# pipe_reg_chain

**pipe_reg_chain: wiring heat map**

The die is cut into 16 by 13 equal tiles; dark blue is low, red is high, scaled to the fullest tile. Values are wire area over tile area, all layers added.
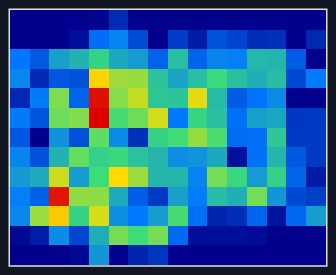
**pipe_reg_chain: placed cells, one colour a class**

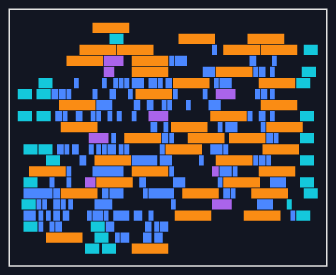
### src/rtl/pipe_reg_chain.sv
// Purpose: elastic WIDTH-bit register chain of DEPTH stages with valid/ready, bubble collapse, flush and occupancy count.
// Latency: DEPTH-1 cycles after the accepting edge when never stalled (DEPTH=1: visible right after acceptance).
// Backpressure: out_ready ripples combinationally to in_ready; empty stages always accept so gaps close under stall.
module pipe_reg_chain #(
  parameter int unsigned            WIDTH     = 8,
  parameter int unsigned            DEPTH     = 4,
  parameter logic [WIDTH-1:0]       RESET_VAL = '0
) (
  input  logic                       clk,
  input  logic                       rst_in,
  input  logic                       flush,
  input  logic [WIDTH-1:0]           d_in,
  input  logic                       in_valid,
  output logic                       in_ready,
  output logic [WIDTH-1:0]           q_output,
  output logic                       out_valid,
  input  logic                       out_ready,
  output logic [$clog2(DEPTH+1)-1:0] count
);

  localparam int unsigned CW = $clog2(DEPTH+1);

  // Stage 0 is the input side; stage DEPTH-1 drives the output.
  logic [WIDTH-1:0] data [DEPTH];
  logic [DEPTH-1:0] v;
  logic [DEPTH-1:0] accept;
  logic             push;
  logic             pop;

  // A stage accepts when it is empty or everything downstream of it can move.
  // Written as "not all stages from i to the end are full, or the consumer
  // takes", which is the unrolled form of accept[i] = ~v[i] | take[i] and
  // avoids a bit-level self-dependency on the accept vector.
  always_comb begin
    logic all_full;
    accept   = '0;
    all_full = 1'b1;
    for (int i = 0; i < DEPTH; i++) begin
      all_full = 1'b1;
      for (int j = i; j < DEPTH; j++) begin
        all_full = all_full & v[j];
      end
      accept[i] = ~all_full | out_ready;
    end
  end

  // Output-side view and handshake events that move the occupancy counter.
  always_comb begin
    in_ready  = accept[0] & ~flush;
    q_output  = data[DEPTH-1];
    out_valid = v[DEPTH-1];
    push      = in_valid & in_ready;
    pop       = v[DEPTH-1] & out_ready;
  end

  // Stage registers: flush clears valids only, data loads only behind a valid.
  always_ff @(posedge clk or posedge rst_in) begin
    if (rst_in) begin
      v <= '0;
      for (int i = 0; i < DEPTH; i++) begin
        data[i] <= RESET_VAL;
      end
    end else if (flush) begin
      v <= '0;
    end else begin
      if (accept[0]) begin
        v[0] <= in_valid;
        if (in_valid) begin
          data[0] <= d_in;
        end
      end
      for (int i = 1; i < DEPTH; i++) begin
        if (accept[i]) begin
          v[i] <= v[i-1];
          if (v[i-1]) begin
            data[i] <= data[i-1];
          end
        end
      end
    end
  end

  // Occupancy: +1 on push alone, -1 on pop alone, unchanged when both happen.
  always_ff @(posedge clk or posedge rst_in) begin
    if (rst_in) begin
      count <= '0;
    end else if (flush) begin
      count <= '0;
    end else begin
      case ({push, pop})
        2'b10:   count <= count + CW'(1);
        2'b01:   count <= count - CW'(1);
        default: count <= count;
      endcase
    end
  end

endmodule

### config.mk
export PLATFORM = sky130hd
export DESIGN_NAME = pipe_reg_chain
export DESIGN_NICKNAME = d
export VERILOG_FILES = /design/src/rtl/pipe_reg_chain.sv
export SDC_FILE = /design/constraint.sdc
export NUM_CORES = 1
export LEC_CHECK = 0
export ABC_AREA = 1
export ABC_CLOCK_PERIOD_IN_PS = 4100
export CAP_MARGIN = 20
export CORE_ASPECT_RATIO = 0.8
export CORE_MARGIN = 1.5
export CORE_UTILIZATION = 40
export CTS_CLUSTER_SIZE = 10
export DETAILED_ROUTE_END_ITERATION = 7
export PLACE_DENSITY = 0.69
export RECOVER_POWER = 25
export SYNTH_ARGS = -nofsm -noshare
export SYNTH_HDL_FRONTEND = slang
export SYNTH_SLANG_ARGS = --single-unit
### constraint.sdc
create_clock -name clk -period 4.1 [get_ports clk]
set_clock_uncertainty 0.2 [all_clocks]
set_input_delay 0.82 -clock clk [delete_from_list [all_inputs] [get_ports clk]]
set_output_delay 0.82 -clock clk [all_outputs]
set_load 0.005 [all_outputs]
==> flow_summary.toml <==
# synthesis and place-and-route metrics
[min_path]
min_from = "data[30]$_DFFE_PP0P_"

[run]
cap_violations = 1

[route]
wirelength_met1_mm = 1.432
vias = 1169

[power_and_ir_drop]
seq-power_w = 0.000497
p_switching_w = 0.0002579
internal_power_w = 0.0006820

[setup_path]
arrival_ns = 2.42
startpoint = "flush"

[clock_network]
clkSinkCount = 39
worstSkewPairLatency_ns = 0.29

[timing]
slew_headroom_pct = -35.86
final.setup.tns_ns = 0
final-max-slew-violation-count = 40
finalSetupViolCount = 0

[logic_synthesis]
top_area_cell = "dfrtp_1"
yosysChipArea_um2 = 1792
syn_inst = 180

[final_layout]
drive_above_1_share_pct = 17.41
area_growth_pct = 16.69

[floorplanning]
die-area_um2 = 4892

[placement]
place_congestion = 0.7278

[run_status]
status = "finished with violations"
violations = "capacitance limit, slew limit"

[global_routing]
grt_use_met3_pct = 3.942
About 'wiring heat map' of pipe_reg_chain:
emptiest ninth of the die: south-east
nearly empty tiles: 20%
mean over tiles: 0.092
fullest tile: 0.34
GRT Util Overall: 13.91%
final WL: 2.827 mm

About 'placed cells, one colour a class' of pipe_reg_chain:
legend:
  purple:
    class: clock drivers and dummy loads
    cells: 8
  cyan:
    class: remaining buffers and delay cells
    cells: 26
  blue:
    class: combinational and other logic
    cells: 128
  orange:
    class: sequential cells
    cells: 39
post-route cell area: 2091 µm²
sequential cell area share: 46.68%
Final Util: 49.42%
Rows: 21

final cells by class:
class	instances	area, µm²
Fill cell	419	2140
Clock inverter	3	20.02
Inverter	22	82.58
Multi-Input combinational cell	106	618.1
Timing Repair Buffer	26	254.0
Tap cell	57	71.32
Sequential cell	39	975.9
Clock buffer	5	68.82
cell usage after synthesis:
| cell type | instances |
|---|---|
| a21oi_1 | 2 |
| a21oi_2 | 8 |
| a31oi_1 | 1 |
| a31oi_4 | 1 |
| buf_12 | 1 |
| buf_2 | 1 |
| buf_4 | 10 |
| buf_8 | 1 |
| dfrtp_1 | 39 |
| fa_1 | 1 |
| inv_1 | 20 |
| inv_2 | 2 |
| mux2_1 | 1 |
| mux2_2 | 1 |
| nand2_1 | 39 |
| nand2_2 | 5 |
| nand2_4 | 1 |
| nand3_1 | 13 |
| nand3_2 | 1 |
| nand3_4 | 2 |
| nand4_2 | 1 |
| nor2_1 | 9 |
| nor2_2 | 2 |
| nor2_4 | 1 |
| o211ai_1 | 1 |
| o21ai_1 | 13 |
| o21ai_2 | 2 |
| xnor2_1 | 1 |
registers in the layout (all words and copies together) (netlist names):
signal / cells
q_output: 8
count: 3
v: 4
data: 24

# neopix_frame_tx

**neopix_frame_tx: placed cells, one colour a class**

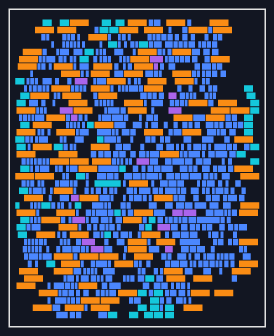
**neopix_frame_tx: wiring heat map**

The die is cut into 19 by 24 equal tiles; dark blue is low, red is high, scaled to the fullest tile. Values are wire area over tile area, all layers added.
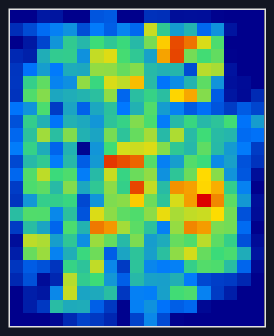
## src/rtl/neopix_pkg.sv

```systemverilog
// Shared types and constants for the WS2812 frame transmitter.
// NEOPIX_RGBW_EN selects 32-bit RGBW pixels instead of 24-bit GRB.
package neopix_pkg;

  typedef enum logic [1:0] {IDLE, FETCH, SHIFT, LATCH} state_e;

`ifdef NEOPIX_RGBW_EN
  localparam int BITS_PER_PIX = 32;
`else
  localparam int BITS_PER_PIX = 24;
`endif
  localparam int BIT_CNT_W    = $clog2(BITS_PER_PIX);

  localparam int RAM_RD_LAT   = 2;
  localparam int MAX_PIX      = 512;

  localparam int T_BIT_DEF    = 62;
  localparam int T0H_DEF      = 20;
  localparam int T1H_DEF      = 40;
  localparam int T_LATCH_DEF  = 14000;

  function automatic logic [9:0] clamp_pix(input logic [9:0] n);
    return (n > 10'(MAX_PIX)) ? 10'(MAX_PIX) : n;
  endfunction

endpackage

```

## src/rtl/neopix_bit_gen.sv

```systemverilog
// One-wire bit waveform generator: a load starts a T_BIT period whose high
// time depends on bit_val; bit_end marks the final cycle of the period.
module neopix_bit_gen #(
  parameter int T_BIT = 62,
  parameter int T0H   = 20,
  parameter int T1H   = 40
) (
  input  logic clk_i,
  input  logic rst_i,
  input  logic load,
  input  logic bit_val,
  output logic dout,
  output logic bit_end
);

  localparam int CW = $clog2(T_BIT);
  localparam logic [CW-1:0] LAST = CW'(T_BIT - 1);
  localparam logic [CW-1:0] HI0  = CW'(T0H);
  localparam logic [CW-1:0] HI1  = CW'(T1H);

  logic [CW-1:0] cnt_q, cnt_d;
  logic          val_q, val_d;
  logic          act_q, act_d;
  logic          dout_q, dout_d;

  always_comb begin
    cnt_d   = cnt_q;
    val_d   = val_q;
    act_d   = act_q;
    bit_end = act_q && (cnt_q == LAST);
    if (load) begin
      // a load on the bit_end cycle chains the next bit with no gap
      cnt_d = '0;
      val_d = bit_val;
      act_d = 1'b1;
    end else if (bit_end) begin
      cnt_d = '0;
      act_d = 1'b0;
    end else if (act_q) begin
      cnt_d = cnt_q + 1'b1;
    end
    dout_d = act_d && (cnt_d < (val_d ? HI1 : HI0));
  end

  always_ff @(posedge clk_i) begin
    if (rst_i) begin
      cnt_q  <= '0;
      val_q  <= 1'b0;
      act_q  <= 1'b0;
      dout_q <= 1'b0;
    end else begin
      cnt_q  <= cnt_d;
      val_q  <= val_d;
      act_q  <= act_d;
      dout_q <= dout_d;
    end
  end

  assign dout = dout_q;

endmodule

```

## src/rtl/neopix_frame_tx.sv

```systemverilog
// Reads a frame of pixels from the 2-cycle-latency pixel RAM and streams it
// MSB first onto a WS2812 line, then holds the latch interval. NEOPIX_RGBW_EN
// (via neopix_pkg) selects 32 bits per pixel.
module neopix_frame_tx
  import neopix_pkg::*;
#(
  parameter int T_BIT   = T_BIT_DEF,
  parameter int T0H     = T0H_DEF,
  parameter int T1H     = T1H_DEF,
  parameter int T_LATCH = T_LATCH_DEF
) (
  input  logic        clk_i,
  input  logic        rst_i,
  input  logic        start_i,
  input  logic [9:0]  num_pixels_i,
  output logic [8:0]  rdaddr_o,
  input  logic [31:0] q_i,
  output logic        dout_o,
  output logic        busy_o,
  output logic        done_o
);

  localparam int BP = BITS_PER_PIX;
  localparam int LW = $clog2(T_LATCH + 1);
  localparam logic [LW-1:0]        LAT_LAST = LW'(T_LATCH - 1);
  localparam logic [BIT_CNT_W-1:0] BIT_LAST = BIT_CNT_W'(BP - 1);

  state_e                state_q, state_d;
  logic                  start_q, start_d;
  logic [9:0]            npix_q, npix_d;
  logic [9:0]            pix_cnt_q, pix_cnt_d;
  logic [BIT_CNT_W-1:0]  bit_cnt_q, bit_cnt_d;
  logic [BP-2:0]         shreg_q, shreg_d;
  logic [BP-1:0]         hold_q, hold_d;
  logic [8:0]            rdaddr_q, rdaddr_d;
  logic [RAM_RD_LAT:0]   vld_pipe_q, vld_pipe_d;
  logic [LW-1:0]         latch_cnt_q, latch_cnt_d;
  logic                  busy_q, busy_d;
  logic                  done_q, done_d;

  logic       issue;
  logic       bg_load, bg_val, bg_end;
  logic [9:0] nxt_pix;

  neopix_bit_gen #(.T_BIT(T_BIT), .T0H(T0H), .T1H(T1H)) u_bit_gen (
    .clk_i   (clk_i),
    .rst_i   (rst_i),
    .load    (bg_load),
    .bit_val (bg_val),
    .dout    (dout_o),
    .bit_end (bg_end)
  );

`ifdef NEOPIX_RGBW_EN
`else
  logic unused_hi;
  assign unused_hi = ^q_i[31:BP];
`endif

  always_comb begin
    state_d     = state_q;
    start_d     = 1'b0;
    npix_d      = npix_q;
    pix_cnt_d   = pix_cnt_q;
    bit_cnt_d   = bit_cnt_q;
    shreg_d     = shreg_q;
    hold_d      = hold_q;
    rdaddr_d    = rdaddr_q;
    latch_cnt_d = latch_cnt_q;
    done_d      = 1'b0;
    issue       = 1'b0;
    bg_load     = 1'b0;
    bg_val      = 1'b0;
    nxt_pix     = pix_cnt_q + 10'd1;

    unique case (state_q)
      IDLE: begin
        // start is registered first so the count is captured with it
        if (start_q) begin
          rdaddr_d  = '0;
          pix_cnt_d = '0;
          bit_cnt_d = '0;
          if (npix_q == 10'd0) begin
            state_d     = LATCH;
            latch_cnt_d = '0;
          end else begin
            state_d = FETCH;
            issue   = 1'b1;
          end
        end else if (start_i) begin
          start_d = 1'b1;
          npix_d  = clamp_pix(num_pixels_i);
        end
      end
      FETCH: begin
        if (vld_pipe_q[RAM_RD_LAT]) begin
          shreg_d = q_i[BP-2:0];
          bg_load = 1'b1;
          bg_val  = q_i[BP-1];
          state_d = SHIFT;
          if (npix_q > 10'd1) begin
            rdaddr_d = 9'd1;
            issue    = 1'b1;
          end
        end
      end
      SHIFT: begin
        if (vld_pipe_q[RAM_RD_LAT]) hold_d = q_i[BP-1:0];
        if (bg_end) begin
          if (bit_cnt_q != BIT_LAST) begin
            bit_cnt_d = bit_cnt_q + 1'b1;
            shreg_d   = {shreg_q[BP-3:0], 1'b0};
            bg_load   = 1'b1;
            bg_val    = shreg_q[BP-2];
          end else if (nxt_pix == npix_q) begin
            state_d     = LATCH;
            latch_cnt_d = '0;
          end else begin
            pix_cnt_d = nxt_pix;
            bit_cnt_d = '0;
            shreg_d   = hold_q[BP-2:0];
            bg_load   = 1'b1;
            bg_val    = hold_q[BP-1];
            // prefetch the pixel after the one starting now, if any
            if ((nxt_pix + 10'd1) < npix_q) begin
              rdaddr_d = nxt_pix[8:0] + 9'd1;
              issue    = 1'b1;
            end
          end
        end
      end
      LATCH: begin
        if (latch_cnt_q == LAT_LAST) begin
          state_d = IDLE;
          done_d  = 1'b1;
        end else begin
          latch_cnt_d = latch_cnt_q + 1'b1;
        end
      end
      default: state_d = IDLE;
    endcase

    vld_pipe_d = {vld_pipe_q[RAM_RD_LAT-1:0], issue};
    busy_d     = (state_d != IDLE);
  end

  always_ff @(posedge clk_i) begin
    if (rst_i) begin
      state_q     <= IDLE;
      start_q     <= 1'b0;
      npix_q      <= '0;
      pix_cnt_q   <= '0;
      bit_cnt_q   <= '0;
      shreg_q     <= '0;
      hold_q      <= '0;
      rdaddr_q    <= '0;
      vld_pipe_q  <= '0;
      latch_cnt_q <= '0;
      busy_q      <= 1'b0;
      done_q      <= 1'b0;
    end else begin
      state_q     <= state_d;
      start_q     <= start_d;
      npix_q      <= npix_d;
      pix_cnt_q   <= pix_cnt_d;
      bit_cnt_q   <= bit_cnt_d;
      shreg_q     <= shreg_d;
      hold_q      <= hold_d;
      rdaddr_q    <= rdaddr_d;
      vld_pipe_q  <= vld_pipe_d;
      latch_cnt_q <= latch_cnt_d;
      busy_q      <= busy_d;
      done_q      <= done_d;
    end
  end

  assign rdaddr_o = rdaddr_q;
  assign busy_o   = busy_q;
  assign done_o   = done_q;

endmodule

```

## config.mk

```make
export PLATFORM = sky130hd
export DESIGN_NAME = neopix_frame_tx
export DESIGN_NICKNAME = d
export VERILOG_FILES = /design/src/rtl/neopix_pkg.sv /design/src/rtl/neopix_bit_gen.sv /design/src/rtl/neopix_frame_tx.sv
export SDC_FILE = /design/constraint.sdc
export NUM_CORES = 1
export LEC_CHECK = 0
export CORE_ASPECT_RATIO = 1.25
export CORE_MARGIN = 1.5
export CORE_UTILIZATION = 60
export CTS_BUF_LIST = sky130_fd_sc_hd__clkbuf_8
export DETAILED_ROUTE_END_ITERATION = 12
export PLACE_DENSITY = 0.83
export SLEW_MARGIN = 20
export SYNTH_ARGS = -nofsm -noshare
export SYNTH_HDL_FRONTEND = slang
export SYNTH_SLANG_ARGS = --single-unit
```

## constraint.sdc

```tcl
create_clock -name clk_i -period 4.8 [get_ports clk_i]
set_clock_uncertainty 0.05 [all_clocks]
set_input_delay 0.96 -clock clk_i [delete_from_list [all_inputs] [get_ports clk_i]]
set_output_delay 0.96 -clock clk_i [all_outputs]
set_load 0.01 [all_outputs]
```

==> flow_summary.toml <==
# synthesis and place-and-route metrics
[power_and_ir_drop]
internal_power_w = 0.001519

[route]
drtPass1Iterations = 5

[clock_network]
cts_max_level = 3
worstSkewPairLatency_ns = 0.38

[logic_synthesis]
synth_cell_type_count = 70
synth.area.top_cells = "dfxtp_1, nand2_1, a21oi_1"
xor_share_pct = 4.029
top_area_cell = "dfxtp_1"

[timing]
rsz0062_at_grt = "no"
fmax_mhz = 240.4

[placement]
pre_cts_slack_ns = 0.6989
dp_hpwl_mm = 10.41

[setup_path]
crit_type = "reg -> reg"
crit_family = "simple AND/OR/NAND/NOR gates"
path_cells = "inv_1 -> ha_1 -> or3_1 -> nor4_1 -> nand3_1 -> xor2_1 -> ha_1 -> o2111ai_1 -> a21oi_1 -> o31a_1 -> or4b_2 -> nand2_1"

[floorplanning]
fp.dieH_um = 117.6

[run_status]
status = "completed"

[final_layout]
lay_top_count = "nand2_1"
nets = 905
## Picture notes: 'placed cells, one colour a class' of neopix_frame_tx
legend:
  purple:
    class: clock drivers and dummy loads
    cells: 16
  cyan:
    class: remaining buffers and delay cells
    cells: 57
  orange:
    class: sequential cells
    cells: 112
  blue:
    class: combinational and other logic
    cells: 656
Final Util: 68.79%
Rows: 41

## Picture notes: 'wiring heat map' of neopix_frame_tx
mean over tiles: 0.22
densest ninth of the die: centre
tiles over half the peak: 29%
emptiest ninth of the die: north-east
nearly empty tiles: 11%
via count: 5970
Routed WL per cell: 15.42 µm
GRT Util Overall: 27.46%

==> metrics by stage <==
step	hold slack, ns	instance area [µm²]
6_report	0.3948	6987
5_1_grt	0.4271	6987
4_1_cts	0.4008	6959
3_5_place_dp	0.3762	6771
3_3_place_gp	0.3704	6771
2_1_floorplan	0.3638	6304
==> sequential cells by signal, indices dropped and copies added (netlist names) <==
register         cells
state_q              2
rdaddr_o             9
npix_q              10
u_bit_gen.val_q      1
latch_cnt_q         14
done_o               1
u_bit_gen.cnt_q      6
shreg_q             23
bit_cnt_q            5
start_q              1
busy_o               1
u_bit_gen.dout       1
vld_pipe_q           3
u_bit_gen.act_q      1
pix_cnt_q           10
hold_q              24
==> final cells by class <==
| cell class | instances | area [µm²] | area share, % |
|---|---|---|---|
| Clock buffer | 10 | 137.6 | 1.970 |
| Clock inverter | 6 | 50.05 | 0.7163 |
| Tap cell | 129 | 161.4 | 2.310 |
| Multi-Input combinational cell | 631 | 3739 | 53.51 |
| Timing Repair Buffer | 57 | 563.0 | 8.059 |
| Inverter | 25 | 93.84 | 1.343 |
| Sequential cell | 112 | 2242 | 32.09 |

# uart_tx_arbiter

**uart_tx_arbiter: clock routing**

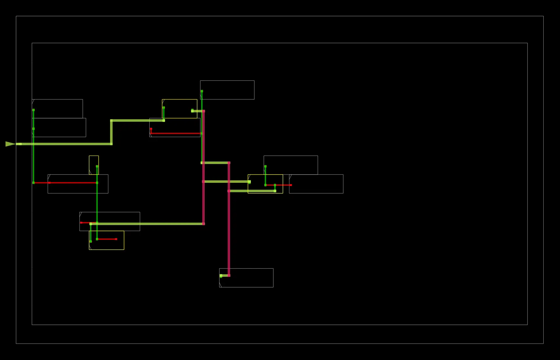
**uart_tx_arbiter: clock distribution**

Scale bar: 20 µm.
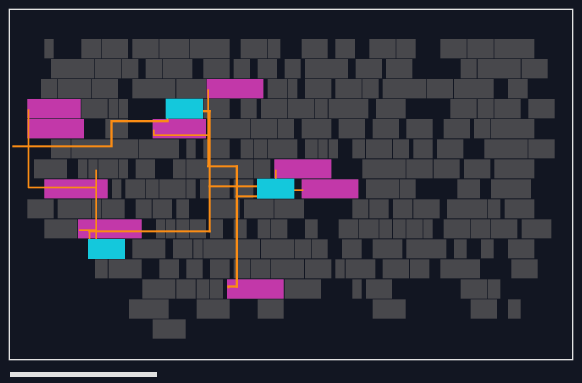
**uart_tx_arbiter: placed cells, one colour a class**

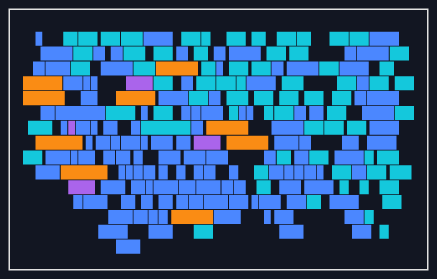
## config.mk

```make
export PLATFORM = sky130hd
export DESIGN_NAME = uart_tx_arbiter
export DESIGN_NICKNAME = d
export VERILOG_FILES = /design/src/rtl/uart_arb_pkg.sv /design/src/rtl/rr_arbiter.sv /design/src/rtl/uart_tx_arbiter.sv
export SDC_FILE = /design/constraint.sdc
export NUM_CORES = 1
export LEC_CHECK = 0
export ABC_AREA = 0
export CORE_ASPECT_RATIO = 0.6
export CORE_MARGIN = 2
export CORE_UTILIZATION = 35
export DETAILED_ROUTE_END_ITERATION = 7
export GPL_ROUTABILITY_DRIVEN = 0
export GPL_TIMING_DRIVEN = 0
export PLACE_DENSITY = 0.89
export RECOVER_POWER = 50
export SYNTH_ARGS = -nofsm -noshare
export SYNTH_HDL_FRONTEND = slang
export SYNTH_SLANG_ARGS = --single-unit
export TNS_END_PERCENT = 5
```

## constraint.sdc

```tcl
create_clock -name clk -period 2.19 [get_ports clk]
set_input_delay 0.438 -clock clk [delete_from_list [all_inputs] [get_ports clk]]
set_output_delay 0.438 -clock clk [all_outputs]
set_load 0.05 [all_outputs]
```

## src/rtl/uart_arb_pkg.sv

```systemverilog
// Shared types and helpers for the UART transmit arbiter and its round-robin picker.
package uart_arb_pkg;

    typedef enum logic [1:0] {
        StArb,
        StIssue,
        StWaitStart,
        StWaitEnd
    } arb_state_e;

    function automatic int unsigned ptr_width(input int unsigned n);
        return (n > 1) ? $clog2(n) : 1;
    endfunction

endpackage

```

## src/rtl/rr_arbiter.sv

```systemverilog
// Combinational round-robin picker: first set request searching upward from ptr_i+1, wrapping.
module rr_arbiter #(
    parameter int unsigned N_REQ = 4,
    parameter int unsigned PTR_W = uart_arb_pkg::ptr_width(N_REQ)
) (
    input  logic [N_REQ-1:0] req_i,
    input  logic [PTR_W-1:0] ptr_i,
    output logic [N_REQ-1:0] gnt_o,
    output logic             valid_o
);

    localparam logic [PTR_W:0] NW = (PTR_W + 1)'(N_REQ);

    logic [PTR_W:0] idx;
    logic           found;

    // ptr_i + N_REQ always fits in PTR_W+1 bits, so one conditional subtract wraps it.
    always_comb begin
        gnt_o = '0;
        found = 1'b0;
        idx   = '0;
        for (int unsigned i = 1; i <= N_REQ; i++) begin
            idx = {1'b0, ptr_i} + (PTR_W + 1)'(i);
            if (idx >= NW) begin
                idx = idx - NW;
            end
            if (!found && req_i[idx[PTR_W-1:0]]) begin
                gnt_o[idx[PTR_W-1:0]] = 1'b1;
                found                 = 1'b1;
            end
        end
    end

    assign valid_o = |req_i;

endmodule

```

## src/rtl/uart_tx_arbiter.sv

```systemverilog
// Round-robin, packet-granular sharing of one UART transmitter among N_REQ byte streams.
// Define UART_ARB_TIMEOUT_EN to force-release an owner that stalls mid-packet.
module uart_tx_arbiter
    import uart_arb_pkg::*;
#(
    parameter int unsigned N_REQ          = 4,
    parameter int unsigned TIMEOUT_CYCLES = 65535
) (
    input  logic               clk,
    input  logic               resetn,
    input  logic [N_REQ-1:0]   req_valid_i,
    input  logic [8*N_REQ-1:0] req_data_i,
    input  logic [N_REQ-1:0]   req_last_i,
    output logic [N_REQ-1:0]   req_ready_o,
    output logic [N_REQ-1:0]   grant_o,
    output logic               uart_e_o,
    output logic [7:0]         uart_d_o,
    input  logic               uart_busy_i,
    output logic               abort_o
);

    localparam int unsigned PtrW = ptr_width(N_REQ);

    arb_state_e       state_q, state_d;
    logic [N_REQ-1:0] grant_q, grant_d;
    logic [PtrW-1:0]  ptr_q, ptr_d;
    logic             last_q, last_d;

    logic [N_REQ-1:0] pick;
    logic             any_valid;
    logic [PtrW-1:0]  owner_idx;
    logic [7:0]       owner_data;
    logic             owner_valid;
    logic             owner_last;
    logic             fire;
    logic             expire;

    rr_arbiter #(
        .N_REQ (N_REQ),
        .PTR_W (PtrW)
    ) u_rr (
        .req_i   (req_valid_i),
        .ptr_i   (ptr_q),
        .gnt_o   (pick),
        .valid_o (any_valid)
    );

    always_comb begin
        owner_idx  = '0;
        owner_data = '0;
        for (int k = 0; k < int'(N_REQ); k++) begin
            if (grant_q[k]) begin
                owner_idx  = PtrW'(k);
                owner_data = req_data_i[8*k +: 8];
            end
        end
    end

    assign owner_valid = |(req_valid_i & grant_q);
    assign owner_last  = |(req_last_i & grant_q);
    assign fire        = (state_q == StIssue) && owner_valid && !uart_busy_i;

    always_comb begin
        state_d     = state_q;
        grant_d     = grant_q;
        ptr_d       = ptr_q;
        last_d      = last_q;
        uart_e_o    = 1'b0;
        uart_d_o    = '0;
        req_ready_o = '0;
        unique case (state_q)
            StArb: begin
                if (any_valid) begin
                    grant_d = pick;
                    state_d = StIssue;
                end
            end
            StIssue: begin
                if (fire) begin
                    uart_e_o    = 1'b1;
                    uart_d_o    = owner_data;
                    req_ready_o = grant_q;
                    last_d      = owner_last;
                    state_d     = StWaitStart;
                end else if (expire) begin
                    grant_d = '0;
                    ptr_d   = owner_idx;
                    state_d = StArb;
                end
            end
            StWaitStart: begin
                if (uart_busy_i) begin
                    state_d = StWaitEnd;
                end
            end
            StWaitEnd: begin
                if (!uart_busy_i) begin
                    if (last_q) begin
                        grant_d = '0;
                        ptr_d   = owner_idx;
                        state_d = StArb;
                    end else begin
                        state_d = StIssue;
                    end
                end
            end
            default: state_d = StArb;
        endcase
    end

    always_ff @(posedge clk) begin
        if (!resetn) begin
            state_q <= StArb;
            grant_q <= '0;
            ptr_q   <= PtrW'(N_REQ - 1);
            last_q  <= 1'b0;
        end else begin
            state_q <= state_d;
            grant_q <= grant_d;
            ptr_q   <= ptr_d;
            last_q  <= last_d;
        end
    end

    assign grant_o = grant_q;

`ifdef UART_ARB_TIMEOUT_EN
    localparam int unsigned CntW = $clog2(TIMEOUT_CYCLES + 1);

    logic [CntW-1:0] cnt_q, cnt_d;
    logic            sent_q, sent_d;
    logic            abort_q;

    // Only an owner that has already started its packet can be timed out.
    assign expire = (state_q == StIssue) && sent_q && !owner_valid &&
                    (cnt_q == CntW'(TIMEOUT_CYCLES - 1));

    always_comb begin
        cnt_d  = cnt_q;
        sent_d = sent_q;
        if (state_q == StArb) begin
            cnt_d  = '0;
            sent_d = 1'b0;
        end else if (fire) begin
            cnt_d  = '0;
            sent_d = 1'b1;
        end else if ((state_q == StIssue) && sent_q && !owner_valid) begin
            cnt_d = cnt_q + CntW'(1);
        end
    end

    always_ff @(posedge clk) begin
        if (!resetn) begin
            cnt_q   <= '0;
            sent_q  <= 1'b0;
            abort_q <= 1'b0;
        end else begin
            cnt_q   <= cnt_d;
            sent_q  <= sent_d;
            abort_q <= expire;
        end
    end

    assign abort_o = abort_q;
`else
    logic unused_timeout;

    assign unused_timeout = ^TIMEOUT_CYCLES;
    assign expire         = 1'b0;
    assign abort_o        = 1'b0;
`endif

endmodule

```

==> flow_summary.toml <==
# synthesis and place-and-route metrics
[min_path]
min_from = "last_q$_SDFFE_PN0P_"

[clock_network]
hold_buffers = 0
tritoncts = "yes"

[power_and_ir_drop]
p_per_area_nw_per_um2 = 688.7
powerComb_w = 0.000926

[logic_synthesis]
ff_type = "dfxtp_1"
ys.flops = 9
logic_family = "AND-OR/OR-AND gates"
most_common_cell = "ha_1"
ys_warn_count = 0
fp_nets = 194

[setup_path]
crit_path_top_delay_cell = "dfxtp_4"
slowest_delay_ns = 0.37
r2r_end = "grant_o[0]$_SDFFE_PN0P_"
start_kind = "register"

[route]
routed_wl_mm = 4.654
first_iter_violations = 119
ant_nets = 0
drcViolationCount = 0

[run_status]
status = "completed"

[final_layout]
seqCellArea_um2 = 193.9

[timing]
worst_slew_pin_slew_ns = 0.7650

[run]
cap_violations = 0

[global_routing]
gr-total-overflow = 0
About 'clock routing' of uart_tx_arbiter:
Setup Skew: 0.008701 ns
Inserted Clock Buffers: 3
clock-net power: 0.000202 W

About 'clock distribution' of uart_tx_arbiter:
legend:
  magenta:
    item: flip-flops
    count: 9
  orange:
    item: clock wires
    length: 159 µm
  cyan:
    item: clock drivers
    count: 3
routed clock nets: 4
clock share of power: 14.4%
Clock Latency Late Sink: 0.24 ns

About 'placed cells, one colour a class' of uart_tx_arbiter:
legend:
  orange:
    class: sequential cells
    cells: 9
  blue:
    class: combinational and other logic
    cells: 123
  purple:
    class: clock drivers and dummy loads
    cells: 4
  cyan:
    class: remaining buffers and delay cells
    cells: 70
Core Area: 2928 µm²
Final Util: 69.44%
Rows: 15
post-route cell area: 2033 µm²
sequential cell area share: 9.538%

-- through the flow --
step	instances	cell area [µm²]	setup TNS [ns]
2_1_floorplan	139	1201	0
3_3_place_gp	240	1844	-14.05
3_5_place_dp	240	1844	-14.86
4_1_cts	245	1956	-0.006160
5_1_grt	248	2033	0
6_report	248	2033	0
-- worst max-delay path: cells and delay by family (launching register included) --
| family | cells | cell delay [ns] |
|---|---|---|
| buf+inv | 3 | 0.37 |
| mux | 2 | 0.45 |
| flops | 1 | 0.37 |
| fa+ha+maj | 1 | 0.31 |
| compound gates | 3 | 0.50 |
-- repair_timing --
action,in CTS,in global routing
resized,103,33
setup buffers,1,2
setup endpoints to repair,17,17
pin swaps,0,2
endpoints found under the hold margin,0,0
gates cloned,0,1
-- area by class of cell --
class                      instances  share of cell area [%]
timing repair buffer              63                   29.11
sequential                         9                   9.538
tap                               42                   2.585
multi-input combinational        114                   51.26
buffer                             7                   3.446
clock buffer                       4                   2.215
inverter                           9                   1.846
-- layer usage --
layer	wire, µm	global-route usage (%)	share of wire (%)
met1	2115	32.95	45
met2	2137	39.29	46
met3	369	5.283	7.9
met4	32	5.091	0.69
met5	0	0	0

# seq_match_monitor_flat

**seq_match_monitor_flat: clock routing**

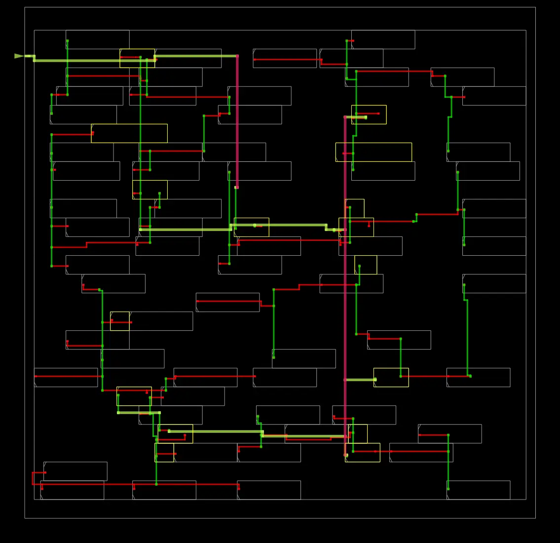
**seq_match_monitor_flat: placed cells, one colour a class**

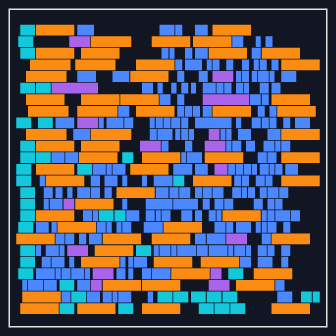
**seq_match_monitor_flat: wiring heat map**

The die is cut into 15 by 15 equal tiles; dark blue is low, red is high, scaled to the fullest tile. Values are wire area over tile area, all layers added.
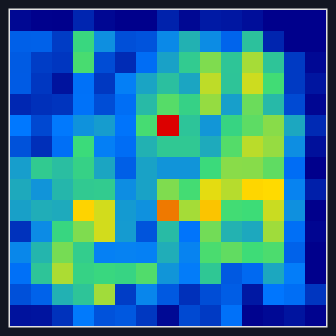
<file path="src/rtl/seq_match_monitor_if.sv">
`default_nettype none
// ============================================================================
//  Module   : seq_match_monitor_if
//  Purpose  : Status-bus bundle between the detector side and the monitor.
//             The detector side drives PAT/CLR; the monitor drives the
//             HIT/COUNT/LED/ERR observation outputs.
//  Revision : 1.0  initial release
// ============================================================================
interface seq_match_monitor_if #(
   parameter int CNT_W = 16
);
   logic [7:0]       PAT;
   logic             CLR;
   logic             HIT;
   logic [CNT_W-1:0] COUNT;
   logic [7:0]       LED;
   logic             ERR;

   // Detector / board side
   modport master (
      output PAT, CLR,
      input  HIT, COUNT, LED, ERR
   );

   // Monitor side
   modport slave (
      input  PAT, CLR,
      output HIT, COUNT, LED, ERR
   );
endinterface
`default_nettype wire

</file>
<file path="src/rtl/seq_match_monitor.sv">
`default_nettype none
// ============================================================================
//  Module   : seq_match_monitor
//  Purpose  : Watches the detector status bus for the detect pattern, emits
//             one HIT pulse per new detection, keeps a saturating count,
//             stretches each detection into an LED flash and latches a sticky
//             fault on any unexpected bus value.
//  Revision : 1.0  initial release
// ============================================================================
module seq_match_monitor #(
   parameter logic [7:0]  DET_PATTERN  = 8'hAA,
   parameter logic [7:0]  IDLE_PATTERN = 8'h55,
   parameter int unsigned STRETCH_LEN  = 1000,
   parameter int          CNT_W        = 16
) (
   input  wire logic             CK,
   input  wire logic             R,
   seq_match_monitor_if.slave    bus
);

   localparam int         TMR_W  = 24;
   localparam logic [TMR_W-1:0] RELOAD = TMR_W'(STRETCH_LEN - 1);

   localparam logic [1:0] ST_IDLE    = 2'd0;
   localparam logic [1:0] ST_STRETCH = 2'd1;
   localparam logic [1:0] ST_FAULT   = 2'd2;

   localparam logic [7:0] LED_OFF   = 8'h00;
   localparam logic [7:0] LED_FLASH = 8'hFF;
   localparam logic [7:0] LED_FAULT = 8'h81;

   logic [7:0]       pat_q;
   logic [7:0]       pat_prev;
   logic [1:0]       state;
   logic [1:0]       state_next;
   logic [TMR_W-1:0] timer;
   logic [TMR_W-1:0] timer_next;

   logic             hit_now;
   logic             illegal_now;

   logic             hit_q;
   logic [CNT_W-1:0] count_q;
   logic [7:0]       led_q;
   logic             err_q;

   logic             hit_d;
   logic [CNT_W-1:0] count_d;
   logic [7:0]       led_d;
   logic             err_d;

   // Rising edge of the detect pattern; both history registers reset to the
   // idle value so that coming out of reset can never look like an edge.
   assign hit_now     = (pat_q == DET_PATTERN) && (pat_prev != DET_PATTERN);
   assign illegal_now = (pat_q != DET_PATTERN) && (pat_q != IDLE_PATTERN);

   // Two-stage capture of the status bus.
   always_ff @(posedge CK or negedge R) begin
      if (!R) begin
         pat_q    <= IDLE_PATTERN;
         pat_prev <= IDLE_PATTERN;
      end else begin
         pat_q    <= bus.PAT;
         pat_prev <= pat_q;
      end
   end

   // State and flash timer registers.
   always_ff @(posedge CK or negedge R) begin
      if (!R) begin
         state <= ST_IDLE;
         timer <= '0;
      end else begin
         state <= state_next;
         timer <= timer_next;
      end
   end

   // Next-state logic; a fault outranks a retrigger, and CLR masks a
   // simultaneous illegal value so the fault re-arms on the next one.
   always_comb begin
      state_next = state;
      timer_next = timer;
      case (state)
         ST_IDLE: begin
            if (illegal_now && !bus.CLR) begin
               state_next = ST_FAULT;
               timer_next = '0;
            end else if (hit_now) begin
               state_next = ST_STRETCH;
               timer_next = RELOAD;
            end
         end
         ST_STRETCH: begin
            if (illegal_now && !bus.CLR) begin
               state_next = ST_FAULT;
               timer_next = '0;
            end else if (hit_now) begin
               timer_next = RELOAD;
            end else if (timer == '0) begin
               state_next = ST_IDLE;
            end else begin
               timer_next = timer - 1'b1;
            end
         end
         ST_FAULT: begin
            if (bus.CLR) begin
               state_next = ST_IDLE;
               timer_next = '0;
            end
         end
         default: begin
            state_next = ST_IDLE;
            timer_next = '0;
         end
      endcase
   end

   // Output values for the coming edge; LED follows the next state so the
   // flash appears on the same edge as the HIT pulse.
   always_comb begin
      hit_d = hit_now;
      if (bus.CLR)
         count_d = '0;
      else if (hit_now && (count_q != {CNT_W{1'b1}}))
         count_d = count_q + 1'b1;
      else
         count_d = count_q;
      err_d = (state_next == ST_FAULT);
      case (state_next)
         ST_STRETCH: led_d = LED_FLASH;
         ST_FAULT:   led_d = LED_FAULT;
         default:    led_d = LED_OFF;
      endcase
   end

   // Registered outputs; nothing reaches a port combinationally from PAT.
   always_ff @(posedge CK or negedge R) begin
      if (!R) begin
         hit_q   <= 1'b0;
         count_q <= '0;
         led_q   <= LED_OFF;
         err_q   <= 1'b0;
      end else begin
         hit_q   <= hit_d;
         count_q <= count_d;
         led_q   <= led_d;
         err_q   <= err_d;
      end
   end

   assign bus.HIT   = hit_q;
   assign bus.COUNT = count_q;
   assign bus.LED   = led_q;
   assign bus.ERR   = err_q;

endmodule
`default_nettype wire
</file>
<file path="src/flat_wrapper.sv">
// flat-port wrapper written by rule: the top's interface ports become plain ports
module seq_match_monitor_flat 
#(
   parameter logic [7:0]  DET_PATTERN  = 8'hAA,
   parameter logic [7:0]  IDLE_PATTERN = 8'h55,
   parameter int unsigned STRETCH_LEN  = 1000,
   parameter int          CNT_W        = 16
)
  (CK, R, bus_PAT, bus_CLR, bus_HIT, bus_COUNT, bus_LED, bus_ERR);
  seq_match_monitor_if #(.CNT_W(CNT_W)) bus_i ();
  input  wire logic CK;
  input  wire logic R;
  input wire logic [$bits(bus_i.PAT)-1:0] bus_PAT;
  input wire logic [$bits(bus_i.CLR)-1:0] bus_CLR;
  output wire logic [$bits(bus_i.HIT)-1:0] bus_HIT;
  output wire logic [$bits(bus_i.COUNT)-1:0] bus_COUNT;
  output wire logic [$bits(bus_i.LED)-1:0] bus_LED;
  output wire logic [$bits(bus_i.ERR)-1:0] bus_ERR;
  assign bus_i.PAT = bus_PAT;
  assign bus_i.CLR = bus_CLR;
  assign bus_HIT = bus_i.HIT;
  assign bus_COUNT = bus_i.COUNT;
  assign bus_LED = bus_i.LED;
  assign bus_ERR = bus_i.ERR;
  seq_match_monitor #(.DET_PATTERN(DET_PATTERN), .IDLE_PATTERN(IDLE_PATTERN), .STRETCH_LEN(STRETCH_LEN), .CNT_W(CNT_W)) u_core (.CK(CK), .R(R), .bus(bus_i));
endmodule
</file>
<file path="config.mk">
export PLATFORM = sky130hd
export DESIGN_NAME = seq_match_monitor_flat
export DESIGN_NICKNAME = d
export VERILOG_FILES = /design/src/rtl/seq_match_monitor_if.sv /design/src/rtl/seq_match_monitor.sv /design/src/flat_wrapper.sv
export SDC_FILE = /design/constraint.sdc
export NUM_CORES = 1
export LEC_CHECK = 0
export CAP_MARGIN = 15
export CORE_UTILIZATION = 60
export CTS_CLUSTER_SIZE = 40
export DETAILED_ROUTE_END_ITERATION = 10
export PLACE_DENSITY = 0.85
export SYNTH_ARGS = -nofsm -noshare
export SYNTH_HDL_FRONTEND = slang
export SYNTH_SLANG_ARGS = --single-unit
</file>
<file path="constraint.sdc">
create_clock -name CK -period 4.85 [get_ports CK]
set_input_delay 0.97 -clock CK [delete_from_list [all_inputs] [get_ports CK]]
set_output_delay 0.97 -clock CK [all_outputs]
set_load 0.05 [all_outputs]
</file>
==> flow_summary.toml <==
# synthesis and place-and-route metrics
[run_status]
status = "completed"

[logic_synthesis]
ys_sh_adder_pct = 2.008
simple_gate_share_pct = 23.78
ys_sh_aoi_pct = 13.90
xor_share_pct = 4.498

[setup_path]
start_kind = "input pin"
slowest_delay_ns = 0.95

[power_and_ir_drop]
total_power_w = 0.001202
p_per_area_nw_per_um2 = 324.1

[min_path]
min_from = "u_core.pat_q[6]$_DFF_PN1_"
hold_depth = 0

[route]
first_iter_violations = 169

[timing]
final.setup.tns_ns = 0
final-max-slew-violation-count = 0

[global_routing]
grt_pass1_vias = 2359
grt_max_degree = 63

[clock_network]
cts_max_level = 3
Notes on 'clock routing' of seq_match_monitor_flat above:
clock-net power: 0.000500 W
Inserted Clock Buffers: 9
# clock sinks: 62

Notes on 'placed cells, one colour a class' of seq_match_monitor_flat above:
legend:
  blue:
    class: combinational and other logic
    cells: 226
  cyan:
    class: remaining buffers and delay cells
    cells: 40
  purple:
    class: clock drivers and dummy loads
    cells: 16
  orange:
    class: sequential cells
    cells: 62
sequential cell area share: 42.09%
Rows: 25
Final Util: 76.52%

Notes on 'wiring heat map' of seq_match_monitor_flat above:
emptiest ninth of the die: north-west
tiles over half the peak: 20%
mean over tiles: 0.18
GRT Util Overall: 25.78%
via count: 2476
Routed WL per cell: 15.36 µm
final WL: 6.312 mm

report_power, final:
group	switching, W	total, W	internal [W]
Combinational	0.0000876	0.000141	0.0000536
Clock	0.000211	0.000500	0.000289
Sequential	0.0000209	0.000561	0.000540
Total	0.000320	0.00120	0.000883
area by class of cell:
class	count	area, µm²	area share, %
well taps	67	83.83	2.260
repair buffers	40	385.4	10.39
clock inverters	7	98.84	2.664
inverters	8	30.03	0.8094
flip-flops and latches	62	1562	42.09
multi-input cells	218	1426	38.45
clock buffers	9	123.9	3.339
synth_stat cells (3+ instances only):
library cell  number  area (µm²)
a21oi_1           10       50.05
ha_1               5       62.56
clkbuf_1           4       15.01
o21ai_0            7       35.03
mux2i_1            5       50.05
dfstp_2            8       210.2
nor2_1            30       112.6
and4_1             3       26.28
o31ai_1            4       30.03
buf_4              6       45.04
o311a_1            3       30.03
and2_1             3       18.77
or3_1              5       31.28
buf_2              3       15.01
and3_1             9       56.30
o21ai_1           12       60.06
a22o_1             3       26.28
xor2_1            15       131.4
nor3_1            17       85.08
nand2_1           17       63.81
nand2b_1           5       31.28
dfrtp_1           54        1351
nand4_1           12       75.07
a21o_1             6       45.04
nand3_1           10       50.05
nor4_1             4       25.02
inv_1              7       26.28

# gated_elastic_pipe

**gated_elastic_pipe: clock distribution**

Scale bar: 10 µm.
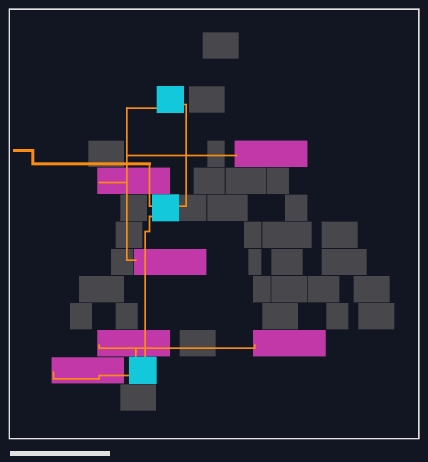
**gated_elastic_pipe: wiring heat map**

The die is cut into 8 by 9 equal tiles; dark blue is low, red is high, scaled to the fullest tile. Values are wire area over tile area, all layers added.
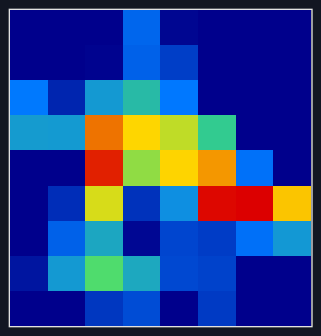
==> config.mk <==
export PLATFORM = sky130hd
export DESIGN_NAME = gated_elastic_pipe
export DESIGN_NICKNAME = d
export VERILOG_FILES = /design/src/rtl/gated_elastic_pipe.sv
export SDC_FILE = /design/constraint.sdc
export NUM_CORES = 1
export LEC_CHECK = 0
export CAP_MARGIN = 15
export CELL_PAD_IN_SITES_DETAIL_PLACEMENT = 0
export CELL_PAD_IN_SITES_GLOBAL_PLACEMENT = 1
export CORE_AREA = 2 2 39 41
export DETAILED_ROUTE_END_ITERATION = 6
export DIE_AREA = 0 0 41 43
export GPL_TIMING_DRIVEN = 0
export PLACE_DENSITY_LB_ADDON = 0.2
export SLEW_MARGIN = 25
export SYNTH_ARGS = -nofsm -noshare
export SYNTH_HDL_FRONTEND = slang
export SYNTH_SLANG_ARGS = --single-unit
==> constraint.sdc <==
create_clock -name clk -period 3.48 [get_ports clk]
set_input_delay 1.044 -clock clk [delete_from_list [all_inputs] [get_ports clk]]
set_output_delay 1.044 -clock clk [all_outputs]
set_load 0.01 [all_outputs]
==> src/rtl/gated_elastic_pipe.sv <==
// Multi-channel elastic valid/ready register pipeline with per-channel data gating,
// flush, and a registered per-channel occupancy count.
module gated_elastic_pipe #(
  parameter int              WIDTH       = 1,
  parameter int              CHANNELS    = 1,
  parameter int              DEPTH       = 2,
  parameter logic [WIDTH-1:0] CLEAR_VALUE = '0
) (
  input  logic                                clk,
  input  logic                                rst,
  input  logic                                flush,
  input  logic [CHANNELS-1:0]                 gate,
  input  logic [CHANNELS-1:0]                 in_valid,
  output logic [CHANNELS-1:0]                 in_ready,
  input  logic [CHANNELS*WIDTH-1:0]           in_data,
  output logic [CHANNELS-1:0]                 out_valid,
  input  logic [CHANNELS-1:0]                 out_ready,
  output logic [CHANNELS*WIDTH-1:0]           out_data,
  output logic [CHANNELS*$clog2(DEPTH+1)-1:0] occupancy
);

  localparam int OW = $clog2(DEPTH+1);

  for (genvar c = 0; c < CHANNELS; c++) begin : g_ch
    logic [DEPTH-1:0] v_q;
    logic [DEPTH-1:0] v_nxt;
    logic [DEPTH-1:0] load;
    logic [WIDTH-1:0] d_q   [DEPTH];
    logic [WIDTH-1:0] d_nxt [DEPTH];
    logic [OW-1:0]    occ_q;
    logic [OW-1:0]    occ_nxt;
    logic             ov;
    logic             ir;
    logic             in_xfer;

    assign ov      = v_q[DEPTH-1] & ~flush;
    assign ir      = ~flush & ~rst & load[0];
    assign in_xfer = in_valid[c] & ir;

    // A stage may load when empty or when the stage ahead of it is loading,
    // so ready ripples back through the whole chain without bubbles.
    always_comb begin
      load = '0;
      load[DEPTH-1] = ~v_q[DEPTH-1] | (ov & out_ready[c]);
      for (int s = DEPTH-2; s >= 0; s--) begin
        load[s] = ~v_q[s] | load[s+1];
      end
    end

    always_comb begin
      v_nxt   = v_q;
      d_nxt   = d_q;
      occ_nxt = '0;
      if (load[0]) begin
        v_nxt[0] = in_xfer;
        d_nxt[0] = (in_xfer && gate[c]) ? in_data[c*WIDTH +: WIDTH] : CLEAR_VALUE;
      end
      for (int s = 1; s < DEPTH; s++) begin
        if (load[s]) begin
          v_nxt[s] = v_q[s-1];
          d_nxt[s] = d_q[s-1];
        end
      end
      for (int s = 0; s < DEPTH; s++) begin
        occ_nxt = occ_nxt + OW'(v_nxt[s]);
      end
    end

    always_ff @(posedge clk) begin
      if (rst || flush) begin
        v_q   <= '0;
        occ_q <= '0;
        for (int s = 0; s < DEPTH; s++) begin
          d_q[s] <= CLEAR_VALUE;
        end
      end else begin
        v_q   <= v_nxt;
        d_q   <= d_nxt;
        occ_q <= occ_nxt;
      end
    end

    // Empty stages already hold CLEAR_VALUE; the mux also covers the flush cycle.
    assign out_valid[c]                = ov;
    assign out_data[c*WIDTH +: WIDTH]  = ov ? d_q[DEPTH-1] : CLEAR_VALUE;
    assign in_ready[c]                 = ir;
    assign occupancy[c*OW +: OW]       = occ_q;
  end

endmodule
==> flow_summary.toml <==
# synthesis and place-and-route metrics
[final_layout]
drive_above_1_share_pct = 17.50
final_cell_mix = "clkdlybuf4s50_1, dfxtp_1, and2_1"

[logic_synthesis]
syn_inst = 26
ys_sh_adder_pct = 4.545
yosysChipArea_um2 = 275.3
synth.area.mux_share_pct = 3.636

[power_and_ir_drop]
p_leak_nw = 0.1971
p_per_area_nw_per_um2 = 362.1
power_leader = "sequential cells"

[global_routing]
grt_first_pass_wirelength_um = 869
antenna_found_initial = 0

[setup_path]
crit_type = "in -> out"
endpoint_kind = "output port"
startpoint = "out_ready"

[run_status]
status = "completed"

[clock_network]
cts_setup_buffers = 0

[placement]
place_congestion = 0.5905

[timing]
worst_slew_pin_slew_ns = 0.2949
rsz0062_at_grt = "no"
setup_slack_ns = 0.1965
## Picture notes: 'clock distribution' of gated_elastic_pipe
legend:
  magenta:
    item: flip-flops
    count: 6
  orange:
    item: clock wires
    length: 116 µm
  cyan:
    item: clock drivers
    count: 3
routed clock nets: 4
Setup Skew: 0.003049 ns
Clock Latency Late Sink: 0.24 ns
clock-net power: 0.0000662 W
clock share of power: 42.6%

## Picture notes: 'wiring heat map' of gated_elastic_pipe
emptiest ninth of the die: north-east
mean over tiles: 0.047
nearly empty tiles: 43%
fullest tile: 0.21
tiles over half the peak: 17%
densest ninth of the die: centre
Routed WL per cell: 9.286 µm
final WL: 520 µm
via count: 233
GRT Util Overall: 8.040%

## logic make-up (layout without fill, tap and decap cells)
logic type | count (synthesis) | after routing
compound gates | 5 | 5
simple gates | 13 | 13
flops | 6 | 6
fa+ha+maj | 1 | 1
mux | 1 | 1
buf+inv | 0 | 14
## layout make-up
class                      instances  area [µm²]
fill                             151       954.7
multi-input combinational         20       155.1
sequential                         6       120.1
timing repair buffer              11       111.4
clock buffer                       3       22.52
tap                               16       20.02
## synthesized netlist by cell type
library cell,count,area [µm²]
o21a_1,1,7.510
ha_1,1,12.51
mux2i_1,1,10.01
a21o_1,2,15.01
a31o_1,1,8.760
a21boi_2,1,11.26
and2b_2,1,8.760
nor2_1,1,3.750
nand2b_1,1,6.260
nand4_1,1,6.260
and3_4,1,11.26
nand2b_4,1,13.76
dfxtp_1,6,120.1
nor3_1,2,10.01
nand3_1,1,5.000
and2_1,4,25.02
## routing by layer
| layer | up-vias | GRT usage (%) | routed length, µm |
|---|---|---|---|
| met5 | - | 0 | 0 |
| met4 | 0 | 8.000 | 0 |
| met3 | 0 | 5.236 | 39 |
| met2 | 7 | 9.688 | 242 |
| met1 | 103 | 8.710 | 238 |
| li1 | 123 | - | - |

# branch_resolve

**branch_resolve: wiring heat map**

The die is cut into 28 by 28 equal tiles; dark blue is low, red is high, scaled to the fullest tile. Values are wire area over tile area, all layers added.
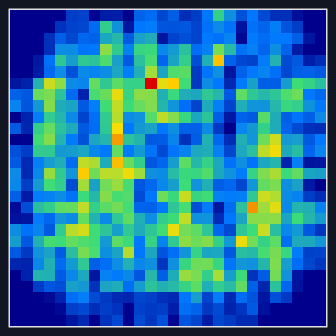
**branch_resolve: placed cells, one colour a class**

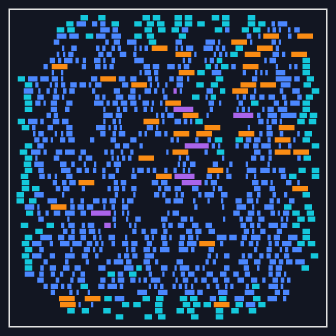
**src/rtl/branch_resolve_pkg.sv**
```systemverilog
// Shared definitions for the branch resolution unit.
// Holds the comparator select encodings, jump-kind encodings, RV32I branch funct3 constants,
// the FSM state type and the funct3 decode helpers. The comparator and the decoder both use these.
package branch_resolve_pkg;

   // Comparator select driven on comp_control
   localparam logic [1:0] CompEq = 2'b00;
   localparam logic [1:0] CompNe = 2'b01;
   localparam logic [1:0] CompLt = 2'b10;
   localparam logic [1:0] CompGe = 2'b11;

   // Request kind on br_jump
   localparam logic [1:0] JumpCond = 2'b00;
   localparam logic [1:0] JumpJal  = 2'b01;
   localparam logic [1:0] JumpJalr = 2'b10;
   localparam logic [1:0] JumpRsvd = 2'b11;

   // RV32I conditional branch funct3 values
   localparam logic [2:0] F3Beq = 3'b000;
   localparam logic [2:0] F3Bne = 3'b001;
   localparam logic [2:0] F3Blt = 3'b100;
   localparam logic [2:0] F3Bge = 3'b101;

   typedef enum logic {
      StIdle,
      StFlush
   } state_e;

   // Unused funct3 values map to eq; they are flagged illegal separately.
   function automatic logic [1:0] decode_comp(input logic [2:0] funct3);
      logic [1:0] sel;
      case (funct3)
         F3Beq:   sel = CompEq;
         F3Bne:   sel = CompNe;
         F3Blt:   sel = CompLt;
         F3Bge:   sel = CompGe;
         default: sel = CompEq;
      endcase
      return sel;
   endfunction

   function automatic logic cond_legal(input logic [2:0] funct3);
      return (funct3 == F3Beq) || (funct3 == F3Bne) || (funct3 == F3Blt) || (funct3 == F3Bge);
   endfunction

endpackage

```
**src/rtl/br_target_calc.sv**
```systemverilog
// Combinational outcome and target computation for one branch/jump request.
// Ports:
//   br_jump, br_funct3          request kind and branch condition
//   br_pc, br_imm, br_base      instruction PC, sign-extended immediate, JALR base
//   comp_out, pred_taken        comparator result and front-end prediction
//   comp_control                comparator select decoded from br_funct3
//   illegal                     reserved jump kind or unused conditional funct3
//   mispredict                  legal request whose prediction must be corrected
//   target                      next PC (taken target or fall-through), modulo 2^32
module br_target_calc
   import branch_resolve_pkg::*;
#(
   parameter int unsigned RESET_PC_ALIGN = 1
) (
   input  logic [1:0]  br_jump,
   input  logic [2:0]  br_funct3,
   input  logic [31:0] br_pc,
   input  logic [31:0] br_imm,
   input  logic [31:0] br_base,
   input  logic        comp_out,
   input  logic        pred_taken,
   output logic [1:0]  comp_control,
   output logic        illegal,
   output logic        mispredict,
   output logic [31:0] target
);

   logic        taken;
   logic        is_jalr;
   logic [31:0] jalr_target;

   always_comb begin
      comp_control = decode_comp(br_funct3);
      illegal      = 1'b0;
      taken        = 1'b0;
      is_jalr      = 1'b0;
      unique case (br_jump)
         JumpCond: begin
            illegal = !cond_legal(br_funct3);
            taken   = comp_out;
         end
         JumpJal:  taken = 1'b1;
         JumpJalr: begin
            taken   = 1'b1;
            is_jalr = 1'b1;
         end
         JumpRsvd: illegal = 1'b1;
      endcase

      jalr_target = br_base + br_imm;
      if (RESET_PC_ALIGN != 0) begin
         jalr_target[0] = 1'b0;
      end

      if (!taken) begin
         target = br_pc + 32'd4;
      end else if (is_jalr) begin
         target = jalr_target;
      end else begin
         target = br_pc + br_imm;
      end

      // JALR targets are never predicted by the front end, so they always redirect.
      mispredict = !illegal && (is_jalr || (taken != pred_taken));
   end

endmodule

```
**src/rtl/branch_resolve.sv**
```systemverilog
// Branch resolution unit: accepts one branch/jump per cycle, resolves its outcome against the
// front-end prediction and, on a mispredict, issues a one-cycle redirect followed by a flush
// window of FLUSH_CYCLES cycles during which no request is accepted.
// Ports:
//   clk, rstn                     clock, synchronous active-low reset
//   br_valid / br_ready           request handshake
//   br_jump, br_funct3            request kind and condition
//   br_pc, br_imm, br_base        operands for target computation
//   pred_taken                    front-end prediction
//   comp_control / comp_out       external comparator select and its same-cycle result
//   redirect_valid, redirect_pc   one-cycle redirect pulse and held redirect target
//   flush                         high in every flush cycle
//   br_illegal                    one-cycle pulse after an illegal request is accepted
// Optional (macro BRANCH_RESOLVE_STATS_EN):
//   br_count, mispred_count       saturating counts of legal requests and mispredicts
module branch_resolve
   import branch_resolve_pkg::*;
#(
   parameter int unsigned FLUSH_CYCLES   = 2,
   parameter int unsigned RESET_PC_ALIGN = 1
) (
   input  logic        clk,
   input  logic        rstn,
   input  logic        br_valid,
   output logic        br_ready,
   input  logic [1:0]  br_jump,
   input  logic [2:0]  br_funct3,
   input  logic [31:0] br_pc,
   input  logic [31:0] br_imm,
   input  logic [31:0] br_base,
   input  logic        pred_taken,
   output logic [1:0]  comp_control,
   input  logic        comp_out,
   output logic        redirect_valid,
   output logic [31:0] redirect_pc,
   output logic        flush,
`ifdef BRANCH_RESOLVE_STATS_EN
   output logic [31:0] br_count,
   output logic [31:0] mispred_count,
`endif
   output logic        br_illegal
);

   state_e      state_q;
   logic [3:0]  flush_cnt_q;
   logic        redirect_valid_q;
   logic [31:0] redirect_pc_q;
   logic        br_illegal_q;

   logic        accept;
   logic        illegal;
   logic        mispredict;
   logic [31:0] target;

   br_target_calc #(
      .RESET_PC_ALIGN (RESET_PC_ALIGN)
   ) u_target_calc (
      .br_jump      (br_jump),
      .br_funct3    (br_funct3),
      .br_pc        (br_pc),
      .br_imm       (br_imm),
      .br_base      (br_base),
      .comp_out     (comp_out),
      .pred_taken   (pred_taken),
      .comp_control (comp_control),
      .illegal      (illegal),
      .mispredict   (mispredict),
      .target       (target)
   );

   assign br_ready = (state_q == StIdle);
   assign flush    = (state_q == StFlush);
   assign accept   = br_valid && br_ready;

   // flush_cnt_q holds the remaining flush cycles after the current one.
   always_ff @(posedge clk) begin
      if (!rstn) begin
         state_q          <= StIdle;
         flush_cnt_q      <= 4'd0;
         redirect_valid_q <= 1'b0;
         redirect_pc_q    <= 32'd0;
         br_illegal_q     <= 1'b0;
      end else begin
         redirect_valid_q <= 1'b0;
         br_illegal_q     <= 1'b0;
         unique case (state_q)
            StIdle: begin
               if (accept) begin
                  if (illegal) begin
                     br_illegal_q <= 1'b1;
                  end else if (mispredict) begin
                     redirect_valid_q <= 1'b1;
                     redirect_pc_q    <= target;
                     flush_cnt_q      <= 4'(FLUSH_CYCLES - 1);
                     state_q          <= StFlush;
                  end
               end
            end
            StFlush: begin
               if (flush_cnt_q == 4'd0) begin
                  state_q <= StIdle;
               end else begin
                  flush_cnt_q <= flush_cnt_q - 4'd1;
               end
            end
         endcase
      end
   end

   assign redirect_valid = redirect_valid_q;
   assign redirect_pc    = redirect_pc_q;
   assign br_illegal     = br_illegal_q;

`ifdef BRANCH_RESOLVE_STATS_EN
   logic [31:0] br_count_q;
   logic [31:0] mispred_count_q;

   always_ff @(posedge clk) begin
      if (!rstn) begin
         br_count_q      <= 32'd0;
         mispred_count_q <= 32'd0;
      end else if (accept && !illegal) begin
         if (br_count_q != 32'hFFFF_FFFF) begin
            br_count_q <= br_count_q + 32'd1;
         end
         if (mispredict && (mispred_count_q != 32'hFFFF_FFFF)) begin
            mispred_count_q <= mispred_count_q + 32'd1;
         end
      end
   end

   assign br_count      = br_count_q;
   assign mispred_count = mispred_count_q;
`endif

endmodule

```
**config.mk**
```make
export PLATFORM = sky130hd
export DESIGN_NAME = branch_resolve
export DESIGN_NICKNAME = d
export VERILOG_FILES = /design/src/rtl/branch_resolve_pkg.sv /design/src/rtl/br_target_calc.sv /design/src/rtl/branch_resolve.sv
export SDC_FILE = /design/constraint.sdc
export NUM_CORES = 1
export LEC_CHECK = 0
export CELL_PAD_IN_SITES_DETAIL_PLACEMENT = 1
export CELL_PAD_IN_SITES_GLOBAL_PLACEMENT = 2
export CORE_MARGIN = 2
export CORE_UTILIZATION = 30
export CTS_CLUSTER_SIZE = 8
export DETAILED_ROUTE_END_ITERATION = 8
export PLACE_DENSITY_LB_ADDON = 0.1
export REMOVE_ABC_BUFFERS = 1
export SLEW_MARGIN = 10
export SYNTH_ARGS = -nofsm -noshare
export SYNTH_HDL_FRONTEND = slang
export SYNTH_SLANG_ARGS = --single-unit
export TNS_END_PERCENT = 30
```
**constraint.sdc**
```tcl
create_clock -name clk -period 7.3 [get_ports clk]
set_input_delay 1.46 -clock clk [delete_from_list [all_inputs] [get_ports clk]]
set_output_delay 1.46 -clock clk [all_outputs]
set_load 0.03 [all_outputs]
```
==> flow_summary.toml <==
# synthesis and place-and-route metrics
[logic_synthesis]
yosysChipArea_um2 = 5615
synthesis.area_um2 = 5615

[global_routing]
grt_first_pass_wirelength_mm = 35.80

[clock_network]
numCtsBuffers = 5
cts_setup_buffers = 0
clk_pin_slew_ns = 0.07

[power_and_ir_drop]
p_per_area_nw_per_um2 = 152.9
clkPwrFrac_pct = 24.0
p_switching_w = 0.0004758
seq-power_w = 0.000252
power_leader = "combinational logic"
irDropWorstVdd_v = 0.0001099

[run_status]
status = "completed"

[setup_path]
r2r_start = "flush$_SDFF_PN0_"
crit_buf_inv = 1
crit_type = "in -> reg"

[floorplanning]
core-area_um2 = 18520
io_pins = 144

[min_path]
hold_depth = 2
hp-class = "reg -> reg"
worstHoldEndpoint = "redirect_pc[17]$_SDFFE_PN0P_"

[timing]
final.setup.tns_ns = 0
post-route-period-util_pct = 62.11
finalSetupViolCount = 0

[route]
via_per_inst = 5.585

[run]
cap_violations = 0

[final_layout]
drive_above_1_share_pct = 3.733
lay_top_count = "clkdlybuf4s50_1"
About 'wiring heat map' of branch_resolve:
nearly empty tiles: 9.2%
mean over tiles: 0.18
tiles over half the peak: 16%
fullest tile: 0.60
final WL: 22.94 mm
Routed WL per cell: 20.52 µm

About 'placed cells, one colour a class' of branch_resolve:
legend:
  cyan:
    class: remaining buffers and delay cells
    cells: 148
  blue:
    class: combinational and other logic
    cells: 689
  orange:
    class: sequential cells
    cells: 39
  purple:
    class: clock drivers and dummy loads
    cells: 8
Final Util: 39.95%
Rows: 50
post-route cell area: 7397 µm²
sequential cell area share: 10.55%

-- final cells by class --
type	instances	area share, %
clock buffers	5	1.691
clock inverters	3	0.5920
inverters	22	1.116
multi-input cells	667	62.23
flip-flops and latches	39	10.55
well taps	234	3.958
repair buffers	148	19.86
-- logic make-up after synthesis --
family	synth area share [%]
xor+xnor	12.95
simple gates	20.52
mux	1.270
flops	13.90
fa+ha+maj	15.42
compound gates	31.82
buf+inv	4.122
-- through the flow --
step | worst slack, ns | std cells | hold WS, ns
floorplan | 2.944 | 728 | 0.4669
detailed placement | 2.472 | 1110 | 0.4409
global placement | 2.541 | 1110 | 0.4259
CTS | 2.763 | 1118 | 0.4503
finish | 2.766 | 1118 | 0.4415
global route | 2.421 | 1118 | 0.4778
-- metal layers --
| layer | GRT usage, % | up-vias | routed length (µm) |
|---|---|---|---|
| met4 | 5.684 | 0 | 474 |
| li1 | - | 3071 | - |
| met3 | 2.717 | 26 | 816 |
| met2 | 41.80 | 137 | 11290 |
| met1 | 28.29 | 3010 | 10350 |
| met5 | 0 | - | 0 |
-- flip-flops by register name, summed over array words and instances, names as in the netlist --
name and cells:
flush 1, flush_cnt_q 4, redirect_valid 1, redirect_pc 32
br_illegal 1

# alu_muldiv_seq

**alu_muldiv_seq: clock distribution**

Scale bar: 50 µm.
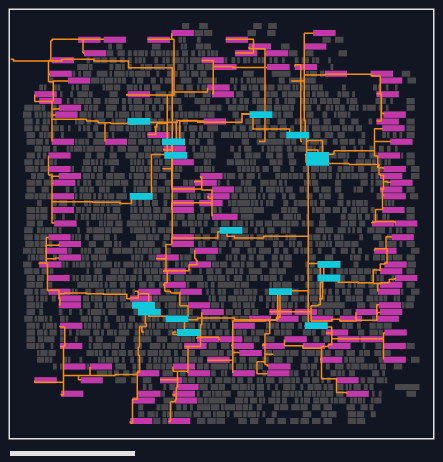
**alu_muldiv_seq: clock routing**

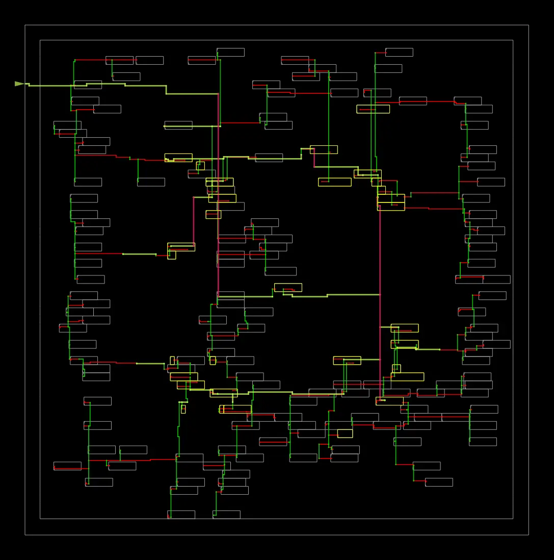
**alu_muldiv_seq: placed cells, one colour a class**

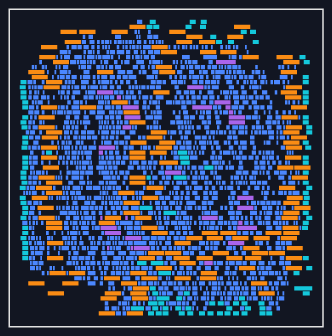
**config.mk**
```make
export PLATFORM = sky130hd
export DESIGN_NAME = alu_muldiv_seq
export DESIGN_NICKNAME = d
export VERILOG_FILES = /design/src/rtl/alu_muldiv_seq.sv
export SDC_FILE = /design/constraint.sdc
export NUM_CORES = 1
export LEC_CHECK = 0
export CAP_MARGIN = 0
export CORE_AREA = 5 5 164 166
export CTS_CLUSTER_SIZE = 40
export DETAILED_ROUTE_END_ITERATION = 7
export DIE_AREA = 0 0 169 171
export GPL_TIMING_DRIVEN = 0
export PLACE_DENSITY = 0.83
export REMOVE_ABC_BUFFERS = 1
export SYNTH_ARGS = -nofsm -noshare
export SYNTH_HDL_FRONTEND = slang
export SYNTH_SLANG_ARGS = --single-unit
```
**constraint.sdc**
```tcl
create_clock -name clk -period 7.6 [get_ports clk]
set_clock_uncertainty 0.2 [all_clocks]
set_input_delay 1.52 -clock clk [delete_from_list [all_inputs] [get_ports clk]]
set_output_delay 1.52 -clock clk [all_outputs]
set_load 0.03 [all_outputs]
```
**src/rtl/alu_muldiv_seq.sv**
```systemverilog
`default_nettype none
// ============================================================================
// Module   : alu_muldiv_seq
// Brief    : Radix-2 iterative RV32M-style multiply/divide unit with ALU flags.
//            Optional bypass of trivial operations via ALU_MULDIV_EARLY_OUT_EN.
// Revision : 1.0 - initial release
// ============================================================================
module alu_muldiv_seq #(
  parameter int XLEN  = 32,
  parameter int CNT_W = $clog2(XLEN)
) (
  input  logic            clk,
  input  logic            rst_n,
  input  logic            start,
  input  logic [2:0]      op_code,
  input  logic [XLEN-1:0] op1,
  input  logic [XLEN-1:0] op2,
  output logic            busy,
  output logic            done,
  output logic [XLEN-1:0] dout,
  output logic            zero_flag,
  output logic            sign_out
);

  typedef enum logic [1:0] {
    S_IDLE = 2'd0,
    S_CALC = 2'd1,
    S_FIX  = 2'd2
  } state_t;

  localparam logic [CNT_W-1:0] C_CNT_LAST = CNT_W'(XLEN - 1);
  localparam logic [CNT_W-1:0] C_CNT_ONE  = CNT_W'(1);

  state_t              r_state;
  logic [CNT_W-1:0]    r_cnt;
  logic [2:0]          r_op;
  logic [XLEN-1:0]     r_mop;
  logic [2*XLEN-1:0]   r_acc;
  logic                r_neg;
  logic                r_div0;

  // Operand conditioning at issue time
  logic            w_op1_signed, w_op2_signed, w_sgn1, w_sgn2;
  logic [XLEN-1:0] w_mag1, w_mag2;
  logic            w_neg, w_div0, w_early;
  logic [2*XLEN-1:0] w_load_acc;

  assign w_op1_signed = (op_code == 3'd1) || (op_code == 3'd2) ||
                        (op_code == 3'd4) || (op_code == 3'd6);
  assign w_op2_signed = (op_code == 3'd1) || (op_code == 3'd4) || (op_code == 3'd6);
  assign w_sgn1 = w_op1_signed & op1[XLEN-1];
  assign w_sgn2 = w_op2_signed & op2[XLEN-1];
  assign w_mag1 = w_sgn1 ? -op1 : op1;
  assign w_mag2 = w_sgn2 ? -op2 : op2;
  assign w_neg  = (op_code[2] & op_code[1]) ? w_sgn1 : (w_sgn1 ^ w_sgn2);
  assign w_div0 = op_code[2] & (op2 == '0);

`ifdef ALU_MULDIV_EARLY_OUT_EN
  logic w_ovf;
  assign w_ovf = op_code[2] & ~op_code[0] &
                 (op1 == {1'b1, {(XLEN-1){1'b0}}}) & (op2 == '1);
  assign w_early = w_div0 | w_ovf | (op1 == '0);
  // Preload the accumulator with what CALC would have produced for the bypassed case.
  assign w_load_acc = w_div0 ? {w_mag1, {XLEN{1'b1}}} : {{XLEN{1'b0}}, w_mag1};
`else
  assign w_early    = 1'b0;
  assign w_load_acc = {{XLEN{1'b0}}, w_mag1};
`endif

  // One iteration: acc = {hi, lo}; multiply shifts right, divide shifts left.
  logic [XLEN:0]     w_madd;
  logic [XLEN:0]     w_rsh;
  logic [XLEN-1:0]   w_sub;
  logic              w_ge;
  logic [2*XLEN-1:0] w_step;

  assign w_madd = {1'b0, r_acc[2*XLEN-1:XLEN]} + {1'b0, (r_acc[0] ? r_mop : {XLEN{1'b0}})};
  assign w_rsh  = r_acc[2*XLEN-1:XLEN-1];
  assign w_ge   = (w_rsh >= {1'b0, r_mop});
  assign w_sub  = w_rsh[XLEN-1:0] - r_mop;
  assign w_step = r_op[2] ? {(w_ge ? w_sub : w_rsh[XLEN-1:0]), r_acc[XLEN-2:0], w_ge}
                          : {w_madd, r_acc[XLEN-1:1]};

  // Sign correction and result selection
  logic [2*XLEN-1:0] w_prod;
  logic [XLEN-1:0]   w_div_raw;
  logic [XLEN-1:0]   w_res;

  assign w_prod    = r_neg ? -r_acc : r_acc;
  assign w_div_raw = r_op[1] ? r_acc[2*XLEN-1:XLEN] : r_acc[XLEN-1:0];
  assign w_res     = !r_op[2]               ? ((r_op[1:0] == 2'b00) ? w_prod[XLEN-1:0]
                                                                    : w_prod[2*XLEN-1:XLEN]) :
                     (r_div0 && !r_op[1])   ? {XLEN{1'b1}} :
                     (r_neg ? -w_div_raw : w_div_raw);

  always_ff @(posedge clk or negedge rst_n) begin
    if (!rst_n) begin
      r_state   <= S_IDLE;
      r_cnt     <= '0;
      r_op      <= '0;
      r_mop     <= '0;
      r_acc     <= '0;
      r_neg     <= 1'b0;
      r_div0    <= 1'b0;
      busy      <= 1'b0;
      done      <= 1'b0;
      dout      <= '0;
      zero_flag <= 1'b0;
      sign_out  <= 1'b0;
    end else begin
      done <= 1'b0;
      case (r_state)
        S_IDLE: begin
          if (start) begin
            r_op   <= op_code;
            r_mop  <= w_mag2;
            r_neg  <= w_neg;
            r_div0 <= w_div0;
            r_acc  <= w_load_acc;
            r_cnt  <= C_CNT_LAST;
            if (w_early) begin
              r_state <= S_FIX;
            end else begin
              r_state <= S_CALC;
              busy    <= 1'b1;
            end
          end
        end
        S_CALC: begin
          r_acc <= w_step;
          r_cnt <= r_cnt - C_CNT_ONE;
          if (r_cnt == '0) begin
            r_state <= S_FIX;
            busy    <= 1'b0;
          end
        end
        S_FIX: begin
          dout      <= w_res;
          zero_flag <= (w_res == '0);
          sign_out  <= w_res[XLEN-1];
          done      <= 1'b1;
          r_state   <= S_IDLE;
        end
        default: r_state <= S_IDLE;
      endcase
    end
  end

endmodule
`default_nettype wire

```
==> flow_summary.toml <==
# synthesis and place-and-route metrics
[floorplanning]
io_pins = 106
die_x_um = 169
floorplan.core_util_pct = 58.24

[clock_network]
tritoncts = "yes"
hold_buffers = 0
clk_pin_slew_ns = 0.07
cts_max_level = 4

[timing]
post-route-period-util_pct = 67.02
hold_viol_final = 0

[logic_synthesis]
ys_top_cells_by_count = "o21ai_0, nand2_1, dfrtp_1, nor2_1, a21oi_1"
ff_type = "dfrtp_1"
ys.flops = 143
async_reset_ff_share_pct = 100.0
synthesis.area_um2 = 14830

[power_and_ir_drop]
total_power_w = 0.008665
combPwrFrac_pct = 68.4
power_frac_seq_pct = 21.5
seq-power_w = 0.00186

[run]
cap_violations = 0

[setup_path]
r2r_start = "r_acc[36]$_DFFE_PN0P_"
r2r_cells = 12
crit_path_max_fanout = 24

[run_status]
status = "completed"

[placement]
pre_cts_slack_ns = 2.294
placed_area_um2 = 15930
port_buffers = 105
dp.cells = 2212

[route]
top_layer = "met4"
wirelength_met1_mm = 18.03
## Picture notes: 'clock distribution' of alu_muldiv_seq
legend:
  magenta:
    item: flip-flops
    count: 143
  orange:
    item: clock wires
    length: 2130 µm
  cyan:
    item: clock drivers
    count: 17
routed clock nets: 18
flops lie: widely spread
Clock Latency Late Sink: 0.44 ns
clock-net power: 0.000877 W
clock share of power: 10.1%

## Picture notes: 'clock routing' of alu_muldiv_seq
clock buffer count: 22
Inserted Clock Buffers: 17
# clock sinks: 143
Seq cells: 143

## Picture notes: 'placed cells, one colour a class' of alu_muldiv_seq
legend:
  cyan:
    class: remaining buffers and delay cells
    cells: 120
  blue:
    class: combinational and other logic
    cells: 1615
  orange:
    class: sequential cells
    cells: 143
  purple:
    class: clock drivers and dummy loads
    cells: 31
Core Area: 25470 µm²
Rows: 59
post-route cell area: 16540 µm²
Final Util: 64.94%

## placed cells by master, fill, tap and decap left out, types with 18 or more instances in the layout
cell type	count
o21ai_0	203
nor4_1	19
ha_1	70
nor2_1	116
xnor2_1	91
mux2i_1	94
o211ai_1	33
inv_1	70
or3_1	23
dfrtp_1	140
o41ai_1	18
nand4_1	21
nand2_1	197
a21oi_1	112
clkdlybuf4s50_1	104
nand3_1	34
a21o_1	34
nor3_1	50
o31ai_1	34
nand2b_1	20
a22oi_1	31
xor2_1	80
## sequential cells by signal, summed over array words and instances, names as in the netlist
name / flops
busy: 1
done: 1
dout: 32
r_acc: 64
r_cnt: 5
r_div0: 1
r_mop: 32
r_neg: 1
r_op: 3
r_state: 2
zero_flag: 1
## final cells by class
type | instances | area (µm²)
multi-input cells | 1541 | 10340
fillers | 2212 | 8930
flip-flops and latches | 143 | 3585
repair buffers | 120 | 1318
clock buffers | 22 | 464.2
well taps | 335 | 419.2
inverters | 74 | 277.8
clock inverters | 9 | 133.9

# pool_stream_unit

[src/rtl/pool_stream_unit.sv]
// pool_stream_unit: streaming feature-map stage. STRIDE=1 registers beats straight through;
// STRIDE=2 performs 2x2 max-pool with stride 2: even rows are reduced horizontally into a
// line buffer, odd rows combine with the buffered row and emit one half-width beat.
// Build option: define POOL_RELU_EN to clamp every negative output lane to zero.
module pool_stream_unit #(
    parameter int LANES     = 16,
    parameter int PW        = 16,
    parameter int ROW_BEATS = 14,
    parameter int ROWS      = 208,
    parameter int CHANNELS  = 32,
    parameter int STRIDE    = 2
) (
    input  logic                  clk,
    input  logic                  rst_n,
    input  logic                  start,
    input  logic                  in_valid,
    output logic                  in_ready,
    input  logic [LANES*PW-1:0]   in_data,
    output logic                  out_valid,
    input  logic                  out_ready,
    output logic [LANES*PW-1:0]   out_data,
    output logic                  done
);

    localparam int HALF   = LANES / 2;
    localparam int DW     = LANES * PW;
    localparam int HW     = HALF * PW;
    localparam int BEAT_W = (ROW_BEATS > 1) ? $clog2(ROW_BEATS) : 1;
    localparam int ROW_W  = (ROWS > 1) ? $clog2(ROWS) : 1;
    localparam int CHAN_W = (CHANNELS > 1) ? $clog2(CHANNELS) : 1;

    localparam logic [BEAT_W-1:0] BEAT_LAST = BEAT_W'(ROW_BEATS - 1);
    localparam logic [ROW_W-1:0]  ROW_LAST  = ROW_W'(ROWS - 1);
    localparam logic [CHAN_W-1:0] CHAN_LAST = CHAN_W'(CHANNELS - 1);
    localparam logic [BEAT_W-1:0] BEAT_ONE  = BEAT_W'(1);
    localparam logic [ROW_W-1:0]  ROW_ONE   = ROW_W'(1);
    localparam logic [CHAN_W-1:0] CHAN_ONE  = CHAN_W'(1);

    logic              armed_q;
    logic              in_done_q;
    logic [BEAT_W-1:0] beat_q;
    logic [ROW_W-1:0]  row_q;
    logic [CHAN_W-1:0] chan_q;
    logic              out_valid_q;
    logic [DW-1:0]     out_data_q;
    logic              done_q;

    logic [HW-1:0]     lbuf [ROW_BEATS];
    logic [HW-1:0]     lbuf_rd;
    logic [HW-1:0]     hmax;
    logic [DW-1:0]     pooled;

    logic              accept;
    logic              emits;
    logic              buffer_row;
    logic              frame_last;
    logic              finish;

    // Signed PW-bit maximum; ties return the shared value, no width growth.
    function automatic logic [PW-1:0] smax(input logic [PW-1:0] a, input logic [PW-1:0] b);
        return ($signed(a) >= $signed(b)) ? a : b;
    endfunction

    // Optional output clamp applied after pooling, purely combinational.
    function automatic logic [PW-1:0] relu(input logic [PW-1:0] v);
`ifdef POOL_RELU_EN
        return v[PW-1] ? '0 : v;
`else
        return v;
`endif
    endfunction

    // Even rows in pooling mode only fill the line buffer, so they never wait on the output.
    assign buffer_row = (STRIDE == 2) && !row_q[0];
    assign emits      = (STRIDE == 1) || row_q[0];
    assign in_ready   = armed_q && !in_done_q && (buffer_row || !out_valid_q || out_ready);
    assign accept     = in_valid && in_ready;
    assign frame_last = (beat_q == BEAT_LAST) && (row_q == ROW_LAST) && (chan_q == CHAN_LAST);
    assign finish     = armed_q && in_done_q && (!out_valid_q || out_ready);
    assign lbuf_rd    = lbuf[beat_q];

    assign out_valid  = out_valid_q;
    assign out_data   = out_data_q;
    assign done       = done_q;

    // Horizontal pair maxima and the output beat the current input would produce.
    always_comb begin
        hmax   = '0;
        pooled = '0;
        for (int j = 0; j < HALF; j++) begin
            hmax[j*PW +: PW] = smax(in_data[2*j*PW +: PW], in_data[(2*j+1)*PW +: PW]);
        end
        if (STRIDE == 1) begin
            for (int k = 0; k < LANES; k++) begin
                pooled[k*PW +: PW] = relu(in_data[k*PW +: PW]);
            end
        end else begin
            for (int j = 0; j < HALF; j++) begin
                pooled[j*PW +: PW] = relu(smax(lbuf_rd[j*PW +: PW], hmax[j*PW +: PW]));
            end
        end
    end

    // Line buffer holds the horizontal maxima of the most recent even row; no reset needed.
    always_ff @(posedge clk) begin
        if (accept && buffer_row) begin
            lbuf[beat_q] <= hmax;
        end
    end

    // Frame sequencing, position counters and the registered output beat.
    always_ff @(posedge clk or negedge rst_n) begin
        if (!rst_n) begin
            armed_q     <= 1'b0;
            in_done_q   <= 1'b0;
            beat_q      <= '0;
            row_q       <= '0;
            chan_q      <= '0;
            out_valid_q <= 1'b0;
            out_data_q  <= '0;
            done_q      <= 1'b0;
        end else begin
            done_q <= 1'b0;

            if (start && !armed_q) begin
                armed_q   <= 1'b1;
                in_done_q <= 1'b0;
                beat_q    <= '0;
                row_q     <= '0;
                chan_q    <= '0;
            end

            if (accept) begin
                if (beat_q == BEAT_LAST) begin
                    beat_q <= '0;
                    if (row_q == ROW_LAST) begin
                        row_q  <= '0;
                        chan_q <= (chan_q == CHAN_LAST) ? '0 : chan_q + CHAN_ONE;
                    end else begin
                        row_q <= row_q + ROW_ONE;
                    end
                end else begin
                    beat_q <= beat_q + BEAT_ONE;
                end
                if (frame_last) begin
                    in_done_q <= 1'b1;
                end
            end

            // A new result replaces an accepted one in the same cycle, so there is no bubble.
            if (accept && emits) begin
                out_valid_q <= 1'b1;
                out_data_q  <= pooled;
            end else if (out_ready) begin
                out_valid_q <= 1'b0;
            end

            // All inputs consumed and the last result drained (or none pending): close frame.
            if (finish) begin
                done_q    <= 1'b1;
                armed_q   <= 1'b0;
                in_done_q <= 1'b0;
            end
        end
    end

endmodule

[config.mk]
export PLATFORM = sky130hd
export DESIGN_NAME = pool_stream_unit
export DESIGN_NICKNAME = d
export VERILOG_FILES = /design/src/rtl/pool_stream_unit.sv
export SDC_FILE = /design/constraint.sdc
export NUM_CORES = 2
export LEC_CHECK = 0
export ABC_AREA = 0
export CORE_UTILIZATION = 30
export DETAILED_ROUTE_END_ITERATION = 8
export GPL_ROUTABILITY_DRIVEN = 0
export PLACE_DENSITY = 0.53
export REMOVE_ABC_BUFFERS = 1
export SKIP_LAST_GASP = 1
export SYNTH_ARGS = -nofsm -noshare
export SYNTH_HDL_FRONTEND = slang
export SYNTH_SLANG_ARGS = --single-unit
export TNS_END_PERCENT = 1
[constraint.sdc]
create_clock -name clk -period 20.8 [get_ports clk]
set_input_delay 5.2 -clock clk [delete_from_list [all_inputs] [get_ports clk]]
set_output_delay 5.2 -clock clk [all_outputs]
set_load 0.005 [all_outputs]
==> flow_summary.toml <==
# synthesis and place-and-route metrics
[timing]
fmax_mhz = 86.04
setup_slack_ns = 9.178
skew_ns = 0.03290

[setup_path]
path_depth = 4
crit_path_top_delay_cell = "clkdlybuf4s50_1"
crit_top_cell = "clkdlybuf4s50_1"
start_kind = "input pin"
cp.required_ns = 15.60
crit_type = "in -> out"

[run_status]
status = "completed"

[power_and_ir_drop]
seq-power_w = 0.00480
irDropWorstVdd_v = 0.00007353
powerComb_w = 0.00247

[clock_network]
cts_max_level = 4
cts_setup_buffers = 0

[run]
cap_violations = 0

[placement]
port_buffers = 391

[logic_synthesis]
ys_warn_count = 0
most_common_cell = "edfxtp_1"
synth.area.top_cells = "edfxtp_1, mux4_2, dfrtp_1"
synth.area.mux_share_pct = 17.07

[final_layout]
largest_reg_flops = 1792
area_growth_pct = 17.63

[route]
drcViolationCount = 0
wl_met3_mm = 13.26

[floorplanning]
die_x_um = 530.0
==> per-layer routing <==
layer,vias up,track usage (%)
met5,-,0
met4,10,4.210
met3,293,2.919
met2,1325,24.80
met1,23340,21.36
li1,18890,-
==> worst reg2reg max path, stage by stage, from the launching register on <==
cell and delay [ns]:
dfrtp_4 0.99, buf_12 0.70, buf_4 0.89, buf_4 0.76
buf_4 0.76, mux4_2 0.60, mux4_2 0.51, ha_1 0.34
nand4_1 0.17, a2111o_1 0.40, o211ai_1 0.12, mux2i_1 0.20
buf_4 0.27, nand2_1 0.45, o221ai_1 0.42
==> metrics by stage <==
step	std cells	utilization (%)
2_1_floorplan	4289	-
3_3_place_gp	8462	33.10
3_5_place_dp	8462	33.10
4_1_cts	8842	35.54
5_1_grt	8848	35.54
6_report	8850	35.55
==> layout make-up <==
cell class | count | share of cell area (%)
sequential | 1941 | 58.51
timing repair buffer | 468 | 4.710
multi-input combinational | 2086 | 24.20
clock inverter | 97 | 1.072
inverter | 262 | 0.9998
antenna | 8 | 0.02035
clock buffer | 283 | 5.775
tap | 3705 | 4.713
**pool_stream_unit: clock distribution**

Scale bar: 200 µm.
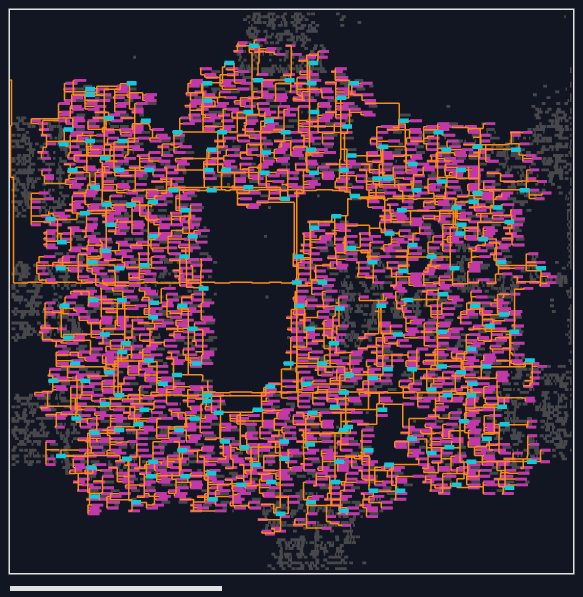
legend:
  orange:
    item: clock wires
    length: 24.7 mm
  cyan:
    item: clock drivers
    count: 205
  magenta:
    item: flip-flops
    count: 1941
routed clock nets: 206
flops lie: widely spread
Clock Latency Late Sink: 0.83 ns
clock-net power: 0.00366 W

**pool_stream_unit: placed cells, one colour a class**

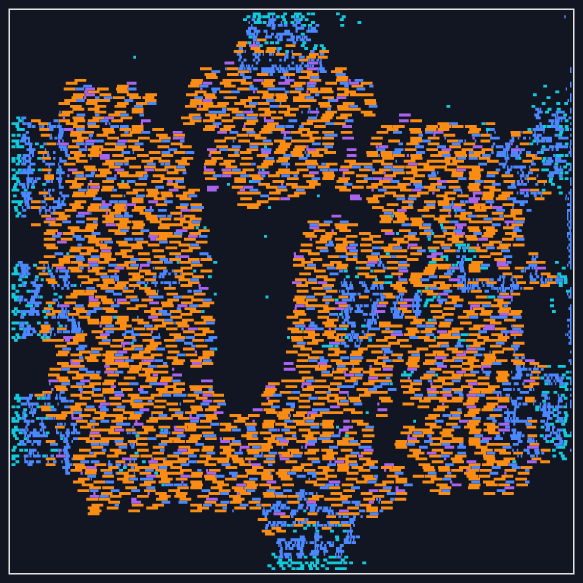
legend:
  blue:
    class: combinational and other logic
    cells: 2348
  orange:
    class: sequential cells
    cells: 1941
  cyan:
    class: remaining buffers and delay cells
    cells: 468
  purple:
    class: clock drivers and dummy loads
    cells: 380
post-route cell area: 98370 µm²
sequential cell area share: 58.51%

**pool_stream_unit: wiring heat map**

The die is cut into 26 by 26 equal tiles; dark blue is low, red is high, scaled to the fullest tile. Values are wire area over tile area, all layers added.
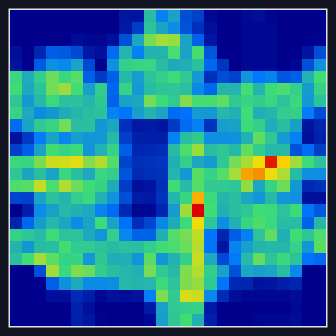
mean over tiles: 0.12
emptiest ninth of the die: north-east
nearly empty tiles: 19%
via count: 43860
final WL: 219.3 mm
GRT Util Overall: 15.46%
Routed WL per cell: 24.78 µm


# bcd_conv_sched

**src/rtl/bcd_conv_sched.sv**
```systemverilog
// Round-robin scheduler that shares one bin2bcd converter among four requesters.
// Each conversion is saturated to MAXVAL and abandoned after TIMEOUT cycles without a done.
module bcd_conv_sched #(
  parameter int TIMEOUT = 64,
  parameter int MAXVAL  = 9999
) (
  input  logic        clk100Mhz,
  input  logic        rst,
  input  logic [3:0]  req,
  input  logic [55:0] req_bin,
  output logic        conv_start,
  output logic [13:0] conv_bin,
  input  logic        conv_done,
  input  logic [15:0] conv_bcd,
  output logic [3:0]  gnt,
  output logic [15:0] result_bcd,
  output logic [1:0]  result_id,
  output logic        result_valid,
  output logic        ovf,
  output logic        err_timeout
);

  localparam logic [1:0] IDLE    = 2'd0;
  localparam logic [1:0] ISSUE   = 2'd1;
  localparam logic [1:0] WAIT    = 2'd2;
  localparam logic [1:0] DELIVER = 2'd3;

  localparam int CW = $clog2(TIMEOUT + 1);

  logic [1:0]    state_reg;
  logic [1:0]    ptr_reg;
  logic [1:0]    id_reg;
  logic [1:0]    result_id_reg;
  logic [CW-1:0] cnt_reg;
  logic [13:0]   conv_bin_reg;
  logic [15:0]   result_bcd_reg;
  logic          ovf_flag_reg;
  logic          err_flag_reg;

  logic [13:0] bin_arr [4];
  logic        win_found;
  logic [1:0]  win_idx;
  logic [1:0]  cand_idx;
  logic [13:0] sel_bin;
  logic        sat_ovf;
  logic [13:0] sat_bin;

  genvar gi;
  generate
    for (gi = 0; gi < 4; gi++) begin : g_slice
      assign bin_arr[gi] = req_bin[14*gi +: 14];
    end
  endgenerate

  // Scan from ptr+4 (ptr itself, lowest priority) down to ptr+1 so the
  // nearest requester after ptr overwrites any farther one.
  always_comb begin
    win_found = 1'b0;
    win_idx   = ptr_reg;
    cand_idx  = ptr_reg;
    for (int k = 4; k >= 1; k--) begin
      cand_idx = ptr_reg + 2'(k);
      if (req[cand_idx]) begin
        win_found = 1'b1;
        win_idx   = cand_idx;
      end
    end
  end

  assign sel_bin = bin_arr[win_idx];
  assign sat_ovf = (sel_bin > 14'(MAXVAL));
  assign sat_bin = sat_ovf ? 14'(MAXVAL) : sel_bin;

  always_ff @(posedge clk100Mhz) begin
    if (!rst) begin
      state_reg      <= IDLE;
      ptr_reg        <= 2'd3;
      id_reg         <= 2'd0;
      result_id_reg  <= 2'd0;
      cnt_reg        <= '0;
      conv_bin_reg   <= '0;
      result_bcd_reg <= 16'h0000;
      ovf_flag_reg   <= 1'b0;
      err_flag_reg   <= 1'b0;
    end else begin
      case (state_reg)
        IDLE: begin
          if (win_found) begin
            id_reg       <= win_idx;
            ptr_reg      <= win_idx;
            conv_bin_reg <= sat_bin;
            ovf_flag_reg <= sat_ovf;
            err_flag_reg <= 1'b0;
            state_reg    <= ISSUE;
          end
        end
        ISSUE: begin
          cnt_reg   <= '0;
          state_reg <= WAIT;
        end
        WAIT: begin
          // A done in the final timeout cycle still counts as a good conversion.
          if (conv_done) begin
            result_bcd_reg <= conv_bcd;
            result_id_reg  <= id_reg;
            state_reg      <= DELIVER;
          end else if (cnt_reg == CW'(TIMEOUT - 1)) begin
            result_bcd_reg <= 16'hFFFF;
            result_id_reg  <= id_reg;
            err_flag_reg   <= 1'b1;
            state_reg      <= DELIVER;
          end else begin
            cnt_reg <= cnt_reg + CW'(1);
          end
        end
        default: begin
          state_reg <= IDLE;
        end
      endcase
    end
  end

  assign conv_start   = (state_reg == ISSUE);
  assign conv_bin     = conv_bin_reg;
  assign result_valid = (state_reg == DELIVER);
  assign gnt          = result_valid ? (4'b0001 << id_reg) : 4'b0000;
  assign result_bcd   = result_bcd_reg;
  assign result_id    = result_id_reg;
  assign ovf          = result_valid & ovf_flag_reg;
  assign err_timeout  = result_valid & err_flag_reg;

endmodule

```
**config.mk**
```make
export PLATFORM = sky130hd
export DESIGN_NAME = bcd_conv_sched
export DESIGN_NICKNAME = d
export VERILOG_FILES = /design/src/rtl/bcd_conv_sched.sv
export SDC_FILE = /design/constraint.sdc
export NUM_CORES = 1
export LEC_CHECK = 0
export CELL_PAD_IN_SITES_DETAIL_PLACEMENT = 0
export CELL_PAD_IN_SITES_GLOBAL_PLACEMENT = 1
export CORE_AREA = 2 2 94 96
export DETAILED_ROUTE_END_ITERATION = 10
export DIE_AREA = 0 0 96 98
export GPL_TIMING_DRIVEN = 0
export PLACE_DENSITY = 0.81
export SYNTH_ARGS = -nofsm -noshare
export SYNTH_HDL_FRONTEND = slang
export SYNTH_SLANG_ARGS = --single-unit
export TNS_END_PERCENT = 1
```
**constraint.sdc**
```tcl
create_clock -name clk100Mhz -period 5 [get_ports clk100Mhz]
set_input_delay 1 -clock clk100Mhz [delete_from_list [all_inputs] [get_ports clk100Mhz]]
set_output_delay 1 -clock clk100Mhz [all_outputs]
set_load 0.005 [all_outputs]
```
**bcd_conv_sched: clock distribution**

Scale bar: 20 µm.
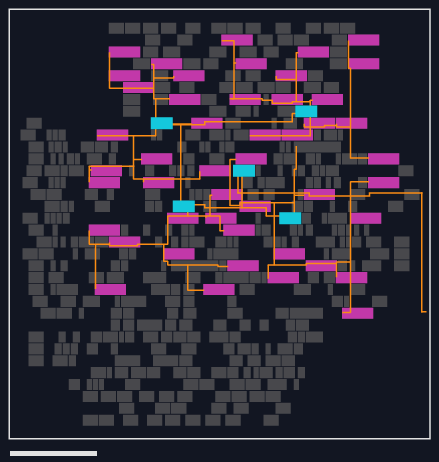
legend:
  orange:
    item: clock wires
    length: 615 µm
  cyan:
    item: clock drivers
    count: 5
  magenta:
    item: flip-flops
    count: 47
routed clock nets: 6
clock-net power: 0.000329 W
clock share of power: 18.0%
Clock Latency Late Sink: 0.30 ns
Setup Skew: 0.006621 ns

==> flow_summary.toml <==
# synthesis and place-and-route metrics
[timing]
fmax_mhz = 292.9

[setup_path]
arrival_ns = 3.57
slowest_delay_ns = 0.55
path_cells = "clkdlybuf4s50_1 -> nand2b_1 -> a21oi_1 -> buf_2 -> o31a_1 -> a211oi_1 -> o22ai_1 -> o311ai_2 -> a41oi_1"

[logic_synthesis]
ys_warn_count = 0
xor_share_pct = 1.330
simple_gate_share_pct = 21.95
ys_cells = 298
synthesis.area_um2 = 2634

[run_status]
status = "completed"

[min_path]
hp-class = "reg -> reg"

[clock_network]
hold_buffers = 0
cts_buffer_depth = 2

[route]
ant_nets = 0

[floorplanning]
die_x_um = 96

[power_and_ir_drop]
irDropWorstVdd_v = 0.0001819
**bcd_conv_sched: wiring heat map**

The die is cut into 19 by 20 equal tiles; dark blue is low, red is high, scaled to the fullest tile. Values are wire area over tile area, all layers added.
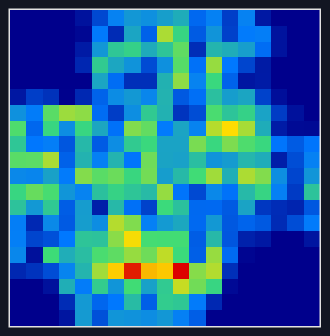
tiles over half the peak: 15%
fullest tile: 0.51
densest ninth of the die: south
emptiest ninth of the die: south-east
nearly empty tiles: 21%
via count: 2755
GRT Util Overall: 17.54%
final WL: 8.193 mm
Routed WL per cell: 15.43 µm

path summary, 6_finish.rpt:
path                           start                  endpoint  slack, ns  cells after the start
min          cnt_reg[6]$_SDFFE_PN0P_   cnt_reg[6]$_SDFFE_PN0P_       0.45                      2
max reg2reg  ptr_reg[1]$_SDFFE_PN1P_  conv_bin[1]$_SDFFE_PN0P_       2.40                      9
min reg2reg  cnt_reg[6]$_SDFFE_PN0P_   cnt_reg[6]$_SDFFE_PN0P_       0.45                      2
max                           req[2]  conv_bin[1]$_SDFFE_PN0P_       1.59                      9
per-stage QoR:
step | total power, W | hold WS (ns)
final | 0.001830 | 0.4512
after CTS | 0.001842 | 0.4495
after global placement | 0.001493 | 0.4205
after global routing | 0.001965 | 0.4923
after floorplan | 0.001116 | 0.4127
after detailed placement | 0.001508 | 0.4365
power groups by stage:
stage | Combinational (W) | Sequential, W | Clock (W)
floorplan | 0.000574 | 0.000541 | 0
finish | 0.000962 | 0.000540 | 0.000329
global route | 0.00105 | 0.000555 | 0.000356
detailed placement | 0.000961 | 0.000547 | 0
CTS | 0.000965 | 0.000540 | 0.000337
global placement | 0.000948 | 0.000545 | 0

# berger_scrub_memory

**berger_scrub_memory: placed cells, one colour a class**

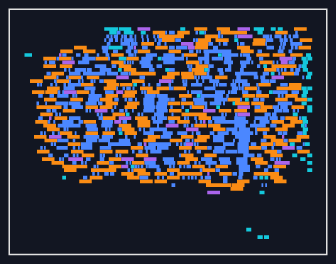
**berger_scrub_memory: clock routing**

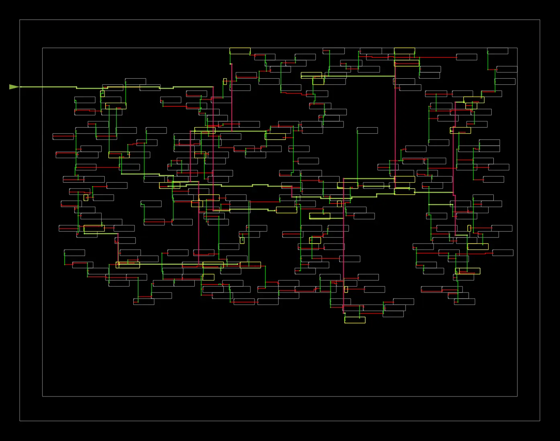
<file path="config.mk">
export PLATFORM = sky130hd
export DESIGN_NAME = berger_scrub_memory
export DESIGN_NICKNAME = d
export VERILOG_FILES = /design/src/rtl/berger_scrub_memory.sv
export SDC_FILE = /design/constraint.sdc
export NUM_CORES = 1
export LEC_CHECK = 0
export CAP_MARGIN = 20
export CORE_ASPECT_RATIO = 0.75
export CORE_MARGIN = 10
export CORE_UTILIZATION = 35
export DETAILED_ROUTE_END_ITERATION = 16
export PLACE_DENSITY = 0.58
export SLEW_MARGIN = 10
export SYNTH_ARGS = -nofsm -noshare
export SYNTH_HDL_FRONTEND = slang
export SYNTH_SLANG_ARGS = --single-unit
</file>
<file path="constraint.sdc">
create_clock -name clk -period 6.23 [get_ports clk]
set_clock_uncertainty 0.05 [all_clocks]
set_input_delay 1.246 -clock clk [delete_from_list [all_inputs] [get_ports clk]]
set_output_delay 1.246 -clock clk [all_outputs]
set_load 0.02 [all_outputs]
</file>
<file path="src/rtl/berger_scrub_memory.sv">
// Berger-coded word memory with a background scrubber that counts mismatches.
// Optional write-path error injection is enabled by defining BERGER_ERR_INJECT_EN.
module berger_scrub_memory #(
  parameter int DATA_W = 8,
  parameter int ADDR_W = 4
) (
  input  logic              clk,
  input  logic              rst,
`ifdef BERGER_ERR_INJECT_EN
  input  logic [DATA_W-1:0] inj_mask,
`endif
  input  logic              wr_en,
  input  logic [ADDR_W-1:0] wr_addr,
  input  logic [DATA_W-1:0] wr_data,
  input  logic              rd_en,
  input  logic [ADDR_W-1:0] rd_addr,
  output logic              rd_valid,
  output logic [DATA_W-1:0] rd_data,
  output logic              rd_err,
  input  logic              scrub_start,
  output logic              scrub_busy,
  output logic              scrub_done,
  output logic [7:0]        err_cnt,
  output logic [ADDR_W-1:0] first_err_addr,
  output logic              err_seen
);
  localparam int DEPTH  = 2 ** ADDR_W;
  localparam int CHK_W  = $clog2(DATA_W + 1);
  localparam int WORD_W = DATA_W + CHK_W;
  localparam logic [WORD_W-1:0] RST_WORD = {CHK_W'(DATA_W), {DATA_W{1'b0}}};

  typedef enum logic [1:0] {IDLE = 2'd0, SCAN = 2'd1, DONE = 2'd2} state_e;

  function automatic logic [CHK_W-1:0] zero_cnt(input logic [DATA_W-1:0] d);
    logic [CHK_W-1:0] c;
    c = '0;
    for (int i = 0; i < DATA_W; i++) c = c + {{(CHK_W-1){1'b0}}, ~d[i]};
    return c;
  endfunction

  function automatic logic word_err(input logic [WORD_W-1:0] w);
    return zero_cnt(w[DATA_W-1:0]) != w[WORD_W-1:DATA_W];
  endfunction

  logic [WORD_W-1:0] mem_q [DEPTH];
  logic [DATA_W-1:0] store_data_s;
  logic              rd_valid_q, rd_err_q;
  logic [DATA_W-1:0] rd_data_q;
  state_e            state_q, state_d;
  logic [ADDR_W-1:0] ptr_q, ptr_d, first_q, first_d;
  logic [7:0]        cnt_q, cnt_d;
  logic              seen_q, seen_d;
  logic              start_s, step_s, hit_s;

`ifdef BERGER_ERR_INJECT_EN
  assign store_data_s = wr_data ^ inj_mask;
`else
  assign store_data_s = wr_data;
`endif

  // Storage array; the check field always comes from the un-injected data
  always_ff @(posedge clk or negedge rst) begin
    if (!rst) begin
      for (int i = 0; i < DEPTH; i++) mem_q[i] <= RST_WORD;
    end else if (wr_en) begin
      mem_q[wr_addr] <= {zero_cnt(wr_data), store_data_s};
    end
  end

  // Registered read port, read-first against a same-cycle write
  always_ff @(posedge clk or negedge rst) begin
    if (!rst) begin
      rd_valid_q <= 1'b0;
      rd_data_q  <= '0;
      rd_err_q   <= 1'b0;
    end else begin
      rd_valid_q <= rd_en;
      if (rd_en) begin
        rd_data_q <= mem_q[rd_addr][DATA_W-1:0];
        rd_err_q  <= word_err(mem_q[rd_addr]);
      end
    end
  end

  assign start_s = (state_q == IDLE) && scrub_start;
  assign step_s  = (state_q == SCAN) && !rd_en && !wr_en;
  assign hit_s   = step_s && word_err(mem_q[ptr_q]);

  // Scrub state register
  always_ff @(posedge clk or negedge rst) begin
    if (!rst) state_q <= IDLE;
    else      state_q <= state_d;
  end

  // Scrub next-state logic
  always_comb begin
    state_d = state_q;
    case (state_q)
      IDLE:    if (scrub_start) state_d = SCAN; else state_d = IDLE;
      SCAN:    if (step_s && (&ptr_q)) state_d = DONE; else state_d = SCAN;
      DONE:    state_d = IDLE;
      default: state_d = IDLE;
    endcase
  end

  // Scrub outputs decoded from state
  always_comb begin
    scrub_busy = 1'b0;
    scrub_done = 1'b0;
    case (state_q)
      SCAN:    scrub_busy = 1'b1;
      DONE:    scrub_done = 1'b1;
      default: begin
        scrub_busy = 1'b0;
        scrub_done = 1'b0;
      end
    endcase
  end

  // Pointer and error statistics; stats persist in IDLE until the next pass
  always_comb begin
    ptr_d   = ptr_q;
    cnt_d   = cnt_q;
    first_d = first_q;
    seen_d  = seen_q;
    if (start_s) begin
      ptr_d  = '0;
      cnt_d  = 8'd0;
      seen_d = 1'b0;
    end else if (step_s) begin
      ptr_d = ptr_q + {{(ADDR_W-1){1'b0}}, 1'b1};
      if (hit_s) begin
        if (cnt_q != 8'hFF) cnt_d = cnt_q + 8'd1;
        else                cnt_d = cnt_q;
        if (!seen_q) begin
          first_d = ptr_q;
          seen_d  = 1'b1;
        end else begin
          first_d = first_q;
        end
      end else begin
        cnt_d = cnt_q;
      end
    end else begin
      ptr_d = ptr_q;
    end
  end

  // Scrub datapath registers
  always_ff @(posedge clk or negedge rst) begin
    if (!rst) begin
      ptr_q   <= '0;
      cnt_q   <= 8'd0;
      first_q <= '0;
      seen_q  <= 1'b0;
    end else begin
      ptr_q   <= ptr_d;
      cnt_q   <= cnt_d;
      first_q <= first_d;
      seen_q  <= seen_d;
    end
  end

  assign rd_valid       = rd_valid_q;
  assign rd_data        = rd_data_q;
  assign rd_err         = rd_err_q;
  assign err_cnt        = cnt_q;
  assign first_err_addr = first_q;
  assign err_seen       = seen_q;
endmodule
</file>
==> flow_summary.toml <==
# synthesis and place-and-route metrics
[run_status]
status = "completed"

[final_layout]
largest_reg_flops = 192
clk_share_pct = 5.442
drive_above_1_share_pct = 20.63

[logic_synthesis]
most_common_cell = "nand2_1"
top_area_cell = "dfrtp_1"

[timing]
slew_headroom_pct = 28.42
setup_slack_ns = 0.5583
rsz0062_at_grt = "no"

[setup_path]
r2r_cells = 17
startpoint = "ptr_q[0]$_DFFE_PN0P_"
slowest_delay_ns = 0.64
cp.required_ns = 6.63

[floorplanning]
io_pins = 46

[clock_network]
cts_buffer_depth = 3

[placement]
placed_area_um2 = 12550
Notes on 'placed cells, one colour a class' of berger_scrub_memory above:
legend:
  orange:
    class: sequential cells
    cells: 221
  purple:
    class: clock drivers and dummy loads
    cells: 39
  blue:
    class: combinational and other logic
    cells: 716
  cyan:
    class: remaining buffers and delay cells
    cells: 71
Final Util: 40.88%
Core Area: 32740 µm²
sequential cell area share: 41.51%
Rows: 57
post-route cell area: 13380 µm²

Notes on 'clock routing' of berger_scrub_memory above:
clock-net power: 0.00136 W
Inserted Clock Buffers: 22

## kinds of logic after synthesis
| logic type | after synthesis | synth area share (%) |
|---|---|---|
| XOR/XNOR | 12 | 0.9609 |
| flip-flops | 221 | 47.36 |
| multiplexers | 144 | 24.78 |
| buffers and inverters | 109 | 3.801 |
| adder cells (fa/ha/maj) | 23 | 3.224 |
| AND/OR/NAND/NOR | 299 | 10.47 |
| AND-OR/OR-AND | 207 | 9.396 |
## critical path, delay by kind of cell (launching register included)
kind	cells	cell delay, ns
xor+xnor	1	0.16
simple gates	2	0.58
buf+inv	4	0.74
mux	2	1.07
fa+ha+maj	4	1.58
flops	1	0.64
compound gates	4	0.74
## metal layers
metal  track usage [%]  vias up  wire [µm]
met1             23.57     4086      15490
li1                  -     3656          -
met3             4.857       29       2786
met5                 0        -          0
met4             2.543        0        405
met2             22.98      258      13800
## metrics by stage
| step | instances | utilization, % |
|---|---|---|
| 2_1_floorplan | 1015 | - |
| 3_3_place_gp | 1445 | 38.35 |
| 3_5_place_dp | 1445 | 38.35 |
| 4_1_cts | 1484 | 40.57 |
| 5_1_grt | 1489 | 40.88 |
| 6_report | 1489 | 40.88 |

# fifo_bist_analyzer

===== src/rtl/fifo_bist_analyzer.sv =====
// Read-side response analyzer for the FIFO memory BIST.
// Aligns issued reads to memory read latency, compares them against RDATA and
// accumulates sticky pass/fail, a saturating fail count and first-fail capture.
// Optional MISR signature output is enabled with macro BIST_MISR_EN.
module fifo_bist_analyzer #(
  parameter int unsigned DATA_WIDTH   = 8,
  parameter int unsigned ADDR_WIDTH   = 4,
  parameter int unsigned READ_LATENCY = 1,
  parameter int unsigned CNT_WIDTH    = 8
`ifdef BIST_MISR_EN
  ,
  parameter logic [DATA_WIDTH-1:0] MISR_TAPS = 8'hB8
`endif
) (
  input  logic                  WCLK,
  input  logic                  RST,
  input  logic                  BIST_EN,
  input  logic                  START,
  input  logic                  R_INC,
  input  logic [ADDR_WIDTH-1:0] R_ADDR,
  input  logic [DATA_WIDTH-1:0] EXPECTED,
  input  logic                  LAST,
  input  logic [DATA_WIDTH-1:0] RDATA,
  output logic                  PASSFAIL,
  output logic                  DONE,
  output logic                  BUSY,
  output logic [CNT_WIDTH-1:0]  FAIL_CNT,
  output logic [ADDR_WIDTH-1:0] FIRST_FAIL_ADDR,
  output logic [DATA_WIDTH-1:0] FIRST_FAIL_XOR
`ifdef BIST_MISR_EN
  ,
  output logic [DATA_WIDTH-1:0] SIGNATURE
`endif
);

  typedef enum logic [1:0] {StIdle, StRun, StDrain, StDone} state_e;

  state_e state_q, state_d;

  logic [READ_LATENCY-1:0] vld_q, vld_d;
  logic [ADDR_WIDTH-1:0]   addr_q [READ_LATENCY];
  logic [ADDR_WIDTH-1:0]   addr_d [READ_LATENCY];
  logic [DATA_WIDTH-1:0]   exp_q  [READ_LATENCY];
  logic [DATA_WIDTH-1:0]   exp_d  [READ_LATENCY];

  logic                  pass_q, pass_d;
  logic                  done_q, done_d;
  logic                  busy_q, busy_d;
  logic [CNT_WIDTH-1:0]  cnt_q, cnt_d;
  logic [ADDR_WIDTH-1:0] ffa_q, ffa_d;
  logic [DATA_WIDTH-1:0] ffx_q, ffx_d;

  logic clear, accept, cmp_en, miscmp;

  // Control decode shared by the FSM, pipeline and result logic.
  always_comb begin
    clear  = BIST_EN && START && ((state_q == StIdle) || (state_q == StDone));
    accept = BIST_EN && R_INC && (state_q == StRun);
    cmp_en = BIST_EN && vld_q[READ_LATENCY-1];
    miscmp = cmp_en && (RDATA != exp_q[READ_LATENCY-1]);
  end

  // Next state; DRAIN waits until the last compare has already been absorbed.
  always_comb begin
    state_d = state_q;
    if (!BIST_EN) begin
      state_d = StIdle;
    end else begin
      unique case (state_q)
        StIdle, StDone: if (START)         state_d = StRun;
        StRun:          if (R_INC && LAST) state_d = StDrain;
        StDrain:        if (vld_q == '0)   state_d = StDone;
        default:                           state_d = StIdle;
      endcase
    end
    done_d = (state_d == StDone);
    busy_d = (state_d == StRun) || (state_d == StDrain);
  end

  // Alignment pipeline: stage 0 loads on an accepted read, tail feeds the compare.
  always_comb begin
    vld_d     = '0;
    addr_d    = addr_q;
    exp_d     = exp_q;
    vld_d[0]  = accept;
    if (accept) begin
      addr_d[0] = R_ADDR;
      exp_d[0]  = EXPECTED;
    end
    for (int k = 1; k < READ_LATENCY; k++) begin
      vld_d[k]  = vld_q[k-1];
      addr_d[k] = addr_q[k-1];
      exp_d[k]  = exp_q[k-1];
    end
    if (!BIST_EN || clear) vld_d = '0;
  end

  // Result accumulation; first-fail fields capture only while the count is zero.
  always_comb begin
    pass_d = pass_q;
    cnt_d  = cnt_q;
    ffa_d  = ffa_q;
    ffx_d  = ffx_q;
    if (clear) begin
      pass_d = 1'b1;
      cnt_d  = '0;
      ffa_d  = '0;
      ffx_d  = '0;
    end else if (miscmp) begin
      pass_d = 1'b0;
      if (cnt_q != '1) cnt_d = cnt_q + CNT_WIDTH'(1);
      if (cnt_q == '0) begin
        ffa_d = addr_q[READ_LATENCY-1];
        ffx_d = RDATA ^ exp_q[READ_LATENCY-1];
      end
    end
  end

`ifdef BIST_MISR_EN
  logic [DATA_WIDTH-1:0] sig_q, sig_d;

  // MISR folds every tail-compared RDATA word, reseeded to all-ones on START.
  always_comb begin
    sig_d = sig_q;
    if (clear) begin
      sig_d = '1;
    end else if (cmp_en) begin
      sig_d = ({sig_q[DATA_WIDTH-2:0], 1'b0} ^ (sig_q[DATA_WIDTH-1] ? MISR_TAPS : '0)) ^ RDATA;
    end
  end

  // Signature register.
  always_ff @(posedge WCLK or posedge RST) begin
    if (RST) sig_q <= '1;
    else     sig_q <= sig_d;
  end

  assign SIGNATURE = sig_q;
`endif

  // All FSM, pipeline and result state with registered outputs.
  always_ff @(posedge WCLK or posedge RST) begin
    if (RST) begin
      state_q <= StIdle;
      vld_q   <= '0;
      for (int k = 0; k < READ_LATENCY; k++) begin
        addr_q[k] <= '0;
        exp_q[k]  <= '0;
      end
      pass_q  <= 1'b1;
      done_q  <= 1'b0;
      busy_q  <= 1'b0;
      cnt_q   <= '0;
      ffa_q   <= '0;
      ffx_q   <= '0;
    end else begin
      state_q <= state_d;
      vld_q   <= vld_d;
      addr_q  <= addr_d;
      exp_q   <= exp_d;
      pass_q  <= pass_d;
      done_q  <= done_d;
      busy_q  <= busy_d;
      cnt_q   <= cnt_d;
      ffa_q   <= ffa_d;
      ffx_q   <= ffx_d;
    end
  end

  assign PASSFAIL        = pass_q;
  assign DONE            = done_q;
  assign BUSY            = busy_q;
  assign FAIL_CNT        = cnt_q;
  assign FIRST_FAIL_ADDR = ffa_q;
  assign FIRST_FAIL_XOR  = ffx_q;

endmodule


===== config.mk =====
export PLATFORM = sky130hd
export DESIGN_NAME = fifo_bist_analyzer
export DESIGN_NICKNAME = d
export VERILOG_FILES = /design/src/rtl/fifo_bist_analyzer.sv
export SDC_FILE = /design/constraint.sdc
export NUM_CORES = 1
export LEC_CHECK = 0
export ABC_CLOCK_PERIOD_IN_PS = 1600
export CORE_MARGIN = 5
export CORE_UTILIZATION = 43
export CTS_BUF_LIST = sky130_fd_sc_hd__clkbuf_16
export CTS_CLUSTER_DIAMETER = 80
export CTS_CLUSTER_SIZE = 12
export DETAILED_ROUTE_END_ITERATION = 10
export PLACE_DENSITY = 0.75
export SYNTH_ARGS = -nofsm -noshare
export SYNTH_HDL_FRONTEND = slang
export SYNTH_SLANG_ARGS = --single-unit

===== constraint.sdc =====
create_clock -name WCLK -period 1.6 [get_ports WCLK]
set_input_delay 0.16 -clock WCLK [delete_from_list [all_inputs] [get_ports WCLK]]
set_output_delay 0.16 -clock WCLK [all_outputs]
set_load 0.05 [all_outputs]

**fifo_bist_analyzer: clock distribution**

Scale bar: 20 µm.
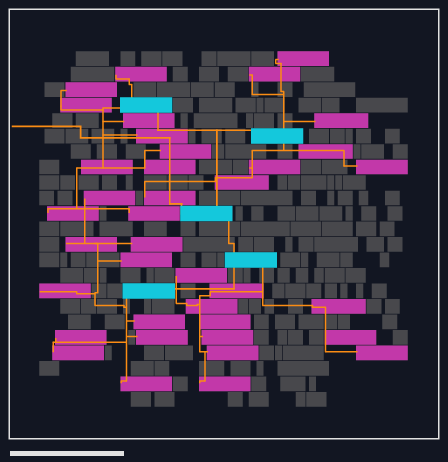
legend:
  cyan:
    item: clock drivers
    count: 5
  orange:
    item: clock wires
    length: 460 µm
  magenta:
    item: flip-flops
    count: 38
routed clock nets: 6
Setup Skew: 0.005464 ns
Clock Latency Late Sink: 0.28 ns
clock share of power: 22.2%
clock-net power: 0.000912 W

**fifo_bist_analyzer: wiring heat map**

The die is cut into 15 by 15 equal tiles; dark blue is low, red is high, scaled to the fullest tile. Values are wire area over tile area, all layers added.
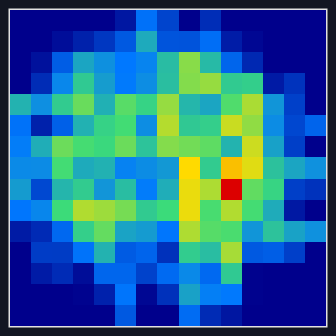
tiles over half the peak: 17%
densest ninth of the die: centre
fullest tile: 0.57
nearly empty tiles: 24%
mean over tiles: 0.15
Routed WL per cell: 18.39 µm
final WL: 5.371 mm

==> flow_summary.toml <==
# synthesis and place-and-route metrics
[final_layout]
bufAreaShareNonClock_pct = 25.03
largest_class = "combinational gates"
diodes = 0
sh_seq_area_pct = 32.02
clk_share_pct = 4.563

[route]
ant_nets = 0
drtPass1Iterations = 4
wirelength_met1_mm = 2.018

[clock_network]
hold_buffers = 0
tritoncts = "yes"
clk_pin_slew_ns = 0.06

[placement]
place_congestion = 0.9018

[logic_synthesis]
ys_warn_count = 0
edf_count = 0

[power_and_ir_drop]
p_leak_nw = 1.435
p_per_area_nw_per_um2 = 1373

[run_status]
status = "finished with violations"
violations = "setup timing"

[setup_path]
slowest_delay_ns = 0.41
crit_family = "flip-flops"

[timing]
setup_slack_ns = -0.2117
finalSetupViolCount = 20
final-max-slew-violation-count = 0

[min_path]
hp-class = "in -> async"

[global_routing]
grt_pass1_vias = 1610
[flip-flops by register name (all words and copies together), names as in the netlist]
register / cells
vld_q: 1
addr_q: 4
PASSFAIL: 1
exp_q: 8
FAIL_CNT: 8
BUSY: 1
FIRST_FAIL_XOR: 8
DONE: 1
FIRST_FAIL_ADDR: 4
state_q: 2
[worst paths after layout]
kind                                            from                       endpoint  slack, ns  cells past startpoint
worst max register to register  exp_q[2]$_DFFE_PP0P_  FIRST_FAIL_XOR[4]$_DFFE_PP0P_      -0.21                      7
max in group asynchronous                        RST           PASSFAIL$_DFFE_PP1P_       1.04                      3
worst min register to register  PASSFAIL$_DFFE_PP1P_           PASSFAIL$_DFFE_PP1P_       0.48                      2
min in group WCLK               PASSFAIL$_DFFE_PP1P_           PASSFAIL$_DFFE_PP1P_       0.48                      2
worst min-delay path                             RST           exp_q[4]$_DFFE_PP0P_       0.22                      3
worst max-delay path            exp_q[2]$_DFFE_PP0P_  FIRST_FAIL_XOR[4]$_DFFE_PP0P_      -0.21                      7
[where the power goes]
group,internal (W),switching [W]
logic,0.000819,0.000956
registers,0.00122,0.000198
clock network,0.000560,0.000352
total,0.00260,0.00151

# store_unit

**store_unit: clock routing**

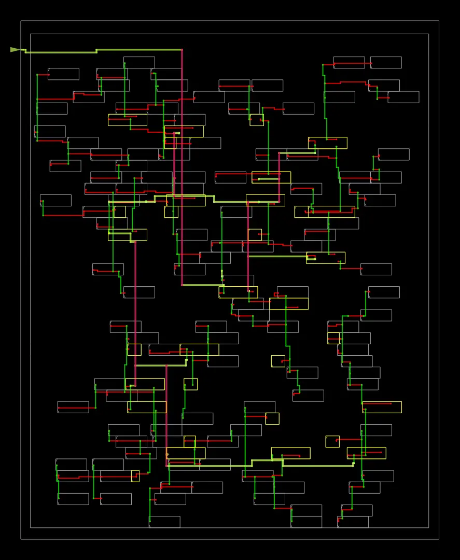
**store_unit: clock distribution**

Scale bar: 20 µm.
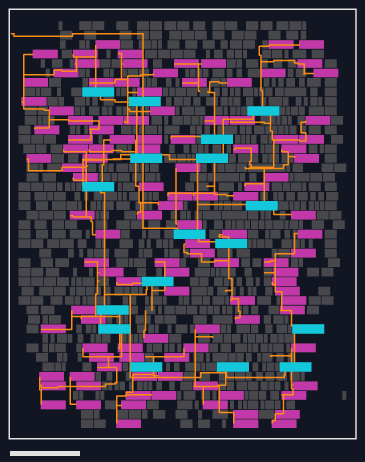
**store_unit: wiring heat map**

The die is cut into 20 by 25 equal tiles; dark blue is low, red is high, scaled to the fullest tile. Values are wire area over tile area, all layers added.
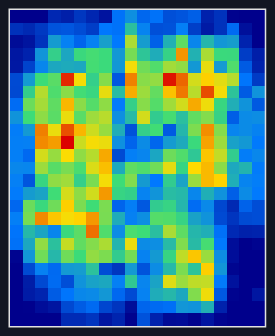
File: src/rtl/store_unit.sv
// store_unit: memory-stage store engine. Accepts a byte-addressed store from the
// ALU, issues one or two word-aligned bus writes with byte enables (splitting
// accesses that straddle a word boundary) and reports completion or error.
module store_unit #(
  parameter int TIMEOUT = 15  // max wait cycles per beat for mem_ack; 0 = wait forever
) (
  input  logic        clk,
  input  logic        rst_n,
  input  logic        st_valid,
  output logic        st_ready,
  input  logic [31:0] st_addr,
  input  logic [31:0] st_data,
  input  logic [1:0]  st_size,
  output logic        st_done,
  output logic        st_err,
  output logic        mem_req,
  output logic [31:0] mem_addr,
  output logic [31:0] mem_wdata,
  output logic [3:0]  mem_be,
  input  logic        mem_ack
);

  typedef enum logic [1:0] {IDLE, BEAT0, BEAT1, RESP} state_t;

  state_t      state;
  logic [3:0]  be1;        // upper-word byte enables, zero when no second beat
  logic [31:0] wd1;        // upper-word lane-positioned data
  logic [15:0] cnt;        // cycles spent waiting in the current beat

  logic [7:0]  base_mask;
  logic [7:0]  mask8;
  logic [63:0] data64;
  logic        timeout_hit;

  // Lane placement of the incoming request across a two-word window.
  always_comb begin
    base_mask = 8'h00;
    case (st_size)
      2'b00:   base_mask = 8'h01;
      2'b01:   base_mask = 8'h03;
      2'b10:   base_mask = 8'h0F;
      default: base_mask = 8'h00;
    endcase
    mask8  = base_mask << st_addr[1:0];
    data64 = {32'h0000_0000, st_data} << {st_addr[1:0], 3'b000};
  end

  // Expiry fires on the edge that ends the TIMEOUT-th waiting cycle of a beat.
  assign timeout_hit = (TIMEOUT > 0) && (cnt == 16'(TIMEOUT - 1));

  // Store sequencer: all outputs are registered and updated with the state.
  always_ff @(posedge clk) begin
    if (!rst_n) begin
      state     <= IDLE;
      st_ready  <= 1'b1;
      st_done   <= 1'b0;
      st_err    <= 1'b0;
      mem_req   <= 1'b0;
      mem_addr  <= 32'h0000_0000;
      mem_wdata <= 32'h0000_0000;
      mem_be    <= 4'h0;
      be1       <= 4'h0;
      wd1       <= 32'h0000_0000;
      cnt       <= 16'h0000;
    end else begin
      case (state)
        IDLE: begin
          if (st_valid) begin
            st_ready <= 1'b0;
            if (st_size == 2'b11) begin
              state   <= RESP;
              st_done <= 1'b1;
              st_err  <= 1'b1;
            end else begin
              state     <= BEAT0;
              mem_req   <= 1'b1;
              mem_addr  <= {st_addr[31:2], 2'b00};
              mem_be    <= mask8[3:0];
              mem_wdata <= data64[31:0];
              be1       <= mask8[7:4];
              wd1       <= data64[63:32];
              cnt       <= 16'h0000;
            end
          end else begin
            st_ready <= 1'b1;
          end
        end
        BEAT0: begin
          if (mem_ack) begin
            if (be1 != 4'h0) begin
              state     <= BEAT1;
              mem_addr  <= mem_addr + 32'd4;
              mem_be    <= be1;
              mem_wdata <= wd1;
              cnt       <= 16'h0000;
            end else begin
              state   <= RESP;
              mem_req <= 1'b0;
              st_done <= 1'b1;
              st_err  <= 1'b0;
            end
          end else if (timeout_hit) begin
            // A failed first beat never proceeds to the second one.
            state   <= RESP;
            mem_req <= 1'b0;
            st_done <= 1'b1;
            st_err  <= 1'b1;
          end else begin
            cnt <= cnt + 16'd1;
          end
        end
        BEAT1: begin
          if (mem_ack) begin
            state   <= RESP;
            mem_req <= 1'b0;
            st_done <= 1'b1;
            st_err  <= 1'b0;
          end else if (timeout_hit) begin
            state   <= RESP;
            mem_req <= 1'b0;
            st_done <= 1'b1;
            st_err  <= 1'b1;
          end else begin
            cnt <= cnt + 16'd1;
          end
        end
        RESP: begin
          state    <= IDLE;
          st_done  <= 1'b0;
          st_err   <= 1'b0;
          st_ready <= 1'b1;
        end
        default: begin
          state    <= IDLE;
          st_ready <= 1'b1;
          st_done  <= 1'b0;
          st_err   <= 1'b0;
          mem_req  <= 1'b0;
        end
      endcase
    end
  end

endmodule
File: config.mk
export PLATFORM = sky130hd
export DESIGN_NAME = store_unit
export DESIGN_NICKNAME = d
export VERILOG_FILES = /design/src/rtl/store_unit.sv
export SDC_FILE = /design/constraint.sdc
export NUM_CORES = 1
export LEC_CHECK = 0
export CAP_MARGIN = 30
export CORE_ASPECT_RATIO = 1.25
export CORE_MARGIN = 2
export CORE_UTILIZATION = 55
export CTS_CLUSTER_DIAMETER = 30
export DETAILED_ROUTE_END_ITERATION = 16
export PLACE_DENSITY = 0.87
export SETUP_SLACK_MARGIN = 0.3
export SYNTH_ARGS = -nofsm -noshare
export SYNTH_HDL_FRONTEND = slang
export SYNTH_SLANG_ARGS = --single-unit
export TNS_END_PERCENT = 50
File: constraint.sdc
create_clock -name clk -period 5 [get_ports clk]
set_input_delay 1 -clock clk [delete_from_list [all_inputs] [get_ports clk]]
set_output_delay 1 -clock clk [all_outputs]
set_load 0.01 [all_outputs]
==> flow_summary.toml <==
# synthesis and place-and-route metrics
[floorplanning]
core-area_um2 = 11030
die-area_um2 = 12160
die_x_um = 99.03

[final_layout]
clk_share_pct = 6.959
comb_area_um2 = 3577

[setup_path]
start_kind = "input pin"
slowest_delay_ns = 0.61

[logic_synthesis]
synthesis.area_um2 = 6208
simple_gate_share_pct = 24.45
ys_sh_aoi_pct = 22.99

[clock_network]
cts_max_level = 4
cts_root_buf = "clkbuf_16"

[global_routing]
use_met2_pct = 52.91

[run_status]
status = "completed"

[placement]
dp_hpwl_mm = 13.29

[timing]
setup_slack_ns = 1.547
post-route-period-util_pct = 69.05

[run]
warnings = 33

[power_and_ir_drop]
p_switching_w = 0.001642
## Picture notes: 'clock routing' of store_unit
Seq cells: 115
Clock Latency Late Sink: 0.42 ns
clock-net power: 0.00117 W

## Picture notes: 'clock distribution' of store_unit
legend:
  magenta:
    item: flip-flops
    count: 115
  cyan:
    item: clock drivers
    count: 17
  orange:
    item: clock wires
    length: 1470 µm
flops lie: widely spread
clock share of power: 27.8%
Setup Skew: 0.009352 ns

## Picture notes: 'wiring heat map' of store_unit
mean over tiles: 0.27
densest ninth of the die: west
nearly empty tiles: 7.6%
via count: 6711
Routed WL per cell: 19.06 µm

per-layer routing:
layer  share of wire [%]  wire length (µm)
met1                  36              7110
met2                  50              9751
met3                 8.4              1639
met4                 5.1               994
met5                   0                 0
final timing paths:
| path | startpoint | to | slack, ns | depth (start not counted) |
|---|---|---|---|---|
| setup / recovery | st_size[0] | cnt[14]$_SDFFE_PN0P_ | 1.55 | 7 |
| hold / removal | wd1[21]$_SDFFE_PN0P_ | wd1[21]$_SDFFE_PN0P_ | 0.45 | 2 |
| setup reg to reg | state[1]$_SDFFE_PN0N_ | cnt[14]$_SDFFE_PN0P_ | 1.91 | 7 |
| hold reg to reg | wd1[21]$_SDFFE_PN0P_ | wd1[21]$_SDFFE_PN0P_ | 0.45 | 2 |
Yosys cell counts, drive strengths merged (12+ instances only):
master,number,area share [%]
clkbuf,41,2.5
a21oi,63,5.3
nor3,36,3.1
o21ai,23,1.9
buf,21,1.8
mux2i,21,3.4
nand4,19,2.1
nand3,39,3.3
o211ai,19,2.3
nand2,81,4.9
dfxtp,115,37
a211oi,12,1.5
mux2,16,2.9
inv,19,1.1
a221oi,20,2.8
nor2,82,5.0


==> screenshots <==
Placed cells, one colour a class.
Plate I
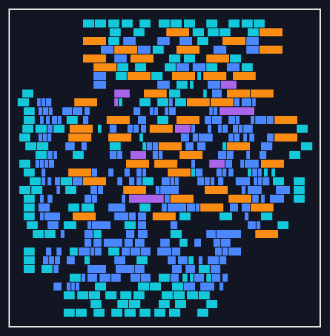
Plate II
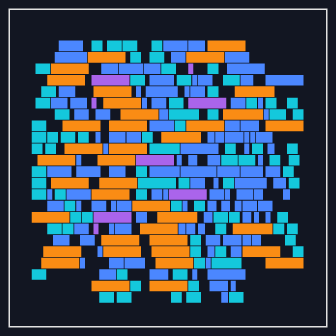
Plate III
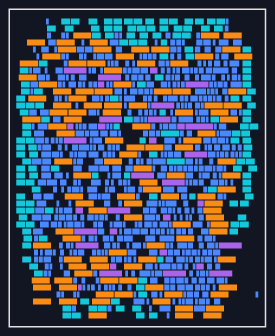
Plate IV
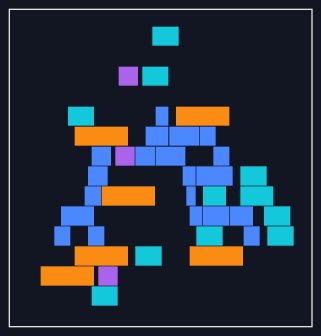
| from | picture |
|---|---|
| fifo_bist_analyzer | Plate II |
| store_unit | Plate III |
| gated_elastic_pipe | Plate IV |
| bcd_conv_sched | Plate I |
Of these, lowest utilization: Plate IV
Of these, fewest cells: Plate IV


## Gallery

Metal 4.
Cells faint in the background.
shot_01.png
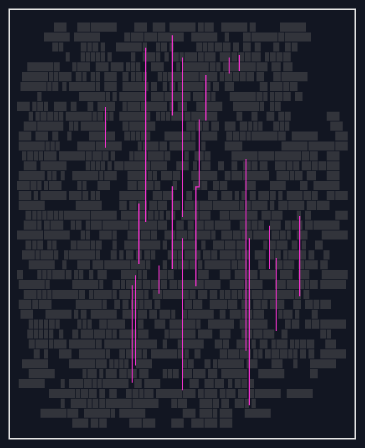
shot_02.png
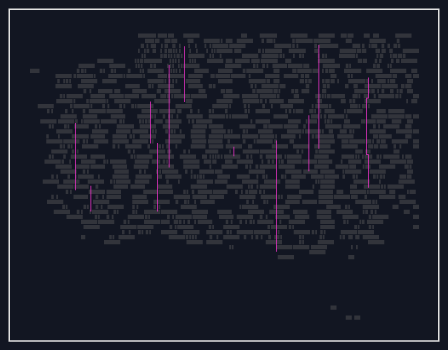
shot_03.png
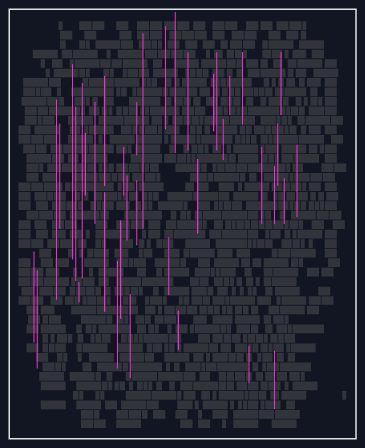
shot_04.png
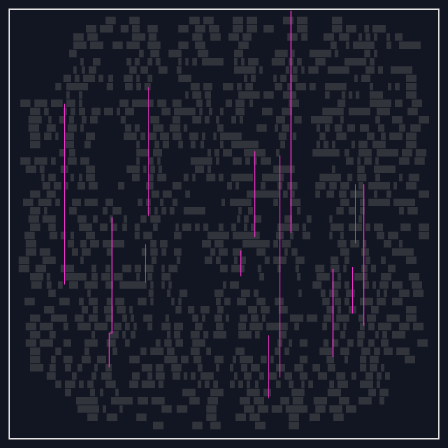
shot_05.png
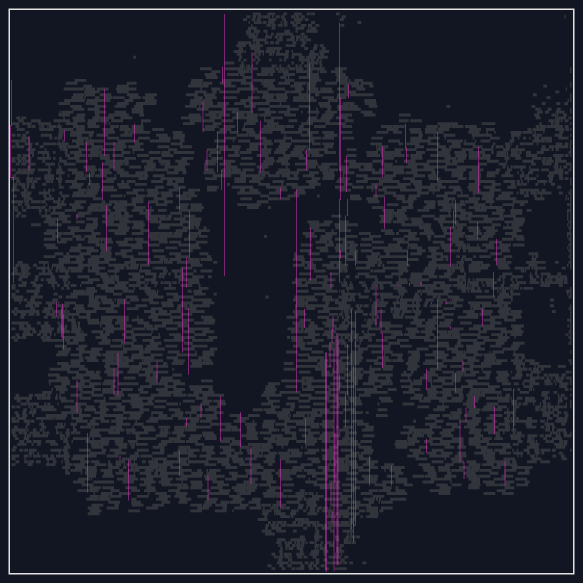
shot_06.png
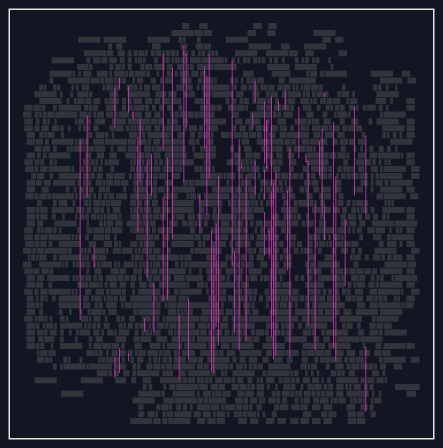
shot_04.png: branch_resolve
shot_01.png: neopix_frame_tx
shot_06.png: alu_muldiv_seq
shot_03.png: store_unit
shot_02.png: berger_scrub_memory
shot_05.png: pool_stream_unit

Key to shot_06.png:
nets with wire on the layer: 56
wire length on this layer: 2250 µm
share of all routed wire: 5.0%
longest straight run: 84.3 µm
main direction: vertical

No activity file was given, so power comes from the tool's default toggle rates.
